######## block 1 ########
[src/rtl/fft_pkg.sv]
// Shared definitions for the FFT output reorder buffer: read FSM state codes
// and the bit-reversal helper used to scatter samples into natural bin order.
package fft_pkg;

  localparam logic IDLE = 1'b0;
  localparam logic READ = 1'b1;

  // Reverses the low `size` bits of v; bits above `size` come back as zero.
  function automatic logic [31:0] bitrev(input logic [31:0] v, input int size);
    logic [31:0] r;
    logic [31:0] s;
    r = '0;
    s = v;
    for (int i = 0; i < 32; i++) begin
      if (i < size) begin
        r = {r[30:0], s[0]};
        s = {1'b0, s[31:1]};
      end
    end
    return r;
  endfunction

endpackage

[src/rtl/fft_out_reorder.sv]
// Ping-pong reorder buffer at the FFT tail: pairs are scattered to bit-reversed
// addresses of the write bank, full banks stream out one sample per clock in bin order.
module fft_out_reorder
  import fft_pkg::*;
#(
  parameter int bit_width = 29,
  parameter int N         = 16,
  parameter int SIZE      = 4
) (
  input  logic                 clk,
  input  logic                 rst_n,
  input  logic                 en_add,
  input  logic [bit_width-1:0] Re_i1,
  input  logic [bit_width-1:0] Im_i1,
  input  logic [bit_width-1:0] Re_i2,
  input  logic [bit_width-1:0] Im_i2,
  output logic [bit_width-1:0] Re_o,
  output logic [bit_width-1:0] Im_o,
  output logic                 en_o,
  output logic [SIZE-1:0]      idx_o,
  output logic                 frame_start,
  output logic                 overflow
);

  // en_add is a valid-only strobe with no ready: a pair is taken when the
  // write bank is free, otherwise it is lost and overflow latches.

  logic                 state_q, state_d;
  logic [SIZE-1:0]      rd_addr_q, rd_addr_d;
  logic                 rb_q, rb_d;
  logic                 wb_q, wb_d;
  logic [SIZE-2:0]      pc_q, pc_d;
  logic [1:0]           full_q, full_d;
  logic                 overflow_q, overflow_d;
  logic [bit_width-1:0] re_q, re_d;
  logic [bit_width-1:0] im_q, im_d;
  logic [SIZE-1:0]      idx_q, idx_d;
  logic                 en_q, en_d;
  logic                 fs_q, fs_d;

  logic [bit_width-1:0] mem_re0_q [0:N-1];
  logic [bit_width-1:0] mem_im0_q [0:N-1];
  logic [bit_width-1:0] mem_re1_q [0:N-1];
  logic [bit_width-1:0] mem_im1_q [0:N-1];

  logic            accept;
  logic            pc_last;
  logic            rd_last;
  logic [SIZE-1:0] wa1;
  logic [SIZE-1:0] wa2;

  always_comb begin
    accept  = en_add && !full_q[wb_q];
    pc_last = (pc_q == (SIZE-1)'(N/2 - 1));
    rd_last = (state_q == READ) && (rd_addr_q == SIZE'(N - 1));
    wa1     = SIZE'(bitrev(32'({pc_q, 1'b0}), SIZE));
    wa2     = SIZE'(bitrev(32'({pc_q, 1'b1}), SIZE));
  end

  // Write side: pair counter, bank select, full flags and sticky overflow.
  // A bank released this cycle still reads as full to an arriving pair.
  always_comb begin
    wb_d       = wb_q;
    pc_d       = pc_q;
    full_d     = full_q;
    overflow_d = overflow_q;
    if (en_add) begin
      if (full_q[wb_q]) begin
        overflow_d = 1'b1;
      end else if (pc_last) begin
        full_d[wb_q] = 1'b1;
        wb_d         = ~wb_q;
        pc_d         = '0;
      end else begin
        pc_d = pc_q + (SIZE-1)'(1);
      end
    end
    if (rd_last) begin
      full_d[rb_q] = 1'b0;
    end
  end

  always_ff @(posedge clk) begin
    if (rst_n && accept) begin
      if (wb_q) begin
        mem_re1_q[wa1] <= Re_i1;
        mem_im1_q[wa1] <= Im_i1;
        mem_re1_q[wa2] <= Re_i2;
        mem_im1_q[wa2] <= Im_i2;
      end else begin
        mem_re0_q[wa1] <= Re_i1;
        mem_im0_q[wa1] <= Im_i1;
        mem_re0_q[wa2] <= Re_i2;
        mem_im0_q[wa2] <= Im_i2;
      end
    end
  end

  always_ff @(posedge clk) begin
    if (!rst_n) begin
      state_q    <= IDLE;
      rd_addr_q  <= '0;
      rb_q       <= 1'b0;
      wb_q       <= 1'b0;
      pc_q       <= '0;
      full_q     <= 2'b00;
      overflow_q <= 1'b0;
      re_q       <= '0;
      im_q       <= '0;
      idx_q      <= '0;
      en_q       <= 1'b0;
      fs_q       <= 1'b0;
    end else begin
      state_q    <= state_d;
      rd_addr_q  <= rd_addr_d;
      rb_q       <= rb_d;
      wb_q       <= wb_d;
      pc_q       <= pc_d;
      full_q     <= full_d;
      overflow_q <= overflow_d;
      re_q       <= re_d;
      im_q       <= im_d;
      idx_q      <= idx_d;
      en_q       <= en_d;
      fs_q       <= fs_d;
    end
  end

  // Staying in READ when the other bank is already full keeps frames gap-free.
  always_comb begin
    state_d = state_q;
    case (state_q)
      IDLE:    if (full_q[rb_q]) state_d = READ;
      READ:    if (rd_last && !full_q[~rb_q]) state_d = IDLE;
      default: state_d = IDLE;
    endcase
  end

  always_comb begin
    rd_addr_d = rd_addr_q;
    rb_d      = rb_q;
    en_d      = 1'b0;
    fs_d      = 1'b0;
    re_d      = re_q;
    im_d      = im_q;
    idx_d     = idx_q;
    if (state_q == IDLE) begin
      if (full_q[rb_q]) rd_addr_d = '0;
    end else begin
      re_d      = rb_q ? mem_re1_q[rd_addr_q] : mem_re0_q[rd_addr_q];
      im_d      = rb_q ? mem_im1_q[rd_addr_q] : mem_im0_q[rd_addr_q];
      idx_d     = rd_addr_q;
      en_d      = 1'b1;
      fs_d      = (rd_addr_q == '0);
      rd_addr_d = rd_addr_q + SIZE'(1);
      if (rd_last) rb_d = ~rb_q;
    end
  end

  assign Re_o        = re_q;
  assign Im_o        = im_q;
  assign idx_o       = idx_q;
  assign en_o        = en_q;
  assign frame_start = fs_q;
  assign overflow    = overflow_q;

endmodule

[config.mk]
export PLATFORM = sky130hd
export DESIGN_NAME = fft_out_reorder
export DESIGN_NICKNAME = d
export VERILOG_FILES = /design/src/rtl/fft_pkg.sv /design/src/rtl/fft_out_reorder.sv
export SDC_FILE = /design/constraint.sdc
export NUM_CORES = 2
export LEC_CHECK = 0
export ABC_AREA = 0
export CAP_MARGIN = 10
export CELL_PAD_IN_SITES_DETAIL_PLACEMENT = 1
export CELL_PAD_IN_SITES_GLOBAL_PLACEMENT = 1
export CORE_MARGIN = 2
export CORE_UTILIZATION = 50
export DETAILED_ROUTE_END_ITERATION = 10
export PLACE_DENSITY = 0.76
export SLEW_MARGIN = 20
export SYNTH_ARGS = -nofsm -noshare
export SYNTH_HDL_FRONTEND = slang
export SYNTH_SLANG_ARGS = --single-unit
export TNS_END_PERCENT = 30
[constraint.sdc]
create_clock -name clk -period 15.8 [get_ports clk]
set_clock_uncertainty 0.05 [all_clocks]
set_input_delay 4.74 -clock clk [delete_from_list [all_inputs] [get_ports clk]]
set_output_delay 4.74 -clock clk [all_outputs]
set_load 0.005 [all_outputs]
==> impl_metrics.yaml <==
# flow metrics
power_and_ir_drop:
  p_int_mw: 8.36
  switching_share: 0.198
global_route:
  use_met3: 0.0426
  grt_first_pass_wirelength_um: 280000
  antenna_found_initial: 25
  grt_max_degree: 151
timing:
  max-slew-margin-rel: 0.197
  slew_violations: 0
routing:
  highest_layer: "met5"
worst_hold_path:
  min_delay_path_depth: 1
  hold_end: "overflow"
floorplanning:
  die_x_um: 389
clock_tree:
  clock_sink_count: 1937
logic_synthesis:
  synth_area_um2: 74300
  synth_cell_types: 34
  postSynthCellCount: 4086
cells_and_area:
  largest_class: "flip-flops and latches"
  final_cell_area_um2: 84300
  syn_to_final_growth_pct: 13.5
  logic_gates: 1891
  drive_gt1_frac: 0.0819
job:
  warning_count: 92
outcome:
  status: "finished, final reports clean"
**Block 1: routing congestion map**

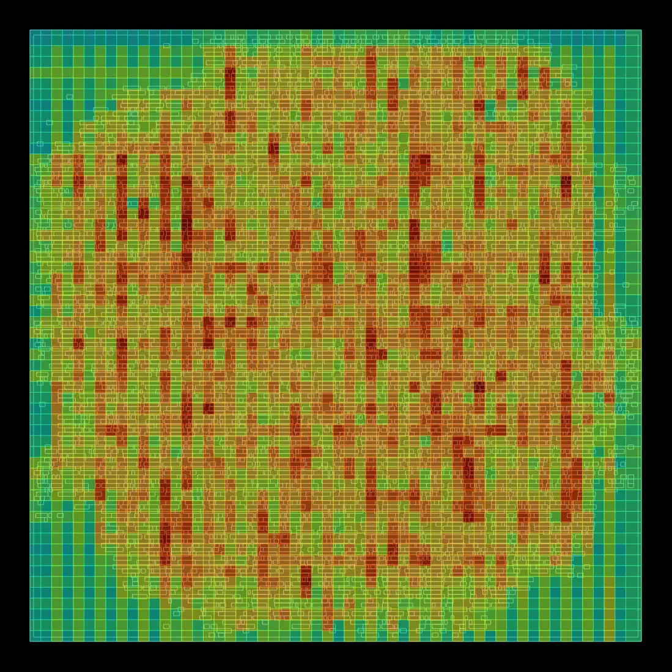
Util after Layout: 0.571
most crowded layer after global routing: met2
routed length per instance: 29.7 µm

**Block 1: register map, names as in the netlist**

The bar under the picture is 100 µm long. Other sequential cells in the stronger gray, the rest of the logic in the fainter gray.
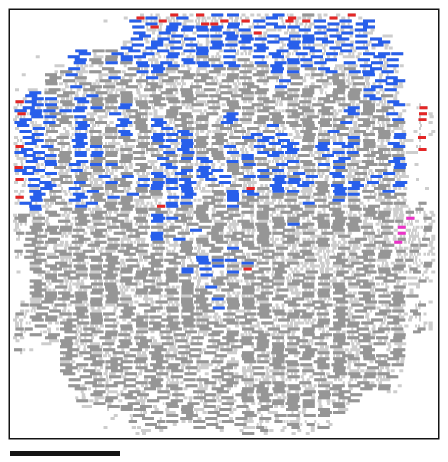
Key: magenta = rd_addr_q [placed flops 4, where middle right]; red = Im_o [placed flops 29]; blue = mem_im1_q [placed flops 464]
Another 1440 sequential cells are not colored.


######## block 2 ########
**Block 2: wiring heat map**

The bar under the picture is 20 µm long. The die is cut into 20 by 20 equal tiles; dark blue is low, red is high, scaled to the fullest tile. Values are wire area over tile area, all layers added.
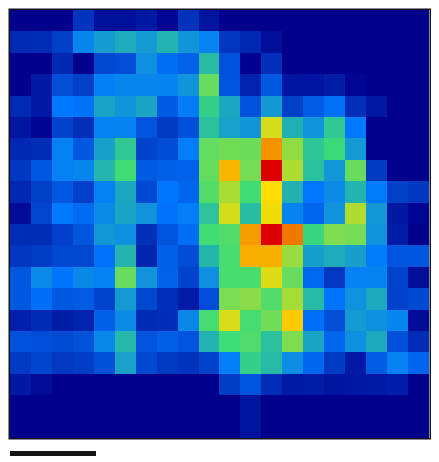
**Block 2: placed cells, one color a class**

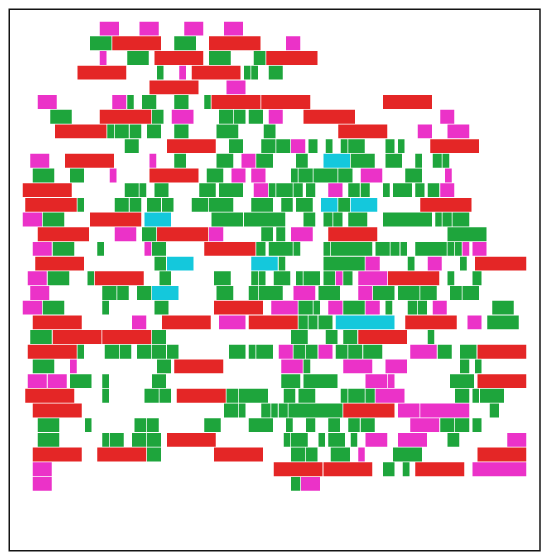
[src/rtl/uart_baud_pkg.sv]
// Shared defaults and types for the UART baud-tick generator.
// Fractional divisor support is selected by the UART_BAUD_FRAC_EN macro.
package uart_baud_pkg;

   localparam int unsigned UART_CNT_W   = 16;
   localparam int unsigned UART_FRAC_W  = 4;
   localparam int unsigned UART_OSR     = 16;
   localparam int unsigned UART_DIV_RST = 650;
   localparam int unsigned UART_OS_W    = $clog2(UART_OSR);

   typedef struct packed {
      logic [UART_CNT_W-1:0]  div_int;
      logic [UART_FRAC_W-1:0] div_frac;
   } uart_div_t;

endpackage

[src/rtl/uart_baud_gen_if.sv]
// Control and tick bundle between the UART datapath and the baud generator.
interface uart_baud_gen_if
   import uart_baud_pkg::*;
#(
   parameter int unsigned CNT_W  = UART_CNT_W,
   parameter int unsigned FRAC_W = UART_FRAC_W,
   parameter int unsigned OSR    = UART_OSR
);
   localparam int unsigned OS_W = $clog2(OSR);

   logic              enable;
   logic              clr;
   logic              div_wr;
   logic [CNT_W-1:0]  div_int;
   logic [FRAC_W-1:0] div_frac;
   logic              div_pending;
   logic              tick_os;
   logic              tick_bit;
   logic [OS_W-1:0]   os_cnt;

   modport master (
      output enable, clr, div_wr, div_int, div_frac,
      input  div_pending, tick_os, tick_bit, os_cnt
   );

   modport slave (
      input  enable, clr, div_wr, div_int, div_frac,
      output div_pending, tick_os, tick_bit, os_cnt
   );

endinterface

[src/rtl/uart_frac_acc.sv]
// Fractional-divisor phase accumulator; only built when UART_BAUD_FRAC_EN is defined.
`ifdef UART_BAUD_FRAC_EN
module uart_frac_acc
   import uart_baud_pkg::*;
#(
   parameter int unsigned FRAC_W = UART_FRAC_W
) (
   input  logic              clk,
   input  logic              reset_n,
   input  logic [FRAC_W-1:0] frac,
   input  logic              advance,
   input  logic              zero,
   output logic              carry
);

   logic [FRAC_W-1:0] acc_q;
   logic [FRAC_W:0]   sum;

   // Carry stretches the current period by one cycle.
   assign sum   = {1'b0, acc_q} + {1'b0, frac};
   assign carry = sum[FRAC_W];

   always_ff @(posedge clk or negedge reset_n) begin
      if (!reset_n) begin
         acc_q <= '0;
      end else if (zero) begin
         acc_q <= '0;
      end else if (advance) begin
         acc_q <= sum[FRAC_W-1:0];
      end
   end

endmodule
`endif

[src/rtl/uart_baud_gen.sv]
// Programmable oversample/bit tick generator with shadowed divisor updates.
// Define UART_BAUD_FRAC_EN to add the fractional-divisor accumulator.
module uart_baud_gen
   import uart_baud_pkg::*;
#(
   parameter int unsigned CNT_W   = UART_CNT_W,
   parameter int unsigned FRAC_W  = UART_FRAC_W,
   parameter int unsigned OSR     = UART_OSR,
   parameter int unsigned DIV_RST = UART_DIV_RST
) (
   input logic            clk,
   input logic            reset_n,
   uart_baud_gen_if.slave bus
);

   localparam int unsigned OS_W = $clog2(OSR);

   logic [CNT_W:0]   cnt_q;
   logic [CNT_W:0]   limit;
   logic [CNT_W-1:0] div_a_q;
   logic [CNT_W-1:0] div_s_q;
   logic [OS_W-1:0]  os_q;
   logic             pend_q;
   logic             tick;
   logic             apply;
   logic             carry;

`ifdef UART_BAUD_FRAC_EN
   logic [FRAC_W-1:0] frac_a_q;
   logic [FRAC_W-1:0] frac_s_q;

   uart_frac_acc #(
      .FRAC_W (FRAC_W)
   ) u_frac_acc (
      .clk     (clk),
      .reset_n (reset_n),
      .frac    (frac_a_q),
      .advance (tick),
      .zero    (bus.clr | apply),
      .carry   (carry)
   );

   always_ff @(posedge clk or negedge reset_n) begin
      if (!reset_n) begin
         frac_a_q <= '0;
         frac_s_q <= '0;
      end else begin
         if (apply) frac_a_q <= frac_s_q;
         if (bus.div_wr) frac_s_q <= bus.div_frac;
      end
   end
`else
   logic [FRAC_W-1:0] unused_div_frac;

   assign unused_div_frac = bus.div_frac;
   assign carry           = 1'b0;
`endif

   // One extra bit keeps limit from wrapping when div_a_q is all ones.
   assign limit = {1'b0, div_a_q} + {{CNT_W{1'b0}}, carry};
   assign tick  = bus.enable & ~bus.clr & (cnt_q == limit);
   assign apply = pend_q & (tick | ~bus.enable | bus.clr);

   always_ff @(posedge clk or negedge reset_n) begin
      if (!reset_n) begin
         cnt_q   <= '0;
         os_q    <= '0;
         div_a_q <= CNT_W'(DIV_RST);
         div_s_q <= CNT_W'(DIV_RST);
         pend_q  <= 1'b0;
      end else begin
         if (bus.clr) begin
            cnt_q <= '0;
            os_q  <= '0;
         end else if (tick) begin
            cnt_q <= '0;
            os_q  <= os_q + 1'b1;
         end else if (bus.enable) begin
            cnt_q <= cnt_q + 1'b1;
         end
         // Apply samples the old shadow; a coincident write re-arms pending.
         if (apply) div_a_q <= div_s_q;
         if (bus.div_wr) div_s_q <= bus.div_int;
         pend_q <= bus.div_wr | (pend_q & ~apply);
      end
   end

   assign bus.tick_os     = tick;
   assign bus.tick_bit    = tick & (os_q == OS_W'(OSR - 1));
   assign bus.os_cnt      = os_q;
   assign bus.div_pending = pend_q;

endmodule
[src/flat_wrapper.sv]
// flat-port wrapper written by rule: the top's interface ports become plain ports
module uart_baud_gen_flat import uart_baud_pkg::*;
#(
   parameter int unsigned CNT_W   = UART_CNT_W,
   parameter int unsigned FRAC_W  = UART_FRAC_W,
   parameter int unsigned OSR     = UART_OSR,
   parameter int unsigned DIV_RST = UART_DIV_RST
)
  (clk, reset_n, bus_enable, bus_clr, bus_div_wr, bus_div_int, bus_div_frac, bus_div_pending, bus_tick_os, bus_tick_bit, bus_os_cnt);
  uart_baud_gen_if #(.CNT_W(CNT_W), .FRAC_W(FRAC_W), .OSR(OSR)) bus_i ();
  input logic clk;
  input logic reset_n;
  input wire logic [$bits(bus_i.enable)-1:0] bus_enable;
  input wire logic [$bits(bus_i.clr)-1:0] bus_clr;
  input wire logic [$bits(bus_i.div_wr)-1:0] bus_div_wr;
  input wire logic [$bits(bus_i.div_int)-1:0] bus_div_int;
  input wire logic [$bits(bus_i.div_frac)-1:0] bus_div_frac;
  output wire logic [$bits(bus_i.div_pending)-1:0] bus_div_pending;
  output wire logic [$bits(bus_i.tick_os)-1:0] bus_tick_os;
  output wire logic [$bits(bus_i.tick_bit)-1:0] bus_tick_bit;
  output wire logic [$bits(bus_i.os_cnt)-1:0] bus_os_cnt;
  assign bus_i.enable = bus_enable;
  assign bus_i.clr = bus_clr;
  assign bus_i.div_wr = bus_div_wr;
  assign bus_i.div_int = bus_div_int;
  assign bus_i.div_frac = bus_div_frac;
  assign bus_div_pending = bus_i.div_pending;
  assign bus_tick_os = bus_i.tick_os;
  assign bus_tick_bit = bus_i.tick_bit;
  assign bus_os_cnt = bus_i.os_cnt;
  uart_baud_gen #(.CNT_W(CNT_W), .FRAC_W(FRAC_W), .OSR(OSR), .DIV_RST(DIV_RST)) u_core (.clk(clk), .reset_n(reset_n), .bus(bus_i));
endmodule
[config.mk]
export PLATFORM = sky130hd
export DESIGN_NAME = uart_baud_gen_flat
export DESIGN_NICKNAME = d
export VERILOG_FILES = /design/src/rtl/uart_baud_pkg.sv /design/src/rtl/uart_baud_gen_if.sv /design/src/rtl/uart_frac_acc.sv /design/src/rtl/uart_baud_gen.sv /design/src/flat_wrapper.sv
export SDC_FILE = /design/constraint.sdc
export NUM_CORES = 1
export LEC_CHECK = 0
export CORE_AREA = 2 2 96 98
export DETAILED_ROUTE_END_ITERATION = 16
export DIE_AREA = 0 0 98 100
export DONT_BUFFER_PORTS = 1
export GPL_TIMING_DRIVEN = 0
export PLACE_DENSITY = 0.51
export SLEW_MARGIN = 5
export SYNTH_ARGS = -nofsm -noshare
export SYNTH_HDL_FRONTEND = slang
export SYNTH_SLANG_ARGS = --single-unit
[constraint.sdc]
create_clock -name clk -period 1.85 [get_ports clk]
set_clock_uncertainty 0.15 [all_clocks]
set_input_delay 0.185 -clock clk [delete_from_list [all_inputs] [get_ports clk]]
set_output_delay 0.185 -clock clk [all_outputs]
set_load 0.05 [all_outputs]
==> impl_metrics.yaml <==
# flow metrics
global_route:
  busiest_layer: "met2"
  grtUsageMet1: 0.246
worst_hold_path:
  min_from: "bus_clr"
power_and_ir_drop:
  vdd_drop_max_mv: 0.455
outcome:
  status: "complete, but fails checks"
  violations: "negative setup slack"
logic_synthesis:
  ys_cells: 316
  numSynthFlops: 54
  yosysSeqAreaShare: 0.451
floorplanning:
  fp_util: 0.339
worst_setup_path:
  r2r_setup_slack_ps: -500
  reg2reg_from: "u_core.div_a_q[1]"
  cp-startpoint: "u_core.div_a_q[1]"
place:
  dpl_cell_area_um2: 3290
  numPortBuffers: 0
clock_tree:
  post_cts_buffers: 31
cells_and_area:
  num-clock-buffers: 6
  syn_to_final_growth_pct: 36.2
timing:
  setup-violations-final: 40
  max-slew-margin-rel: 0.563
  worst_pin_slew_ps: 655
  setup_ws_ps: -662
## Picture notes: 'wiring heat map' of block 2
The emptiest ninth of the die: upper right. 12% of the tiles are over half the peak. 24% of the tiles are nearly empty. The densest ninth of the die: center. The mean over all tiles is 0.14. The fullest tile reaches 0.65.

## Picture notes: 'placed cells, one color a class' of block 2
Key: red = flip-flops [cells 54]; cyan = clock drivers and dummy loads [cells 8]; green = all other logic [cells 237]; magenta = other buffers and delay cells [cells 74]
Rows: 35
core area: 8890 µm²
Util after Layout: 0.462
Design Area, Final: 4110 µm²
sequential share of cell area: 0.333


######## block 3 ########
**Block 3: routing congestion map**

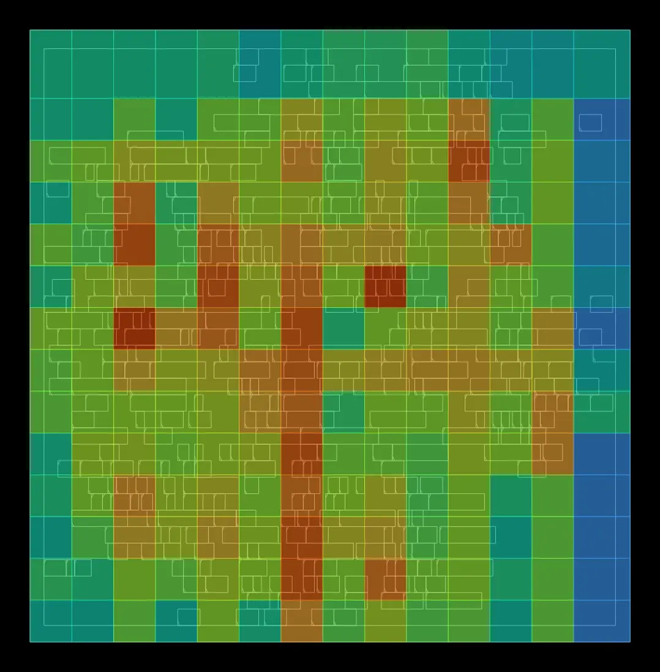
**Block 3: wiring heat map**

The bar under the picture is 20 µm long. The die is cut into 20 by 20 equal tiles; dark blue is low, red is high, scaled to the fullest tile. Values are wire area over tile area, all layers added.
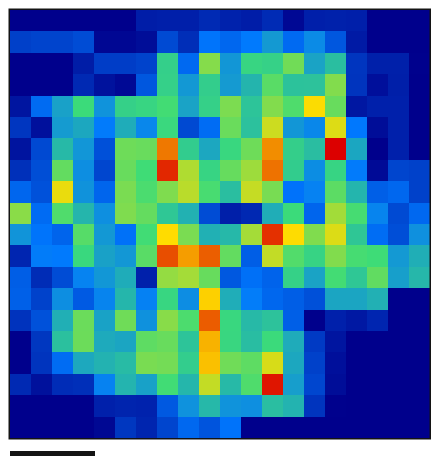
<file path="src/rtl/i2s_pkg.sv">
// i2s_pkg: shared mode and FSM state types for the I2S frame-sync generator.
package i2s_pkg;
    typedef enum logic [1:0] {
        DSP_SHORT = 2'd0,
        DSP_LONG  = 2'd1,
        I2S       = 2'd2,
        LEFT_J    = 2'd3
    } mode_e;
    typedef enum logic [1:0] {
        IDLE  = 2'd0,
        SETUP = 2'd1,
        RUN   = 2'd2,
        DRAIN = 2'd3
    } state_e;
endpackage

</file>
<file path="src/rtl/i2s_slot_counter.sv">
// i2s_slot_counter: nested bit/slot position counter; exposes the next position so callers can register decodes aligned with it.
module i2s_slot_counter #(
    parameter int BIT_W  = 5,
    parameter int SLOT_W = 4
) (
    input  logic              sck_i,
    input  logic              rst_i,
    input  logic              clr_i,
    input  logic              adv_i,
    input  logic [BIT_W-1:0]  num_bits_i,
    input  logic [SLOT_W-1:0] num_slots_i,
    output logic [BIT_W-1:0]  bit_o,
    output logic [SLOT_W-1:0] slot_o,
    output logic              last_o,
    output logic [BIT_W-1:0]  nbit_o,
    output logic [SLOT_W-1:0] nslot_o
);
    logic [BIT_W-1:0]  r_bit;
    logic [SLOT_W-1:0] r_slot;
    logic              w_bit_wrap;
    assign w_bit_wrap = r_bit == num_bits_i;
    assign last_o     = w_bit_wrap && r_slot == num_slots_i;
    assign nbit_o     = clr_i ? '0 : !adv_i ? r_bit : w_bit_wrap ? '0 : r_bit + BIT_W'(1);
    assign nslot_o    = clr_i ? '0 : (!adv_i || !w_bit_wrap) ? r_slot :
                        (r_slot == num_slots_i) ? '0 : r_slot + SLOT_W'(1);
    assign bit_o      = r_bit;
    assign slot_o     = r_slot;
    always_ff @(posedge sck_i or posedge rst_i) begin
        if (rst_i) begin
            r_bit  <= '0;
            r_slot <= '0;
        end else begin
            r_bit  <= nbit_o;
            r_slot <= nslot_o;
        end
    end
endmodule

</file>
<file path="src/rtl/i2s_fsync_gen.sv">
// i2s_fsync_gen: I2S/TDM frame-sync generator with setup delay, drain-to-frame-end and per-frame config shadowing.
module i2s_fsync_gen
    import i2s_pkg::*;
#(
    parameter int BIT_W  = 5,
    parameter int SLOT_W = 4,
    parameter int CNT_W  = 16
) (
    input  logic              sck_i,
    input  logic              rst_i,
    input  logic              cfg_en_i,
    input  logic [1:0]        cfg_mode_i,
    input  logic [BIT_W-1:0]  cfg_num_bits_i,
    input  logic [SLOT_W-1:0] cfg_num_slots_i,
    input  logic [BIT_W-1:0]  cfg_pulse_w_i,
    input  logic [CNT_W-1:0]  cfg_setup_i,
    input  logic              cfg_pol_i,
    output logic              ws_o,
    output logic              frame_start_o,
    output logic [SLOT_W-1:0] slot_idx_o,
    output logic [BIT_W-1:0]  bit_idx_o,
    output logic              busy_o
);
    state_e            r_state, w_next;
    mode_e             r_mode, w_mode;
    logic [BIT_W-1:0]  r_nb, r_pw, w_nb, w_pw, w_nbit;
    logic [SLOT_W-1:0] r_ns, w_ns, w_nslot, w_sa;
    logic [SLOT_W:0]   w_h;
    logic [BIT_W:0]    r_pcnt, w_pcnt;
    logic [CNT_W-1:0]  r_cnt;
    logic              r_pol, w_pol, r_ws, w_ws, w_raw, r_fs;
    logic              w_last, w_run, w_nrun, w_start, w_load;
    always_comb begin
        w_next = r_state;
        case (r_state)
            IDLE:    w_next = !cfg_en_i ? IDLE : (cfg_setup_i != '0) ? SETUP : RUN;
            SETUP:   w_next = !cfg_en_i ? IDLE : (r_cnt == '0) ? RUN : SETUP;
            default: w_next = cfg_en_i ? RUN : w_last ? IDLE : DRAIN;
        endcase
    end
    assign w_run   = r_state == RUN || r_state == DRAIN;
    assign w_nrun  = w_next == RUN || w_next == DRAIN;
    assign w_start = !w_run && w_nrun;
    // The next position is (0,0) exactly when a frame begins; that is when new config takes effect.
    assign w_load  = w_nrun && (w_start || w_last);
    assign w_mode  = w_load ? mode_e'(cfg_mode_i) : r_mode;
    assign w_nb    = w_load ? cfg_num_bits_i : r_nb;
    assign w_ns    = w_load ? cfg_num_slots_i : r_ns;
    assign w_pw    = w_load ? cfg_pulse_w_i : r_pw;
    assign w_pol   = w_load ? cfg_pol_i : r_pol;
    i2s_slot_counter #(.BIT_W(BIT_W), .SLOT_W(SLOT_W)) u_cnt (
        .sck_i       (sck_i),
        .rst_i       (rst_i),
        .clr_i       (!w_nrun || w_start),
        .adv_i       (w_run),
        .num_bits_i  (r_nb),
        .num_slots_i (r_ns),
        .bit_o       (bit_idx_o),
        .slot_o      (slot_idx_o),
        .last_o      (w_last),
        .nbit_o      (w_nbit),
        .nslot_o     (w_nslot)
    );
    // Saturating in-frame cycle count replaces a bits*slots product for the DSP_LONG pulse.
    assign w_pcnt = (!w_nrun || w_load) ? '0 : r_pcnt[BIT_W] ? r_pcnt : r_pcnt + (BIT_W+1)'(1);
    assign w_h    = ({1'b0, w_ns} + (SLOT_W+1)'(1)) >> 1;
    assign w_sa   = (w_nbit != w_nb) ? w_nslot : (w_nslot == w_ns) ? '0 : w_nslot + SLOT_W'(1);
    assign w_raw  = (w_mode == DSP_SHORT) ? (w_nslot == '0 && w_nbit == '0) :
                    (w_mode == DSP_LONG)  ? (w_pcnt <= {1'b0, w_pw}) :
                    (w_mode == LEFT_J)    ? ({1'b0, w_nslot} < w_h) :
                                            !({1'b0, w_sa} < w_h);
    assign w_ws   = w_nrun ? w_raw ^ w_pol : cfg_pol_i;
    always_ff @(posedge sck_i or posedge rst_i) begin
        if (rst_i) begin
            r_state <= IDLE;
            r_mode  <= DSP_SHORT;
            r_nb    <= '0;
            r_ns    <= '0;
            r_pw    <= '0;
            r_pol   <= 1'b0;
            r_cnt   <= '0;
            r_pcnt  <= '0;
            r_ws    <= 1'b0;
            r_fs    <= 1'b0;
        end else begin
            r_state <= w_next;
            r_cnt   <= (r_state == IDLE) ? cfg_setup_i - CNT_W'(1) : r_cnt - CNT_W'(1);
            r_pcnt  <= w_pcnt;
            r_ws    <= w_ws;
            r_fs    <= w_load;
            if (w_load) begin
                r_mode <= w_mode;
                r_nb   <= w_nb;
                r_ns   <= w_ns;
                r_pw   <= w_pw;
                r_pol  <= w_pol;
            end
        end
    end
    assign ws_o          = r_ws;
    assign frame_start_o = r_fs;
    assign busy_o        = r_state != IDLE;
endmodule

</file>
<file path="config.mk">
export PLATFORM = sky130hd
export DESIGN_NAME = i2s_fsync_gen
export DESIGN_NICKNAME = d
export VERILOG_FILES = /design/src/rtl/i2s_pkg.sv /design/src/rtl/i2s_slot_counter.sv /design/src/rtl/i2s_fsync_gen.sv
export SDC_FILE = /design/constraint.sdc
export NUM_CORES = 1
export LEC_CHECK = 0
export CORE_AREA = 2 2 97 99
export DETAILED_ROUTE_END_ITERATION = 10
export DIE_AREA = 0 0 99 101
export SLEW_MARGIN = 20
export SYNTH_ARGS = -nofsm -noshare
export SYNTH_HDL_FRONTEND = slang
export SYNTH_SLANG_ARGS = --single-unit
</file>
<file path="constraint.sdc">
create_clock -name sck_i -period 10.5 [get_ports sck_i]
set_input_delay 3.15 -clock sck_i [delete_from_list [all_inputs] [get_ports sck_i]]
set_output_delay 3.15 -clock sck_i [all_outputs]
set_load 0.02 [all_outputs]
</file>
==> impl_metrics.yaml <==
# flow metrics
global_route:
  grt_use_met2: 0.277
timing:
  fin_setup_tns_ps: 0
  setup-violations-final: 0
  max_freq_mhz: 132
place:
  dpl_cell_area_um2: 4070
routing:
  routed-wl-met2_um: 3710
  highest_layer: "met4"
  first_iter_violations: 153
logic_synthesis:
  synth_area_um2: 3500
floorplanning:
  dieHeight_um: 101
job:
  cap_viol_max_count: 0
clock_tree:
  clkSlewWorstSetupHoldPaths_ps: 100
  clock_sink_count: 52
outcome:
  status: "finished, final reports clean"
power_and_ir_drop:
  pwr-share-seq: 0.347
worst_setup_path:
  arrival_ps: 7760
## Picture notes: 'routing congestion map' of block 3
Util after Layout: 0.463
routed length per instance: 15.2 µm

## Picture notes: 'wiring heat map' of block 3
The densest ninth of the die: center. The mean over all tiles is 0.12. The fullest tile reaches 0.42. 18% of the tiles are nearly empty. 22% of the tiles are over half the peak.


######## block 4 ########
**Block 4: wiring heat map**

The bar under the picture is 20 µm long. The die is cut into 14 by 14 equal tiles; dark blue is low, red is high, scaled to the fullest tile. Values are wire area over tile area, all layers added.
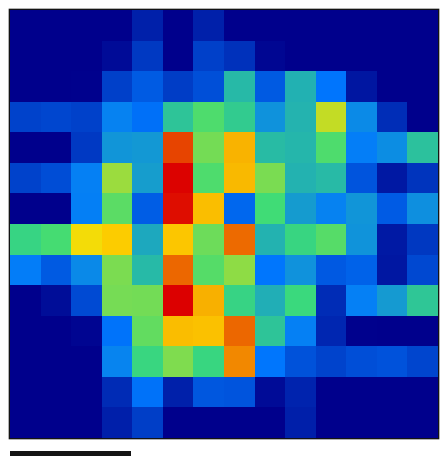
**Block 4: register map, names as in the netlist**

The bar under the picture is 20 µm long. Other sequential cells in the stronger gray, the rest of the logic in the fainter gray.
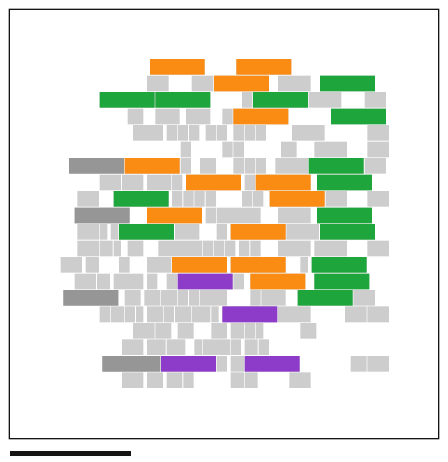
--- config.mk ---
export PLATFORM = sky130hd
export DESIGN_NAME = serial_word_capture_flat
export DESIGN_NICKNAME = d
export VERILOG_FILES = /design/src/rtl/serial_word_capture_pkg.sv /design/src/rtl/serial_word_capture_if.sv /design/src/rtl/capture_shift_reg.sv /design/src/rtl/serial_word_capture.sv /design/src/flat_wrapper.sv
export SDC_FILE = /design/constraint.sdc
export NUM_CORES = 1
export LEC_CHECK = 0
export CAP_MARGIN = 30
export CORE_MARGIN = 8
export CORE_UTILIZATION = 52
export DETAILED_ROUTE_END_ITERATION = 8
export PLACE_DENSITY = 0.87
export SYNTH_ARGS = -nofsm -noshare
export SYNTH_HDL_FRONTEND = slang
export SYNTH_SLANG_ARGS = --single-unit
--- constraint.sdc ---
create_clock -name clk -period 1.8 [get_ports clk]
set_input_delay 0.27 -clock clk [delete_from_list [all_inputs] [get_ports clk]]
set_output_delay 0.27 -clock clk [all_outputs]
set_load 0.005 [all_outputs]
--- src/rtl/serial_word_capture_pkg.sv ---
// Shared definitions for the serial word capture block: FSM states and default word width.
package serial_word_capture_pkg;

    localparam int unsigned DefaultWidth = 14;

    typedef enum logic [0:0] {
        StIdle  = 1'b0,
        StShift = 1'b1
    } state_e;

endpackage

--- src/rtl/serial_word_capture_if.sv ---
// Serial-in / parallel-out handshake bundle between a bit source, the capture block and its consumer.
interface serial_word_capture_if
    import serial_word_capture_pkg::*;
#(
    parameter int unsigned WIDTH = DefaultWidth
);

    logic             frame_start;
    logic             bit_en;
    logic             bit_in;
    logic             out_ready;
    logic             clear_err;
    logic [WIDTH-1:0] word_out;
    logic             word_valid;
    logic             overrun;
    logic             frame_abort;
    logic             busy;

    modport master (
        output frame_start, bit_en, bit_in, out_ready, clear_err,
        input  word_out, word_valid, overrun, frame_abort, busy
    );

    modport slave (
        input  frame_start, bit_en, bit_in, out_ready, clear_err,
        output word_out, word_valid, overrun, frame_abort, busy
    );

endinterface

--- src/rtl/capture_shift_reg.sv ---
// Left-shifting deserialiser: load starts a new word with d in bit 0, shift_en appends d at bit 0.
module capture_shift_reg
    import serial_word_capture_pkg::*;
#(
    parameter int unsigned WIDTH = DefaultWidth
) (
    input  logic             clk,
    input  logic             resetn,
    input  logic             load,
    input  logic             shift_en,
    input  logic             d,
    output logic [WIDTH-1:0] q
);

    logic [WIDTH-1:0] data_q;

    always_ff @(posedge clk or negedge resetn) begin
        if (!resetn) begin
            data_q <= '0;
        end else if (load) begin
            data_q <= WIDTH'(d);
        end else if (shift_en) begin
            data_q <= {data_q[WIDTH-2:0], d};
        end
    end

    assign q = data_q;

endmodule

--- src/rtl/serial_word_capture.sv ---
// Frames a qualified serial bit stream into WIDTH-bit words with a valid/ready output register
// and sticky overrun / frame-abort flags.
module serial_word_capture
    import serial_word_capture_pkg::*;
#(
    parameter int unsigned WIDTH = DefaultWidth
) (
    input logic                  clk,
    input logic                  resetn,
    serial_word_capture_if.slave bus
);

    localparam int unsigned CntW = $clog2(WIDTH + 1);

    state_e           state_q, state_d;
    logic [CntW-1:0]  count_q, count_d;
    logic [WIDTH-1:0] word_q, word_d;
    logic             valid_q, valid_d;
    logic             overrun_q, overrun_d;
    logic             abort_q, abort_d;

    logic             sr_load, sr_shift, complete, abort_set, overrun_set;
    logic [WIDTH-1:0] sr_q;
    logic [WIDTH-1:0] new_word;
    logic             unused_sr_msb;

    capture_shift_reg #(
        .WIDTH (WIDTH)
    ) u_shift (
        .clk      (clk),
        .resetn   (resetn),
        .load     (sr_load),
        .shift_en (sr_shift),
        .d        (bus.bit_in),
        .q        (sr_q)
    );

    // The completing bit is taken straight from bit_in so the word lands one edge after it.
    assign new_word      = {sr_q[WIDTH-2:0], bus.bit_in};
    assign unused_sr_msb = sr_q[WIDTH-1];

    always_comb begin
        state_d   = state_q;
        count_d   = count_q;
        sr_load   = 1'b0;
        sr_shift  = 1'b0;
        complete  = 1'b0;
        abort_set = 1'b0;
        unique case (state_q)
            StIdle: begin
                if (bus.bit_en && bus.frame_start) begin
                    sr_load = 1'b1;
                    count_d = CntW'(1);
                    state_d = StShift;
                end
            end
            StShift: begin
                if (bus.bit_en) begin
                    if (count_q == CntW'(WIDTH - 1)) begin
                        complete = 1'b1;
                        count_d  = '0;
                        state_d  = StIdle;
                    end else if (bus.frame_start) begin
                        sr_load   = 1'b1;
                        count_d   = CntW'(1);
                        abort_set = 1'b1;
                    end else begin
                        sr_shift = 1'b1;
                        count_d  = count_q + CntW'(1);
                    end
                end
            end
            default: state_d = StIdle;
        endcase
    end

    always_comb begin
        word_d      = word_q;
        valid_d     = valid_q;
        overrun_set = 1'b0;
        if (complete) begin
            if (!valid_q || bus.out_ready) begin
                word_d  = new_word;
                valid_d = 1'b1;
            end else begin
                overrun_set = 1'b1;
            end
        end else if (valid_q && bus.out_ready) begin
            valid_d = 1'b0;
        end
        // Setting a flag wins over clearing it in the same cycle.
        overrun_d = overrun_set | (overrun_q & ~bus.clear_err);
        abort_d   = abort_set | (abort_q & ~bus.clear_err);
    end

    always_ff @(posedge clk or negedge resetn) begin
        if (!resetn) begin
            state_q   <= StIdle;
            count_q   <= '0;
            word_q    <= '0;
            valid_q   <= 1'b0;
            overrun_q <= 1'b0;
            abort_q   <= 1'b0;
        end else begin
            state_q   <= state_d;
            count_q   <= count_d;
            word_q    <= word_d;
            valid_q   <= valid_d;
            overrun_q <= overrun_d;
            abort_q   <= abort_d;
        end
    end

    assign bus.word_out    = word_q;
    assign bus.word_valid  = valid_q;
    assign bus.overrun     = overrun_q;
    assign bus.frame_abort = abort_q;
    assign bus.busy        = (state_q == StShift);

endmodule

--- src/flat_wrapper.sv ---
// flat-port wrapper written by rule: the top's interface ports become plain ports
module serial_word_capture_flat import serial_word_capture_pkg::*;
#(
    parameter int unsigned WIDTH = DefaultWidth
)
  (clk, resetn, bus_frame_start, bus_bit_en, bus_bit_in, bus_out_ready, bus_clear_err, bus_word_out, bus_word_valid, bus_overrun, bus_frame_abort, bus_busy);
  serial_word_capture_if #(.WIDTH(WIDTH)) bus_i ();
  input logic clk;
  input logic resetn;
  input wire logic [$bits(bus_i.frame_start)-1:0] bus_frame_start;
  input wire logic [$bits(bus_i.bit_en)-1:0] bus_bit_en;
  input wire logic [$bits(bus_i.bit_in)-1:0] bus_bit_in;
  input wire logic [$bits(bus_i.out_ready)-1:0] bus_out_ready;
  input wire logic [$bits(bus_i.clear_err)-1:0] bus_clear_err;
  output wire logic [$bits(bus_i.word_out)-1:0] bus_word_out;
  output wire logic [$bits(bus_i.word_valid)-1:0] bus_word_valid;
  output wire logic [$bits(bus_i.overrun)-1:0] bus_overrun;
  output wire logic [$bits(bus_i.frame_abort)-1:0] bus_frame_abort;
  output wire logic [$bits(bus_i.busy)-1:0] bus_busy;
  assign bus_i.frame_start = bus_frame_start;
  assign bus_i.bit_en = bus_bit_en;
  assign bus_i.bit_in = bus_bit_in;
  assign bus_i.out_ready = bus_out_ready;
  assign bus_i.clear_err = bus_clear_err;
  assign bus_word_out = bus_i.word_out;
  assign bus_word_valid = bus_i.word_valid;
  assign bus_overrun = bus_i.overrun;
  assign bus_frame_abort = bus_i.frame_abort;
  assign bus_busy = bus_i.busy;
  serial_word_capture #(.WIDTH(WIDTH)) u_core (.clk(clk), .resetn(resetn), .bus(bus_i));
endmodule
==> impl_metrics.yaml <==
# flow metrics
cells_and_area:
  antennaDiodeCount: 0
  largest_class: "flip-flops and latches"
  drive_gt1_frac: 0.213
  num-clock-buffers: 8
routing:
  first_iter_violations: 72
  routed-wl-met2_um: 1450
  dr_wl_met3_um: 284
  highest_layer: "met4"
  routed_wl_um: 3080
global_route:
  grt_max_degree: 36
  antenna_found_initial: 0
  busiest_layer: "met2"
place:
  numPortBuffers: 24
  place_ws_ps: 28.4
clock_tree:
  cts_resized: 0
worst_setup_path:
  r2r_cells: 6
  critical_path_required_ps: 2030
  reg2reg_from: "u_core.count_q[1]"
power_and_ir_drop:
  switching_share: 0.250
  p_leak_nw: 0.863
  p_sw_uw: 393
  vdd_drop_max_mv: 0.513
logic_synthesis:
  numSynthFlops: 35
  synth_nets: 141
  synth-simple-area-share: 0.0904
floorplanning:
  core_area_um2: 2950
outcome:
  status: "finished, final reports clean"
About 'wiring heat map' of block 4:
The densest ninth of the die: center. The emptiest ninth of the die: upper left. The mean over all tiles is 0.10. 18% of the tiles are over half the peak. The fullest tile reaches 0.41.
Vias: 1137
routed length per instance: 15.6 µm

About 'register map, names as in the netlist' of block 4:
Key: green = u_core.bus.word_out [placed flops 14]; purple = u_core.count_q [placed flops 4, where bottom center]; orange = u_core.u_shift.q [placed flops 13]
Another 4 sequential cells are not colored.
Reg area: 877 µm²
Seq group: 877 µW


######## block 5 ########
**Block 5: register map, names as in the netlist**

The bar under the picture is 20 µm long. Other sequential cells in the stronger gray, the rest of the logic in the fainter gray.
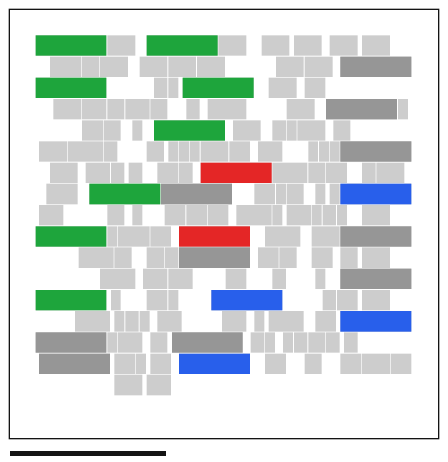
**Block 5: placed cells, one color a class**

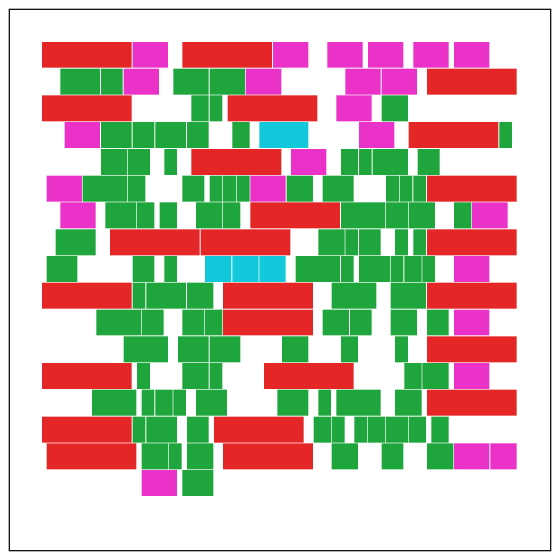
[src/rtl/player_hit_manager.sv]
// player_hit_manager
//   Converts level-type collision flags into single-cycle life decrement /
//   increment pulses, owns the post-hit invulnerability window and the
//   sprite blink during it, and goes quiet once lives are exhausted.
//
// Ports
//   clk                 system clock
//   resetN              asynchronous active-low reset
//   startOfFrame        one-cycle pulse per video frame
//   OneSecPulse         one-cycle pulse per second
//   collision_explosion level, player overlaps an explosion
//   collision_enemy     level, player overlaps an enemy
//   collision_lifekit   level, player overlaps a life kit
//   lives[3:0]          current life count from the lives controller
//   lives_over          lives == 0, from the lives controller
//   decrement_life      one-cycle pulse: lose one life
//   increment_life      one-cycle pulse: gain one life
//   invulnerable        high while in INVULN
//   player_hide         sprite blank request (blink)
//   hits_taken[7:0]     saturating count of hits applied
//
// state      | meaning
// VULNERABLE | hits are taken, kits are accepted
// INVULN     | post-hit window, hits ignored, sprite blinks
// DEAD       | lives exhausted, no events until reset

module player_hit_manager #(
  parameter logic [3:0] INVULN_SECONDS = 4'd2,
  parameter logic [3:0] BLINK_FRAMES   = 4'd4,
  parameter logic [3:0] MAX_LIVES      = 4'd9
) (
  input  logic       clk,
  input  logic       resetN,
  input  logic       startOfFrame,
  input  logic       OneSecPulse,
  input  logic       collision_explosion,
  input  logic       collision_enemy,
  input  logic       collision_lifekit,
  input  logic [3:0] lives,
  input  logic       lives_over,
  output logic       decrement_life,
  output logic       increment_life,
  output logic       invulnerable,
  output logic       player_hide,
  output logic [7:0] hits_taken
);

  typedef enum logic [1:0] {
    VULNERABLE = 2'd0,
    INVULN     = 2'd1,
    DEAD       = 2'd2
  } state_t;

  state_t     state_q, state_d;
  logic [3:0] sec_cnt_q, sec_cnt_d;
  logic [3:0] frame_cnt_q, frame_cnt_d;
  logic       kit_prev_q;
  logic       kit_pending_q, kit_pending_d;
  logic       dec_q, dec_d;
  logic       inc_q, inc_d;
  logic       invuln_q, invuln_d;
  logic       hide_q, hide_d;
  logic [7:0] hits_q, hits_d;

  logic hit;
  logic kit_rise;
  logic kit_ok;

  assign hit      = collision_explosion | collision_enemy;
  assign kit_rise = collision_lifekit & ~kit_prev_q;
  assign kit_ok   = (lives < MAX_LIVES);

  always_ff @(posedge clk or negedge resetN) begin
    if (!resetN) begin
      state_q       <= VULNERABLE;
      sec_cnt_q     <= 4'd0;
      frame_cnt_q   <= 4'd0;
      kit_prev_q    <= 1'b0;
      kit_pending_q <= 1'b0;
      dec_q         <= 1'b0;
      inc_q         <= 1'b0;
      invuln_q      <= 1'b0;
      hide_q        <= 1'b0;
      hits_q        <= 8'd0;
    end else begin
      state_q       <= state_d;
      sec_cnt_q     <= sec_cnt_d;
      frame_cnt_q   <= frame_cnt_d;
      kit_prev_q    <= collision_lifekit;
      kit_pending_q <= kit_pending_d;
      dec_q         <= dec_d;
      inc_q         <= inc_d;
      invuln_q      <= invuln_d;
      hide_q        <= hide_d;
      hits_q        <= hits_d;
    end
  end

  always_comb begin
    state_d       = state_q;
    sec_cnt_d     = sec_cnt_q;
    frame_cnt_d   = frame_cnt_q;
    kit_pending_d = kit_pending_q;
    dec_d         = 1'b0;
    inc_d         = 1'b0;
    invuln_d      = invuln_q;
    hide_d        = hide_q;
    hits_d        = hits_q;

    // A deferred kit is served first (lives re-checked now); otherwise a
    // fresh rise is served directly.
    if (state_q != DEAD) begin
      if (kit_pending_q) begin
        kit_pending_d = 1'b0;
        inc_d         = kit_ok;
      end else if (kit_rise) begin
        inc_d = kit_ok;
      end
    end

    unique case (state_q)
      VULNERABLE: begin
        invuln_d = 1'b0;
        hide_d   = 1'b0;
        if (hit) begin
          dec_d       = 1'b1;
          inc_d       = 1'b0;
          // A kit rise coinciding with the hit is deferred by one cycle so
          // the two pulses never overlap.
          kit_pending_d = kit_pending_q | kit_rise;
          state_d     = INVULN;
          sec_cnt_d   = INVULN_SECONDS;
          frame_cnt_d = 4'd0;
          invuln_d    = 1'b1;
          if (hits_q != 8'hFF) hits_d = hits_q + 8'd1;
        end
      end
      INVULN: begin
        if (startOfFrame) begin
          if (frame_cnt_q == BLINK_FRAMES - 4'd1) begin
            hide_d      = ~hide_q;
            frame_cnt_d = 4'd0;
          end else begin
            frame_cnt_d = frame_cnt_q + 4'd1;
          end
        end
        if (OneSecPulse && sec_cnt_q != 4'd0) sec_cnt_d = sec_cnt_q - 4'd1;
        // Leave when the counter is (about to be) zero; a zero-length window
        // also exits right away.
        if (sec_cnt_q == 4'd0 || (OneSecPulse && sec_cnt_q == 4'd1)) begin
          state_d  = VULNERABLE;
          invuln_d = 1'b0;
          hide_d   = 1'b0;
        end
      end
      DEAD: begin
        invuln_d      = 1'b0;
        hide_d        = 1'b0;
        kit_pending_d = 1'b0;
      end
      default: state_d = VULNERABLE;
    endcase

    // Exhausted lives override everything, including a same-cycle hit.
    if (lives_over) begin
      state_d       = DEAD;
      dec_d         = 1'b0;
      inc_d         = 1'b0;
      invuln_d      = 1'b0;
      hide_d        = 1'b0;
      kit_pending_d = 1'b0;
      hits_d        = hits_q;
    end
  end

  assign decrement_life = dec_q;
  assign increment_life = inc_q;
  assign invulnerable   = invuln_q;
  assign player_hide    = hide_q;
  assign hits_taken     = hits_q;

endmodule
[config.mk]
export PLATFORM = sky130hd
export DESIGN_NAME = player_hit_manager
export DESIGN_NICKNAME = d
export VERILOG_FILES = /design/src/rtl/player_hit_manager.sv
export SDC_FILE = /design/constraint.sdc
export NUM_CORES = 1
export LEC_CHECK = 0
export CORE_MARGIN = 3
export CORE_UTILIZATION = 55
export CTS_CLUSTER_SIZE = 12
export DETAILED_ROUTE_END_ITERATION = 10
export HOLD_SLACK_MARGIN = 0.15
export PLACE_DENSITY_LB_ADDON = 0.05
export SYNTH_ARGS = -nofsm -noshare
export SYNTH_HDL_FRONTEND = slang
export SYNTH_SLANG_ARGS = --single-unit
export TNS_END_PERCENT = 5
[constraint.sdc]
create_clock -name clk -period 3.7 [get_ports clk]
set_input_delay 1.11 -clock clk [delete_from_list [all_inputs] [get_ports clk]]
set_output_delay 1.11 -clock clk [all_outputs]
set_load 0.02 [all_outputs]
==> impl_metrics.yaml <==
# flow metrics
outcome:
  status: "finished, final reports clean"
worst_setup_path:
  cp_num_buf_inv: 1
  r2r_end: "hits_taken[1]"
  crit_type: "reg2out"
  path_depth: 1
  crit_fanout: 7
clock_tree:
  clock_sink_count: 24
  clockBufferDepth: 2
floorplanning:
  die_x_um: 54.9
cells_and_area:
  area_share_nonclk_buffers: 0.148
  final_cell_area_um2: 1610
  n_all_buffers: 24
timing:
  setup-violations-final: 0
global_route:
  grt_usage: 0.192
logic_synthesis:
  topCombFamilyByArea: "simple AND/OR/NAND/NOR gates"
  top_area_cell: "dfrtp_1"
power_and_ir_drop:
  switching_share: 0.385
  p_sw_uw: 343
Notes on 'register map, names as in the netlist' of block 5 above:
Key: green = hits_taken [placed flops 8]; red = state_q [placed flops 2]; blue = frame_cnt_q [placed flops 4]
Another 10 sequential cells are not colored.

Notes on 'placed cells, one color a class' of block 5 above:
Key: green = all other logic [cells 105]; cyan = clock drivers and dummy loads [cells 4]; magenta = other buffers and delay cells [cells 24]; red = flip-flops [cells 24]
Util after Layout: 0.719
sequential share of cell area: 0.374
core area: 2230 µm²
Rows: 17


######## block 6 ########
**Block 6: routing congestion map**

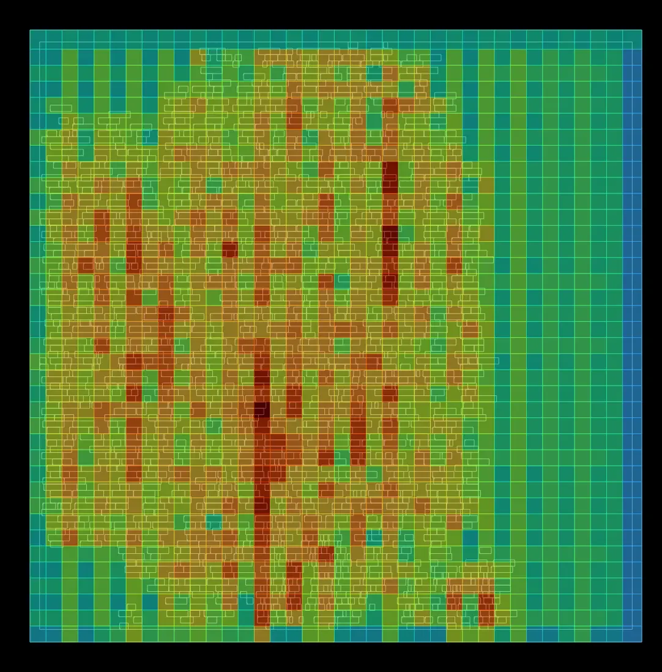
**Block 6: wiring heat map**

The bar under the picture is 100 µm long. The die is cut into 26 by 26 equal tiles; dark blue is low, red is high, scaled to the fullest tile. Values are wire area over tile area, all layers added.
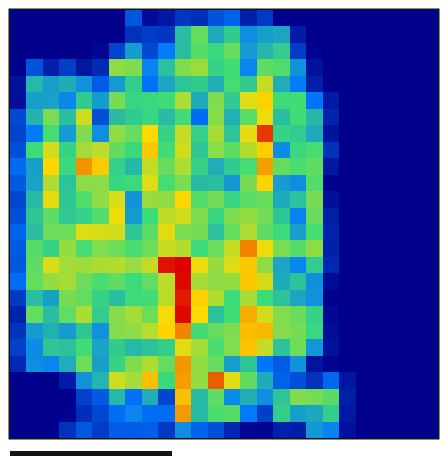
### src/rtl/sampling_pkg.sv
// +--------------------------------------------------------------+
// | sampling_pkg: shared tile geometry and output FSM states      |
// | Rev 1.0                                                      |
// +--------------------------------------------------------------+
`default_nettype none

package sampling_pkg;

   localparam int TILE_SRC_DIM = 4;
   localparam int TILE_DST_DIM = 8;
   localparam int SRC_PIXELS   = TILE_SRC_DIM * TILE_SRC_DIM;
   localparam int DST_PIXELS   = TILE_DST_DIM * TILE_DST_DIM;

   typedef enum logic [1:0] {
      OUT_IDLE   = 2'd0,
      OUT_EMIT   = 2'd1,
      OUT_FINISH = 2'd2
   } out_state_t;

endpackage

`default_nettype wire

### src/rtl/upsample_pixel_sel.sv
// +--------------------------------------------------------------+
// | upsample_pixel_sel: 8x8 position -> pixel from a 4x4 source   |
// | Optional: UPSAMPLE_BILINEAR_EN (2x2 averaging). Rev 1.0       |
// +--------------------------------------------------------------+
`default_nettype none

module upsample_pixel_sel
   import sampling_pkg::*;
#(
   parameter int PIXEL_W = 16
)
(
   input  logic [PIXEL_W-1:0] src [SRC_PIXELS],
   input  logic [5:0]         pos,
   output logic [PIXEL_W-1:0] pixel
);

   // pos = {r[2:0], c[2:0]}; source row/col are r>>1 and c>>1
   logic [1:0] sr;
   logic [1:0] sc;

   assign sr = pos[5:4];
   assign sc = pos[2:1];

`ifdef UPSAMPLE_BILINEAR_EN
   logic [1:0]         sr2;
   logic [1:0]         sc2;
   logic [PIXEL_W+1:0] sum;

   // Odd output positions blend with the next source sample, clamped at the edge
   assign sc2 = (pos[0] && (sc != 2'd3)) ? sc + 2'd1 : sc;
   assign sr2 = (pos[3] && (sr != 2'd3)) ? sr + 2'd1 : sr;

   assign sum = {2'b00, src[{sr,  sc }]} + {2'b00, src[{sr,  sc2}]}
              + {2'b00, src[{sr2, sc }]} + {2'b00, src[{sr2, sc2}]};

   assign pixel = sum[PIXEL_W+1:2];
`else
   logic unused_odd_bits;

   assign unused_odd_bits = pos[3] ^ pos[0];
   assign pixel           = src[{sr, sc}];
`endif

endmodule

`default_nettype wire

### src/rtl/upsampling_module_2x.sv
// +--------------------------------------------------------------+
// | upsampling_module_2x: double-buffered 4x4 -> 8x8 tile scaler  |
// | Optional: UPSAMPLE_BILINEAR_EN (see upsample_pixel_sel). Rev 1.0 |
// +--------------------------------------------------------------+
`default_nettype none

module upsampling_module_2x
   import sampling_pkg::*;
#(
   parameter int PIXEL_W = 16,
   parameter int WATCH_W = 16
)
(
   input  logic               Clock,
   input  logic               Input_Reset_n,
   input  logic [PIXEL_W-1:0] Input_Pixel,
   input  logic               Input_Valid,
   output logic               Input_Ready,
   input  logic               Input_Finish,
   output logic [PIXEL_W-1:0] Output_Pixel,
   output logic               Output_Valid,
   input  logic               Output_Ready,
   output logic               Output_Finish,
   output logic [WATCH_W-1:0] Watch
);

   logic [PIXEL_W-1:0] input_buffer [SRC_PIXELS];
   logic [PIXEL_W-1:0] latch_buffer [SRC_PIXELS];
   logic [3:0]         input_counter;
   logic               input_filled;
   logic [5:0]         output_counter;
   out_state_t         state;
   logic               accept;

   assign Input_Ready = !input_filled;
   assign accept      = Input_Valid && Input_Ready && !Input_Finish;

   always_ff @(posedge Clock or negedge Input_Reset_n) begin
      if (!Input_Reset_n) begin
         input_counter <= '0;
         input_filled  <= 1'b0;
         for (int i = 0; i < SRC_PIXELS; i++) input_buffer[i] <= '0;
      end else begin
         // The output side empties the full buffer; accept is impossible then
         if ((state == OUT_IDLE) && input_filled) input_filled <= 1'b0;

         if (Input_Finish && !input_filled) begin
            input_counter <= '0;
         end else if (accept) begin
            input_buffer[input_counter] <= Input_Pixel;
            input_counter               <= input_counter + 4'd1;
            if (input_counter == 4'(SRC_PIXELS - 1)) input_filled <= 1'b1;
         end
      end
   end

   always_ff @(posedge Clock or negedge Input_Reset_n) begin
      if (!Input_Reset_n) begin
         state          <= OUT_IDLE;
         output_counter <= '0;
         Output_Valid   <= 1'b0;
         Output_Finish  <= 1'b0;
         Watch          <= '0;
         for (int i = 0; i < SRC_PIXELS; i++) latch_buffer[i] <= '0;
      end else begin
         case (state)
            OUT_IDLE: begin
               if (input_filled) begin
                  latch_buffer   <= input_buffer;
                  output_counter <= '0;
                  Output_Valid   <= 1'b1;
                  state          <= OUT_EMIT;
               end
            end
            OUT_EMIT: begin
               if (Output_Ready) begin
                  output_counter <= output_counter + 6'd1;
                  if (output_counter == 6'(DST_PIXELS - 1)) begin
                     Output_Valid  <= 1'b0;
                     Output_Finish <= 1'b1;
                     state         <= OUT_FINISH;
                  end
               end
            end
            OUT_FINISH: begin
               Output_Finish <= 1'b0;
               Watch         <= Watch + WATCH_W'(1);
               state         <= OUT_IDLE;
            end
            default: begin
               Output_Valid  <= 1'b0;
               Output_Finish <= 1'b0;
               state         <= OUT_IDLE;
            end
         endcase
      end
   end

   upsample_pixel_sel #(
      .PIXEL_W (PIXEL_W)
   ) u_pixel_sel (
      .src   (latch_buffer),
      .pos   (output_counter),
      .pixel (Output_Pixel)
   );

endmodule

`default_nettype wire

### config.mk
export PLATFORM = sky130hd
export DESIGN_NAME = upsampling_module_2x
export DESIGN_NICKNAME = d
export VERILOG_FILES = /design/src/rtl/sampling_pkg.sv /design/src/rtl/upsample_pixel_sel.sv /design/src/rtl/upsampling_module_2x.sv
export SDC_FILE = /design/constraint.sdc
export NUM_CORES = 1
export LEC_CHECK = 0
export CAP_MARGIN = 0
export CORE_MARGIN = 4
export CORE_UTILIZATION = 35
export DETAILED_ROUTE_END_ITERATION = 12
export MAX_ROUTING_LAYER = met4
export PLACE_DENSITY_LB_ADDON = 0.3
export SLEW_MARGIN = 20
export SYNTH_ARGS = -nofsm -noshare
export SYNTH_HDL_FRONTEND = slang
export SYNTH_SLANG_ARGS = --single-unit
### constraint.sdc
create_clock -name Clock -period 1.8 [get_ports Clock]
set_input_delay 0.18 -clock Clock [delete_from_list [all_inputs] [get_ports Clock]]
set_output_delay 0.18 -clock Clock [all_outputs]
set_load 0.005 [all_outputs]
==> impl_metrics.yaml <==
# flow metrics
outcome:
  status: "complete, but fails checks"
  violations: "negative setup slack"
worst_setup_path:
  path_depth: 7
  crit_top_cell: "buf_12"
  r2r_cells: 7
  start_kind: "flip-flop"
timing:
  setup_ws_ps: -788
  rsz0062_at_grt: "yes"
  setup-violations-final: 39
place:
  gp_congestion: 0.755
cells_and_area:
  nNetsFinal: 1677
  final_cell_area_um2: 28600
  inv_count: 6
global_route:
  grt_pass1_vias: 14092
  antenna_found_initial: 1
floorplanning:
  core_area_um2: 64600
power_and_ir_drop:
  clock_power_mw: 11.4
  switching_share: 0.258
clock_tree:
  cts_resized: 161
routing:
  routed_wl_um: 57100
Notes on 'routing congestion map' of block 6 above:
total track usage: 0.166
Util after Layout: 0.443
routed length per instance: 22.4 µm

Notes on 'wiring heat map' of block 6 above:
32% of the tiles are over half the peak. The densest ninth of the die: center. The emptiest ninth of the die: upper right. The mean over all tiles is 0.13.


######## block 7 ########
===== src/rtl/tone_pkg.sv =====
// Shared constants and types for the tone detector and the square-wave note
// generators.
//   NUM_NOTES    : number of recognised notes (C4..C5 white/black subset)
//   note_idx_t   : 3-bit note index
//   state_t      : detector FSM state encoding
//   HALF_US      : half-period of each note in microseconds
//   note_period(): full period in clk cycles for note k at clk_mhz
//   note_tol()   : match tolerance in clk cycles for a given period
package tone_pkg;

  localparam int NUM_NOTES = 8;

  typedef logic [2:0] note_idx_t;

  typedef enum logic [1:0] {
    ST_IDLE    = 2'd0,
    ST_MEASURE = 2'd1,
    ST_LOCKED  = 2'd2
  } state_t;

  // C4, D4, E4, F4, G4, A4, B4, C5
  localparam int HALF_US [NUM_NOTES] = '{1911, 1703, 1517, 1432, 1276, 1136, 1012, 956};

  // The generators hold each half for clk_mhz*H+1 cycles, so a full period
  // is twice that.
  function automatic int note_period(input int clk_mhz, input int k);
    return 2 * (clk_mhz * HALF_US[k] + 1);
  endfunction

  function automatic int note_tol(input int p, input int shift);
    return p >> shift;
  endfunction

endpackage


===== src/rtl/sync_edge_detect.sv =====
// Two-flop synchronizer followed by a registered rising-edge detector.
// Reusable for any asynchronous pin input.
//   i_clk   : clock
//   i_rst_n : asynchronous active-low reset
//   i_async : asynchronous input level
//   o_rise  : one-cycle pulse, high in the cycle after the synchronized
//             level first reads 1 (two clocks after the input is sampled)
module sync_edge_detect (
  input  logic i_clk,
  input  logic i_rst_n,
  input  logic i_async,
  output logic o_rise
);

  logic r_meta;
  logic r_sync;
  logic r_sync_d;

  always_ff @(posedge i_clk or negedge i_rst_n) begin
    if (!i_rst_n) begin
      r_meta   <= 1'b0;
      r_sync   <= 1'b0;
      r_sync_d <= 1'b0;
    end else begin
      r_meta   <= i_async;
      r_sync   <= r_meta;
      r_sync_d <= r_sync;
    end
  end

  // Built only from flops, so the pulse is glitch-free.
  assign o_rise = r_sync & ~r_sync_d;

endmodule


===== src/rtl/tone_detector.sv =====
// Measures the period of an incoming 50%-duty tone and identifies which of
// the NUM_NOTES fixed notes it is, locking only after CONFIRM consecutive
// matching periods.
//   clk           : system clock, CLK_MHZ MHz
//   rst_n         : asynchronous active-low reset
//   enable        : low forces IDLE and flushes the measurement pipeline
//   tone_in       : asynchronous square-wave input
//   note_valid    : high while locked on a note
//   note_code     : locked note index; holds its last value when not valid
//   period        : last measured full period in clk cycles
//   note_change   : one-cycle pulse when a lock is acquired
//   o_dbg_state   : current FSM state
//   o_dbg_confirm : current consecutive-match count
// Pipeline: edge pulse E -> period_q (end of E) -> match (next clock) ->
// FSM/outputs (next clock), i.e. outputs move two clocks after E is sampled.
// CNT_W must be wide enough to hold the longest note period at CLK_MHZ.
module tone_detector
  import tone_pkg::*;
#(
  parameter int CLK_MHZ   = 20,
  parameter int CNT_W     = 20,
  parameter int TOL_SHIFT = 6,
  parameter int CONFIRM   = 3
) (
  input  logic                             clk,
  input  logic                             rst_n,
  input  logic                             enable,
  input  logic                             tone_in,
  output logic                             note_valid,
  output note_idx_t                        note_code,
  output logic [CNT_W-1:0]                 period,
  output logic                             note_change,
  output state_t                           o_dbg_state,
  output logic [$clog2(CONFIRM+1)-1:0]     o_dbg_confirm
);

  localparam int CW = $clog2(CONFIRM + 1);
  localparam logic [CNT_W-1:0] CNT_MAX = '1;

  // ---------------- input path and period counter ----------------
  logic             w_edge;
  logic [CNT_W-1:0] r_cnt;
  logic [CNT_W-1:0] w_p;
  logic             w_timeout;

  sync_edge_detect u_sync (
    .i_clk   (clk),
    .i_rst_n (rst_n),
    .i_async (tone_in),
    .o_rise  (w_edge)
  );

  always_ff @(posedge clk or negedge rst_n) begin
    if (!rst_n) begin
      r_cnt <= '0;
    end else if (!enable || w_edge) begin
      r_cnt <= '0;
    end else if (r_cnt != CNT_MAX) begin
      r_cnt <= r_cnt + CNT_W'(1);
    end
  end

  // A saturated counter reports the saturated value, which never matches.
  assign w_p       = (r_cnt == CNT_MAX) ? CNT_MAX : r_cnt + CNT_W'(1);
  // An edge in the saturation cycle takes precedence over the timeout.
  assign w_timeout = (r_cnt == CNT_MAX) && !w_edge;

  // ---------------- FSM state registers (declared early) ----------------
  state_t           r_state;
  logic [CW-1:0]    r_confirm;
  note_idx_t        r_cand;
  logic             r_valid;
  note_idx_t        r_code;
  logic             r_change;
  logic [CNT_W-1:0] r_period_o;

  // ---------------- stage 1: capture period ----------------
  logic [CNT_W-1:0] r_period_q;
  logic             r_pq_vld;

  always_ff @(posedge clk or negedge rst_n) begin
    if (!rst_n) begin
      r_period_q <= '0;
      r_pq_vld   <= 1'b0;
    end else begin
      // The first edge after IDLE only provides a reference; drop it.
      r_pq_vld <= enable && w_edge && (r_state != ST_IDLE);
      if (w_edge) begin
        r_period_q <= w_p;
      end
    end
  end

  // ---------------- stage 2: window match ----------------
  logic [NUM_NOTES-1:0] w_win;
  logic                 w_hit;
  note_idx_t            w_idx;

  for (genvar k = 0; k < NUM_NOTES; k++) begin : g_win
    localparam int PK = note_period(CLK_MHZ, k);
    localparam int TK = note_tol(PK, TOL_SHIFT);
    localparam logic [CNT_W-1:0] PK_V = CNT_W'(PK);
    logic [CNT_W-1:0] w_diff;
    assign w_diff   = (r_period_q >= PK_V) ? (r_period_q - PK_V) : (PK_V - r_period_q);
    assign w_win[k] = (w_diff <= CNT_W'(TK));
  end

  // Scan downwards so the lowest matching index is the one left standing.
  always_comb begin
    w_idx = '0;
    for (int k = NUM_NOTES - 1; k >= 0; k--) begin
      if (w_win[k]) begin
        w_idx = note_idx_t'(k);
      end
    end
  end

  assign w_hit = |w_win;

  logic             r_m_vld;
  logic             r_m_hit;
  note_idx_t        r_m_idx;
  logic [CNT_W-1:0] r_m_period;

  always_ff @(posedge clk or negedge rst_n) begin
    if (!rst_n) begin
      r_m_vld    <= 1'b0;
      r_m_hit    <= 1'b0;
      r_m_idx    <= '0;
      r_m_period <= '0;
    end else begin
      r_m_vld    <= enable && r_pq_vld;
      r_m_hit    <= w_hit;
      r_m_idx    <= w_idx;
      r_m_period <= r_period_q;
    end
  end

  // ---------------- stage 3: FSM ----------------
  state_t           w_state_n;
  logic [CW-1:0]    w_confirm_n;
  logic [CW-1:0]    w_conf_inc;
  note_idx_t        w_cand_n;
  logic             w_valid_n;
  note_idx_t        w_code_n;
  logic             w_change_n;
  logic [CNT_W-1:0] w_period_n;

  assign w_conf_inc = r_confirm + CW'(1);

  always_ff @(posedge clk or negedge rst_n) begin
    if (!rst_n) begin
      r_state    <= ST_IDLE;
      r_confirm  <= '0;
      r_cand     <= '0;
      r_valid    <= 1'b0;
      r_code     <= '0;
      r_change   <= 1'b0;
      r_period_o <= '0;
    end else begin
      r_state    <= w_state_n;
      r_confirm  <= w_confirm_n;
      r_cand     <= w_cand_n;
      r_valid    <= w_valid_n;
      r_code     <= w_code_n;
      r_change   <= w_change_n;
      r_period_o <= w_period_n;
    end
  end

  always_comb begin
    w_state_n   = r_state;
    w_confirm_n = r_confirm;
    w_cand_n    = r_cand;
    w_valid_n   = r_valid;
    w_code_n    = r_code;
    w_change_n  = 1'b0;
    w_period_n  = r_period_o;

    if (!enable) begin
      w_state_n   = ST_IDLE;
      w_valid_n   = 1'b0;
      w_confirm_n = '0;
    end else begin
      case (r_state)
        ST_IDLE: begin
          if (w_edge) begin
            w_state_n   = ST_MEASURE;
            w_confirm_n = '0;
          end
        end

        ST_MEASURE: begin
          if (w_timeout) begin
            w_state_n   = ST_IDLE;
            w_confirm_n = '0;
          end else if (r_m_vld) begin
            w_period_n = r_m_period;
            if (!r_m_hit) begin
              w_confirm_n = '0;
            end else begin
              if (r_m_idx == r_cand) begin
                w_confirm_n = w_conf_inc;
              end else begin
                w_cand_n    = r_m_idx;
                w_confirm_n = CW'(1);
              end
              if (w_confirm_n == CW'(CONFIRM)) begin
                w_state_n  = ST_LOCKED;
                w_valid_n  = 1'b1;
                w_code_n   = w_cand_n;
                w_change_n = 1'b1;
              end
            end
          end
        end

        ST_LOCKED: begin
          if (w_timeout) begin
            w_state_n   = ST_IDLE;
            w_valid_n   = 1'b0;
            w_confirm_n = '0;
          end else if (r_m_vld) begin
            w_period_n = r_m_period;
            if (!(r_m_hit && (r_m_idx == r_code))) begin
              // Lose lock immediately; a hit on another note seeds the
              // next candidate so relocking needs only CONFIRM-1 more.
              w_state_n = ST_MEASURE;
              w_valid_n = 1'b0;
              if (r_m_hit) begin
                w_cand_n    = r_m_idx;
                w_confirm_n = CW'(1);
              end else begin
                w_confirm_n = '0;
              end
            end
          end
        end

        default: begin
          w_state_n = ST_IDLE;
        end
      endcase
    end
  end

  assign note_valid    = r_valid;
  assign note_code     = r_code;
  assign period        = r_period_o;
  assign note_change   = r_change;
  assign o_dbg_state   = r_state;
  assign o_dbg_confirm = r_confirm;

endmodule


===== config.mk =====
export PLATFORM = sky130hd
export DESIGN_NAME = tone_detector
export DESIGN_NICKNAME = d
export VERILOG_FILES = /design/src/rtl/tone_pkg.sv /design/src/rtl/sync_edge_detect.sv /design/src/rtl/tone_detector.sv
export SDC_FILE = /design/constraint.sdc
export NUM_CORES = 1
export LEC_CHECK = 0
export CORE_MARGIN = 2
export CORE_UTILIZATION = 48
export CTS_BUF_LIST = sky130_fd_sc_hd__clkbuf_16
export CTS_CLUSTER_SIZE = 16
export DETAILED_ROUTE_END_ITERATION = 8
export PLACE_DENSITY_LB_ADDON = 0.3
export SLEW_MARGIN = 20
export SYNTH_ARGS = -nofsm -noshare
export SYNTH_HDL_FRONTEND = slang
export SYNTH_SLANG_ARGS = --single-unit

===== constraint.sdc =====
create_clock -name clk -period 5.72 [get_ports clk]
set_clock_uncertainty 0.05 [all_clocks]
set_input_delay 0.572 -clock clk [delete_from_list [all_inputs] [get_ports clk]]
set_output_delay 0.572 -clock clk [all_outputs]
set_load 0.03 [all_outputs]

**Block 7: placed cells, one color a class**

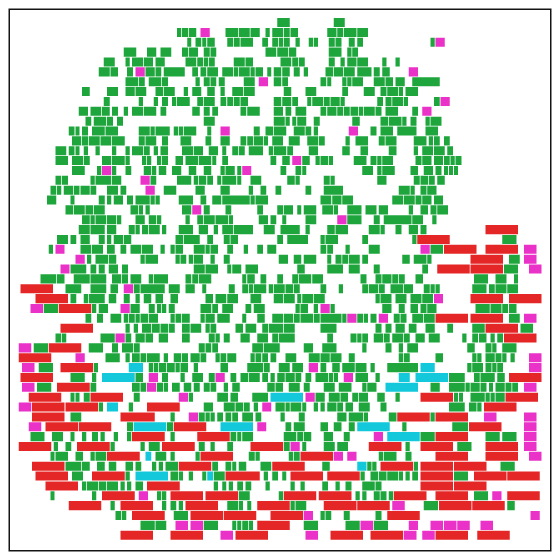
Key: cyan = clock drivers and dummy loads [cells 16]; magenta = other buffers and delay cells [cells 78]; green = all other logic [cells 1087]; red = flip-flops [cells 101]

**Block 7: wiring heat map**

The bar under the picture is 50 µm long. The die is cut into 30 by 30 equal tiles; dark blue is low, red is high, scaled to the fullest tile. Values are wire area over tile area, all layers added.
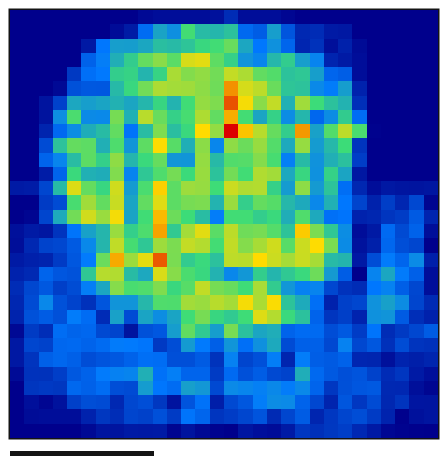
21% of the tiles are over half the peak. The fullest tile reaches 1.0. The emptiest ninth of the die: upper right. 16% of the tiles are nearly empty. The mean over all tiles is 0.28.

==> impl_metrics.yaml <==
# flow metrics
logic_synthesis:
  synthAoiAreaFrac: 0.283
  synth-edff-count: 0
  async_reset_ff_frac: 1.00
  area_leaders: "dfrtp_1, xnor2_1, o21ai_0"
cells_and_area:
  nNetsFinal: 1293
  n_all_buffers: 78
  flops: 101
  combGateArea_um2: 6920
global_route:
  grt_first_pass_wirelength_um: 56800
  grtUsageMet1: 0.467
worst_setup_path:
  r2r_setup_slack_ps: 920
  critical_path_required_ps: 5880
  r2r_end: "r_m_hit"
  slowest_delay_ps: 930
place:
  gp_congestion: 1.04
timing:
  max-slew-margin-rel: 0.256
  slew_violations: 0
outcome:
  status: "finished, final reports clean"
floorplanning:
  dieHeight_um: 149
  io_pins: 33
power_and_ir_drop:
  pwr-share-seq: 0.435
job:
  warning_count: 34

######## block 8 ########
**config.mk**
```make
export PLATFORM = sky130hd
export DESIGN_NAME = uart_tx_cfg
export DESIGN_NICKNAME = d
export VERILOG_FILES = /design/src/rtl/uart_tx_cfg.sv
export SDC_FILE = /design/constraint.sdc
export NUM_CORES = 1
export LEC_CHECK = 0
export CAP_MARGIN = 40
export CORE_ASPECT_RATIO = 0.7
export CORE_MARGIN = 3
export CORE_UTILIZATION = 40
export CTS_CLUSTER_SIZE = 8
export DETAILED_ROUTE_END_ITERATION = 8
export PLACE_DENSITY_LB_ADDON = 0.3
export SYNTH_ARGS = -nofsm -noshare
export SYNTH_HDL_FRONTEND = slang
export SYNTH_SLANG_ARGS = --single-unit
```
**constraint.sdc**
```tcl
create_clock -name i_clk -period 2.1 [get_ports i_clk]
set_input_delay 0.525 -clock i_clk [delete_from_list [all_inputs] [get_ports i_clk]]
set_output_delay 0.525 -clock i_clk [all_outputs]
set_load 0.05 [all_outputs]
```
**src/rtl/uart_tx_cfg.sv**
```systemverilog
// uart_tx_cfg: UART transmitter (start, NB_DATA bits LSB-first, optional parity, NB_STOP stops),
// bit timing from an oversampling tick. Parity logic is built only when UART_TX_PARITY_EN is defined.
module uart_tx_cfg #(
  parameter int NB_DATA    = 8,
  parameter int NB_STOP    = 1,
  parameter int OVERSAMPLE = 16
) (
  input  logic               i_clk,
  input  logic               i_reset,
  input  logic               i_tick,
  input  logic               i_tx_start,
  input  logic [NB_DATA-1:0] i_tx_data,
  input  logic [1:0]         i_parity_mode,
  output logic               o_tx,
  output logic               o_tx_ready,
  output logic               o_tx_busy,
  output logic               o_tx_done,
  output logic [2:0]         o_dbg_state
);
  localparam int NB_TICK = $clog2(OVERSAMPLE);
  localparam int NB_BIT  = $clog2(NB_DATA);
  localparam logic [NB_TICK-1:0] TICK_LAST = NB_TICK'(OVERSAMPLE - 1);
  localparam logic [NB_BIT-1:0]  BIT_LAST  = NB_BIT'(NB_DATA - 1);
  localparam logic               STOP_LAST = 1'(NB_STOP - 1);

  typedef enum logic [2:0] {
    IDLE   = 3'd0,
    START  = 3'd1,
    DATA   = 3'd2,
`ifdef UART_TX_PARITY_EN
    PARITY = 3'd3,
`endif
    STOP   = 3'd4
  } state_t;

  state_t               state_q, state_d;
  logic [NB_TICK-1:0]   tick_q, tick_d;
  logic [NB_BIT-1:0]    bit_q, bit_d;
  logic                 stop_q, stop_d;
  logic [NB_DATA-1:0]   shift_q, shift_d;
  logic                 tx_d, done_d, bit_end;

`ifdef UART_TX_PARITY_EN
  logic par_en_q, par_en_d, par_bit_q, par_bit_d;
`else
  logic unused_parity_mode;
  assign unused_parity_mode = ^i_parity_mode;
`endif

  // Handshake: i_tx_start is a request that transfers only in a cycle where o_tx_ready is high;
  // requests seen while busy are dropped, never queued.
  always_comb begin
    state_d = state_q;
    tick_d  = tick_q;
    bit_d   = bit_q;
    stop_d  = stop_q;
    shift_d = shift_q;
    done_d  = 1'b0;
    bit_end = 1'b0;
    tx_d    = 1'b1;
`ifdef UART_TX_PARITY_EN
    par_en_d  = par_en_q;
    par_bit_d = par_bit_q;
`endif

    if (i_tick) begin
      if (tick_q == TICK_LAST) begin
        tick_d  = '0;
        bit_end = 1'b1;
      end else begin
        tick_d = tick_q + 1'b1;
      end
    end

    case (state_q)
      IDLE: begin
        // A tick in the accept cycle must not count toward the start bit.
        tick_d = '0;
        bit_d  = '0;
        stop_d = 1'b0;
        if (i_tx_start) begin
          shift_d = i_tx_data;
          state_d = START;
`ifdef UART_TX_PARITY_EN
          par_en_d  = (i_parity_mode == 2'b01) || (i_parity_mode == 2'b10);
          par_bit_d = (i_parity_mode == 2'b10) ? ~^i_tx_data : ^i_tx_data;
`endif
        end
      end
      START: begin
        if (bit_end) state_d = DATA;
      end
      DATA: begin
        if (bit_end) begin
          shift_d = shift_q >> 1;
          if (bit_q == BIT_LAST) begin
            bit_d = '0;
`ifdef UART_TX_PARITY_EN
            state_d = par_en_q ? PARITY : STOP;
`else
            state_d = STOP;
`endif
          end else begin
            bit_d = bit_q + 1'b1;
          end
        end
      end
`ifdef UART_TX_PARITY_EN
      PARITY: begin
        if (bit_end) state_d = STOP;
      end
`endif
      STOP: begin
        if (bit_end) begin
          if (stop_q == STOP_LAST) begin
            stop_d  = 1'b0;
            state_d = IDLE;
            done_d  = 1'b1;
          end else begin
            stop_d = 1'b1;
          end
        end
      end
      default: begin
        state_d = IDLE;
        tick_d  = '0;
        bit_d   = '0;
        stop_d  = 1'b0;
      end
    endcase

    // o_tx is registered from the bit value of the state being entered.
    case (state_d)
      START:   tx_d = 1'b0;
      DATA:    tx_d = shift_d[0];
`ifdef UART_TX_PARITY_EN
      PARITY:  tx_d = par_bit_d;
`endif
      default: tx_d = 1'b1;
    endcase
  end

  always_ff @(posedge i_clk or posedge i_reset) begin
    if (i_reset) begin
      state_q   <= IDLE;
      tick_q    <= '0;
      bit_q     <= '0;
      stop_q    <= 1'b0;
      shift_q   <= '0;
      o_tx      <= 1'b1;
      o_tx_done <= 1'b0;
`ifdef UART_TX_PARITY_EN
      par_en_q  <= 1'b0;
      par_bit_q <= 1'b0;
`endif
    end else begin
      state_q   <= state_d;
      tick_q    <= tick_d;
      bit_q     <= bit_d;
      stop_q    <= stop_d;
      shift_q   <= shift_d;
      o_tx      <= tx_d;
      o_tx_done <= done_d;
`ifdef UART_TX_PARITY_EN
      par_en_q  <= par_en_d;
      par_bit_q <= par_bit_d;
`endif
    end
  end

  assign o_tx_ready  = (state_q == IDLE);
  assign o_tx_busy   = ~o_tx_ready;
  assign o_dbg_state = state_q;

endmodule

```
**Block 8: routing congestion map**

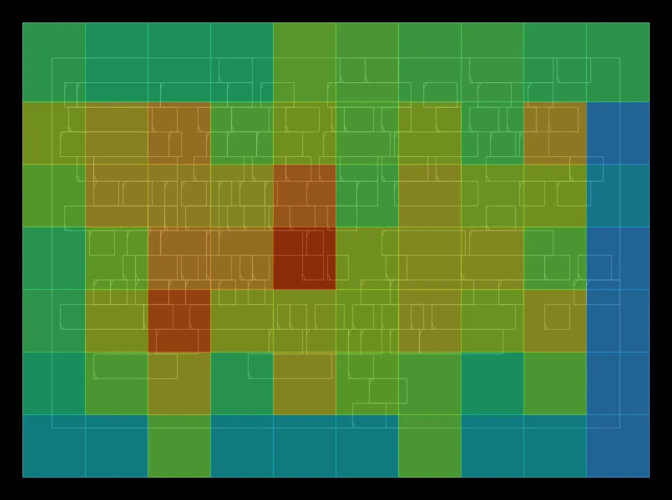
M3 GR Usage: 0.0448
Util after Layout: 0.543
grt met2 use: 0.199
total track usage: 0.142

**Block 8: register map, names as in the netlist**

The bar under the picture is 20 µm long. Other sequential cells in the stronger gray, the rest of the logic in the fainter gray.
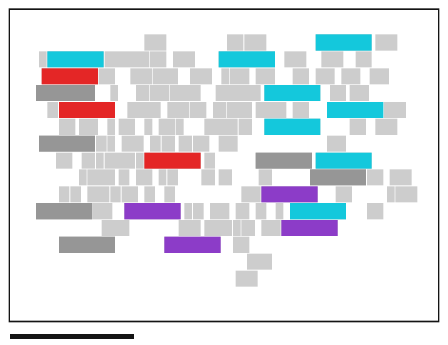
Key: cyan = shift_q [placed flops 8]; red = o_dbg_state [placed flops 3]; purple = tick_q [placed flops 4]
Another 6 sequential cells are not colored.

==> impl_metrics.yaml <==
# flow metrics
outcome:
  status: "finished, final reports clean"
global_route:
  grt_max_degree: 22
  grt_overflow: 0
  grtUsageMet1: 0.216
logic_synthesis:
  synth_area_um2: 1110
  synthAdderAreaFrac: 0.0337
  async_reset_ff_frac: 1.00
  synth_cell_types: 40
  syn_area_per_cell_um2: 10.9
  numSynthFlops: 21
cells_and_area:
  num-clock-buffers: 4
  logic_gates: 70
  lay_top_count: "dfrtp_1"
  drive_gt1_frac: 0.194
  seq_area_frac: 0.380
clock_tree:
  clk_latency_ps: 260
place:
  gp_congestion: 0.888
  numPortBuffers: 18
power_and_ir_drop:
  comb_power_uw: 550
  pwr_density_cell_nw_per_um2: 1070
  pwr-share-seq: 0.454
  clock_power_uw: 260
worst_setup_path:
  cp_num_buf_inv: 2
timing:
  setup-violations-final: 0
floorplanning:
  core_area_um2: 2550
job:
  warning_count: 28

######## block 9 ########
**Block 9: routing congestion map**

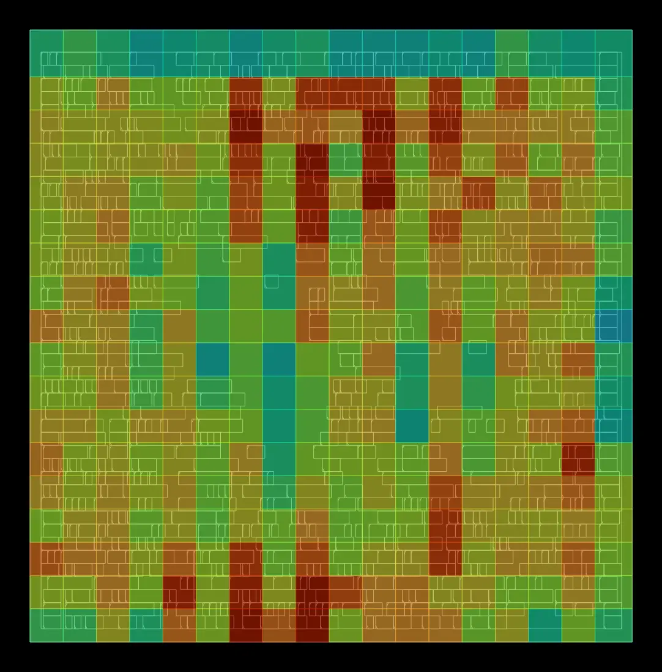
**Block 9: wiring by layer**

The bar under the picture is 50 µm long.
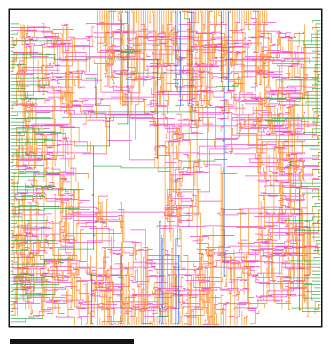
**Block 9: register map, names as in the netlist**

The bar under the picture is 50 µm long. Other sequential cells in the stronger gray, the rest of the logic in the fainter gray.
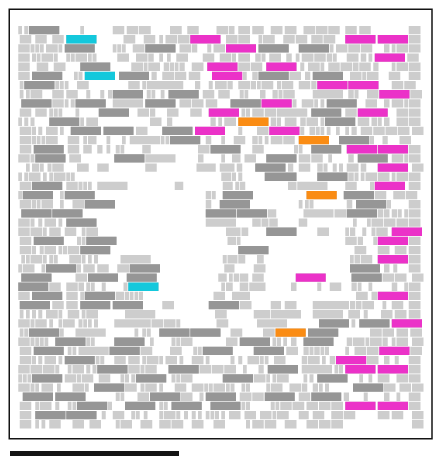
### src/rtl/tluh_pkg.sv
// Shared widths, opcodes, params and state encoding for the TL-UH atomic sequencer.
package tluh_pkg;

  localparam int unsigned TL_AW  = 32;
  localparam int unsigned TL_DW  = 32;
  localparam int unsigned TL_DBW = TL_DW / 8;

  typedef enum logic [2:0] {
    IDLE,
    RD_REQ,
    RD_WAIT,
    CALC,
    WR_REQ,
    RESP
  } atomic_state_e;

  localparam logic [2:0] ArithmeticData = 3'd2;
  localparam logic [2:0] LogicalData    = 3'd3;

  localparam logic [2:0] ARITH_MIN  = 3'd0;
  localparam logic [2:0] ARITH_MAX  = 3'd1;
  localparam logic [2:0] ARITH_MINU = 3'd2;
  localparam logic [2:0] ARITH_MAXU = 3'd3;
  localparam logic [2:0] ARITH_ADD  = 3'd4;

  localparam logic [2:0] LOGIC_XOR  = 3'd0;
  localparam logic [2:0] LOGIC_OR   = 3'd1;
  localparam logic [2:0] LOGIC_AND  = 3'd2;
  localparam logic [2:0] LOGIC_SWAP = 3'd3;

  // Captured atomic request; the opcode is kept only as its arithmetic/logical decode.
  typedef struct packed {
    logic              arith;
    logic [2:0]        param;
    logic [TL_AW-1:0]  addr;
    logic [TL_DW-1:0]  data;
    logic [TL_DBW-1:0] mask;
  } atomic_req_t;

  function automatic logic atomic_legal(input logic [2:0] opcode, input logic [2:0] param);
    case (opcode)
      ArithmeticData: return (param <= ARITH_ADD);
      LogicalData:    return (param <= LOGIC_SWAP);
      default:        return 1'b0;
    endcase
  endfunction

endpackage

### src/rtl/tluh_byte_merge.sv
// Byte-lane merge: masked lanes take the new value, unmasked lanes keep the old one.
module tluh_byte_merge #(
  parameter int unsigned TL_DBW = 4
) (
  input  logic [TL_DBW*8-1:0] old_data,
  input  logic [TL_DBW*8-1:0] new_data,
  input  logic [TL_DBW-1:0]   mask,
  output logic [TL_DBW*8-1:0] merged_c
);

  always_comb begin
    merged_c = old_data;
    for (int unsigned i = 0; i < TL_DBW; i++) begin
      if (mask[i]) merged_c[i*8 +: 8] = new_data[i*8 +: 8];
    end
  end

endmodule

### src/rtl/tluh_atomic_seq.sv
// Read-modify-write sequencer for TL-UH Arithmetic/Logical atomics; returns the pre-op value.
module tluh_atomic_seq
  import tluh_pkg::*;
(
  input  logic              clk_i,
  input  logic              rst_i,
  input  logic              req_valid_i,
  output logic              req_ready_o,
  input  logic [2:0]        req_opcode_i,
  input  logic [2:0]        req_param_i,
  input  logic [TL_AW-1:0]  req_addr_i,
  input  logic [TL_DW-1:0]  req_data_i,
  input  logic [TL_DBW-1:0] req_mask_i,
  output logic              mem_req_o,
  output logic              mem_we_o,
  output logic [TL_AW-1:0]  mem_addr_o,
  output logic [TL_DW-1:0]  mem_wdata_o,
  output logic [TL_DBW-1:0] mem_be_o,
  input  logic              mem_gnt_i,
  input  logic              mem_rvalid_i,
  input  logic [TL_DW-1:0]  mem_rdata_i,
  input  logic              mem_err_i,
  output logic              alu_enable_o,
  output logic [TL_DW-1:0]  alu_op1_o,
  output logic [TL_DW-1:0]  alu_op2_o,
  output logic              alu_cin_o,
  output logic              alu_operation_o,
  output logic [2:0]        alu_function_o,
  input  logic [TL_DW-1:0]  alu_result_i,
  input  logic              alu_cout_i,
  output logic              rsp_valid_o,
  input  logic              rsp_ready_i,
  output logic [TL_DW-1:0]  rsp_data_o,
  output logic              rsp_error_o
);

  atomic_state_e    state_q, state_d;
  atomic_req_t      req_q;
  logic [TL_DW-1:0] old_q;
  logic [TL_DW-1:0] merged_q;
  logic [TL_DW-1:0] merged_c;
  logic             err_q;
  logic             req_legal_c;
  logic             req_ready_d, mem_req_d, mem_we_d, alu_enable_d, rsp_valid_d;
  logic             unused_cout;

  assign unused_cout = alu_cout_i;
  assign req_legal_c = atomic_legal(req_opcode_i, req_param_i);

  // Next state plus the registered-output values for that state.
  always_comb begin : fsm_next
    state_d = state_q;
    unique case (state_q)
      IDLE:    if (req_valid_i)  state_d = req_legal_c ? RD_REQ : RESP;
      RD_REQ:  if (mem_gnt_i)    state_d = RD_WAIT;
      RD_WAIT: if (mem_rvalid_i) state_d = mem_err_i ? RESP : CALC;
      CALC:                      state_d = WR_REQ;
      WR_REQ:  if (mem_gnt_i)    state_d = RESP;
      RESP:    if (rsp_ready_i)  state_d = IDLE;
      default:                   state_d = IDLE;
    endcase
    req_ready_d  = (state_d == IDLE);
    mem_req_d    = (state_d == RD_REQ) || (state_d == WR_REQ);
    mem_we_d     = (state_d == WR_REQ);
    alu_enable_d = (state_d == CALC);
    rsp_valid_d  = (state_d == RESP);
  end

  always_ff @(posedge clk_i or posedge rst_i) begin : fsm_reg
    if (rst_i) begin
      state_q      <= IDLE;
      req_ready_o  <= 1'b1;
      mem_req_o    <= 1'b0;
      mem_we_o     <= 1'b0;
      alu_enable_o <= 1'b0;
      rsp_valid_o  <= 1'b0;
    end else begin
      state_q      <= state_d;
      req_ready_o  <= req_ready_d;
      mem_req_o    <= mem_req_d;
      mem_we_o     <= mem_we_d;
      alu_enable_o <= alu_enable_d;
      rsp_valid_o  <= rsp_valid_d;
    end
  end

  // Request capture, old-value capture and merged-result capture.
  always_ff @(posedge clk_i or posedge rst_i) begin : datapath
    if (rst_i) begin
      req_q    <= '0;
      old_q    <= '0;
      merged_q <= '0;
      err_q    <= 1'b0;
    end else begin
      unique case (state_q)
        IDLE: if (req_valid_i) begin
          req_q    <= '{arith: (req_opcode_i == ArithmeticData), param: req_param_i,
                        addr: req_addr_i, data: req_data_i, mask: req_mask_i};
          old_q    <= '0;
          merged_q <= '0;
          err_q    <= ~req_legal_c;
        end
        RD_WAIT: if (mem_rvalid_i) begin
          old_q <= mem_rdata_i;
          err_q <= mem_err_i;
        end
        CALC:    merged_q <= merged_c;
        default: ;
      endcase
    end
  end

  tluh_byte_merge #(.TL_DBW(TL_DBW)) u_merge (
    .old_data (old_q),
    .new_data (alu_result_i),
    .mask     (req_q.mask),
    .merged_c (merged_c)
  );

  assign mem_addr_o      = req_q.addr;
  assign mem_be_o        = req_q.mask;
  assign mem_wdata_o     = merged_q;
  assign alu_op1_o       = old_q;
  assign alu_op2_o       = req_q.data;
  assign alu_cin_o       = 1'b0;
  assign alu_operation_o = req_q.arith;
  assign alu_function_o  = req_q.param;
  assign rsp_data_o      = old_q;
  assign rsp_error_o     = err_q;

endmodule

### config.mk
export PLATFORM = sky130hd
export DESIGN_NAME = tluh_atomic_seq
export DESIGN_NICKNAME = d
export VERILOG_FILES = /design/src/rtl/tluh_pkg.sv /design/src/rtl/tluh_byte_merge.sv /design/src/rtl/tluh_atomic_seq.sv
export SDC_FILE = /design/constraint.sdc
export NUM_CORES = 1
export LEC_CHECK = 0
export CAP_MARGIN = 10
export CORE_AREA = 2 2 123 125
export DETAILED_ROUTE_END_ITERATION = 7
export DIE_AREA = 0 0 125 127
export PLACE_DENSITY = 0.87
export SETUP_SLACK_MARGIN = 0.15
export SLEW_MARGIN = 10
export SYNTH_ARGS = -nofsm -noshare
export SYNTH_HDL_FRONTEND = slang
export SYNTH_SLANG_ARGS = --single-unit
export TNS_END_PERCENT = 100
### constraint.sdc
create_clock -name clk_i -period 10.9 [get_ports clk_i]
set_input_delay 1.09 -clock clk_i [delete_from_list [all_inputs] [get_ports clk_i]]
set_output_delay 1.09 -clock clk_i [all_outputs]
set_load 0.1 [all_outputs]
==> impl_metrics.yaml <==
# flow metrics
outcome:
  status: "finished, final reports clean"
clock_tree:
  post_cts_buffers: 0
  cts_resized: 0
worst_setup_path:
  r2r_end: "mem_wdata_o[13]"
  crit_chain: "clkdlybuf4s50_1"
  r2r_cells: 5
  cp-startpoint: "mem_be_o[2]"
  crit_fanout: 10
cells_and_area:
  final_util: 0.678
  combGateArea_um2: 2060
floorplanning:
  dieHeight_um: 127
logic_synthesis:
  synth_cell_types: 34
  synth-simple-area-share: 0.235
  synthAdderAreaFrac: 0
timing:
  max-slew-margin-rel: 0.276
routing:
  first_pass_iters: 4
  routed_via_density: 4.89
job:
  cap_viol_max_count: 0
global_route:
  grt_overflow: 0
## Picture notes: 'routing congestion map' of block 9
routed length per instance: 16.6 µm
total track usage: 0.238
met1 Use GR: 0.276

## Picture notes: 'wiring by layer' of block 9
Key: magenta = met1 [wire length 7120 µm]; green = met3 [wire length 1510 µm]; blue = met4 [wire length 690 µm]; orange = met2 [wire length 9450 µm]

## Picture notes: 'register map, names as in the netlist' of block 9
Key: cyan = alu_function_o [placed flops 3]; magenta = mem_wdata_o [placed flops 32]; orange = mem_be_o [placed flops 4]
Another 106 sequential cells are not colored.



==> layout pictures side by side <==
Placed cells, one color a class.
Plate I
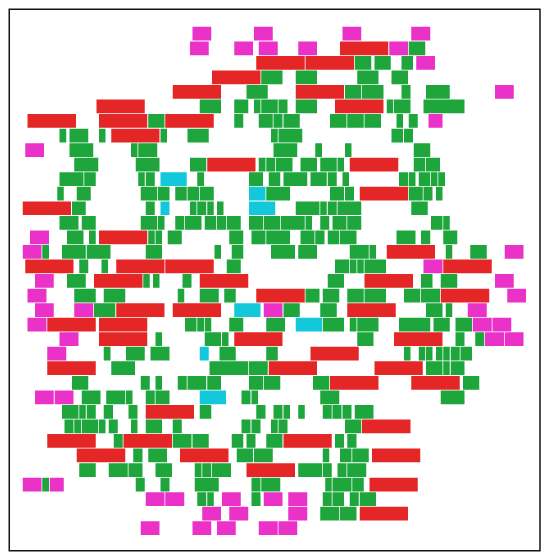
Plate II
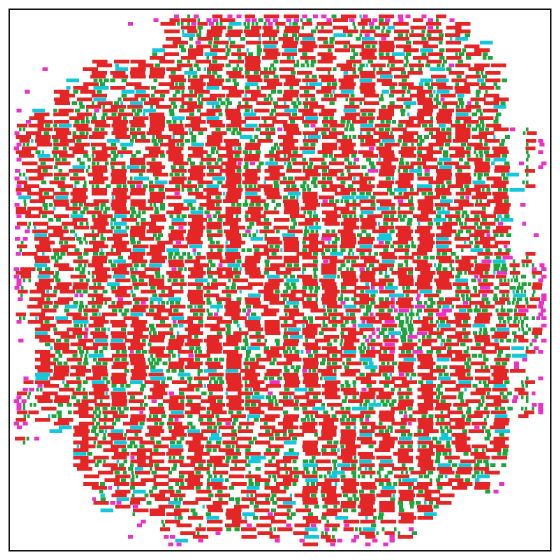
Plate III
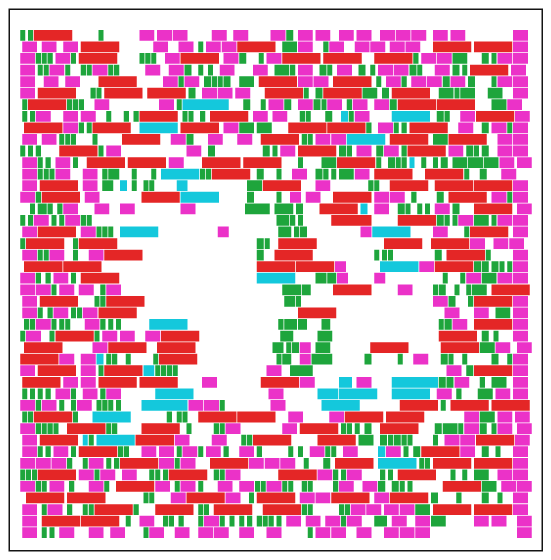
Plate IV
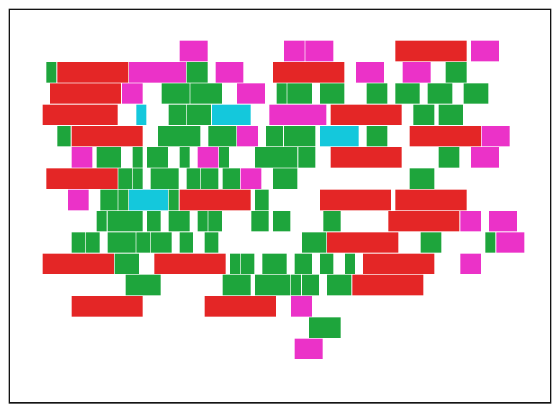
Plate V
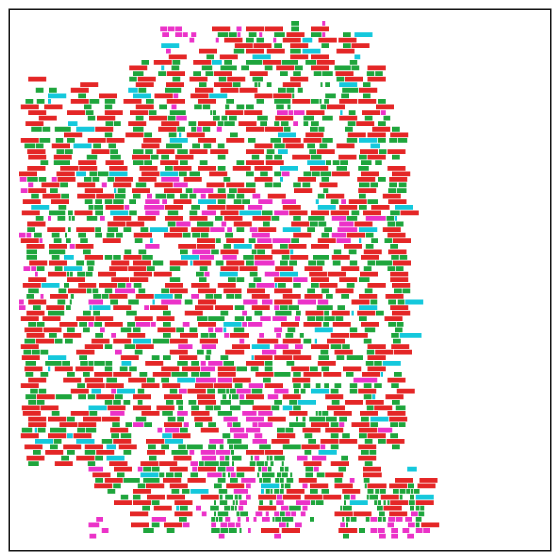
Plate VI
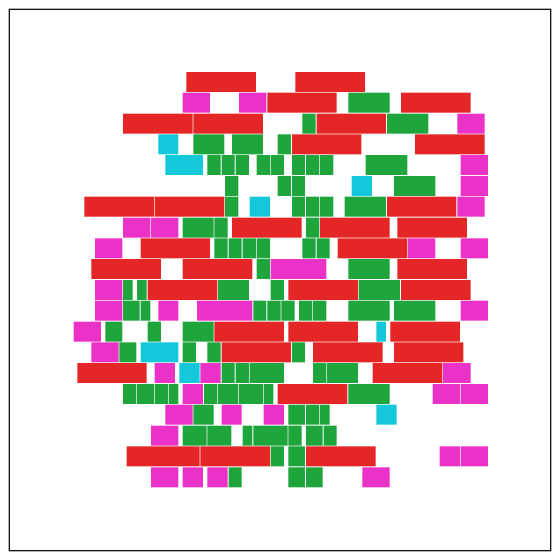
The one with the fewest sequential cells is Plate IV.
The one with the fewest cells is Plate IV.
Plate VI comes from block 4.
Plate V comes from block 6.
Plate IV comes from block 8.
Plate III comes from block 9.
Plate II comes from block 1.
Plate I comes from block 3.


==> screenshots <==
Wiring heat map.
(a)
The bar under the picture is 50 µm long. The die is cut into 25 by 25 equal tiles; dark blue is low, red is high, scaled to the fullest tile. Values are wire area over tile area, all layers added.
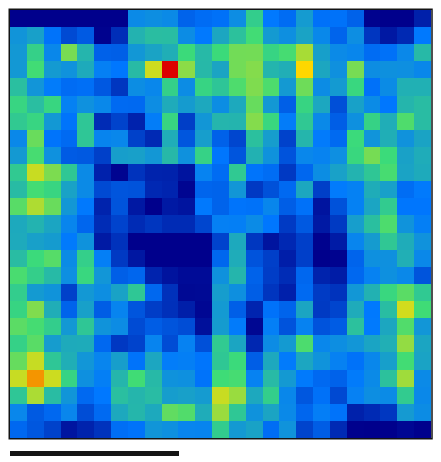
(b)
The bar under the picture is 20 µm long. The die is cut into 14 by 10 equal tiles; dark blue is low, red is high, scaled to the fullest tile. Values are wire area over tile area, all layers added.
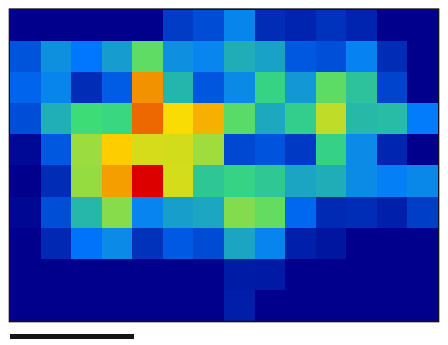
(c)
The bar under the picture is 20 µm long. The die is cut into 11 by 11 equal tiles; dark blue is low, red is high, scaled to the fullest tile. Values are wire area over tile area, all layers added.
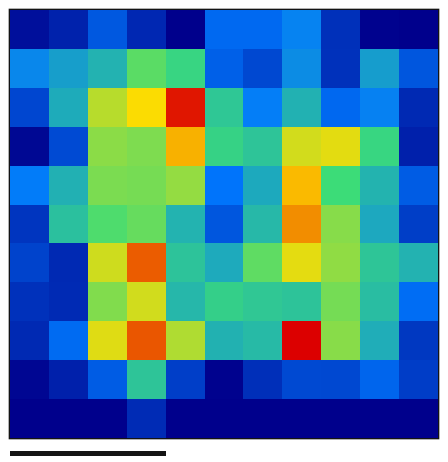
(d)
The bar under the picture is 100 µm long. The die is cut into 39 by 39 equal tiles; dark blue is low, red is high, scaled to the fullest tile. Values are wire area over tile area, all layers added.
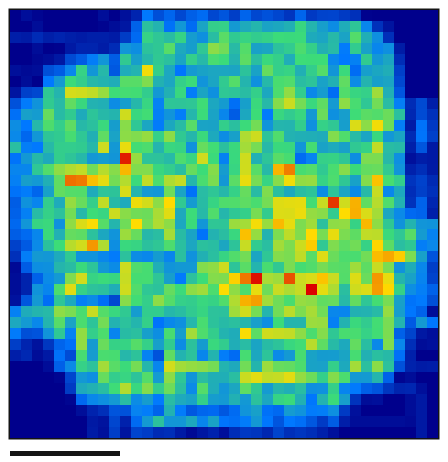
Of these, largest die: (d)
(c) is block 5.
(d) is block 1.
(a) is block 9.
(b) is block 8.

Key to (a):
The mean over all tiles is 0.20. The fullest tile reaches 0.67. The densest ninth of the die: top center. 5.4% of the tiles are nearly empty. 9.6% of the tiles are over half the peak. The emptiest ninth of the die: center.

No activity file was given, so power comes from the tool's default toggle rates.
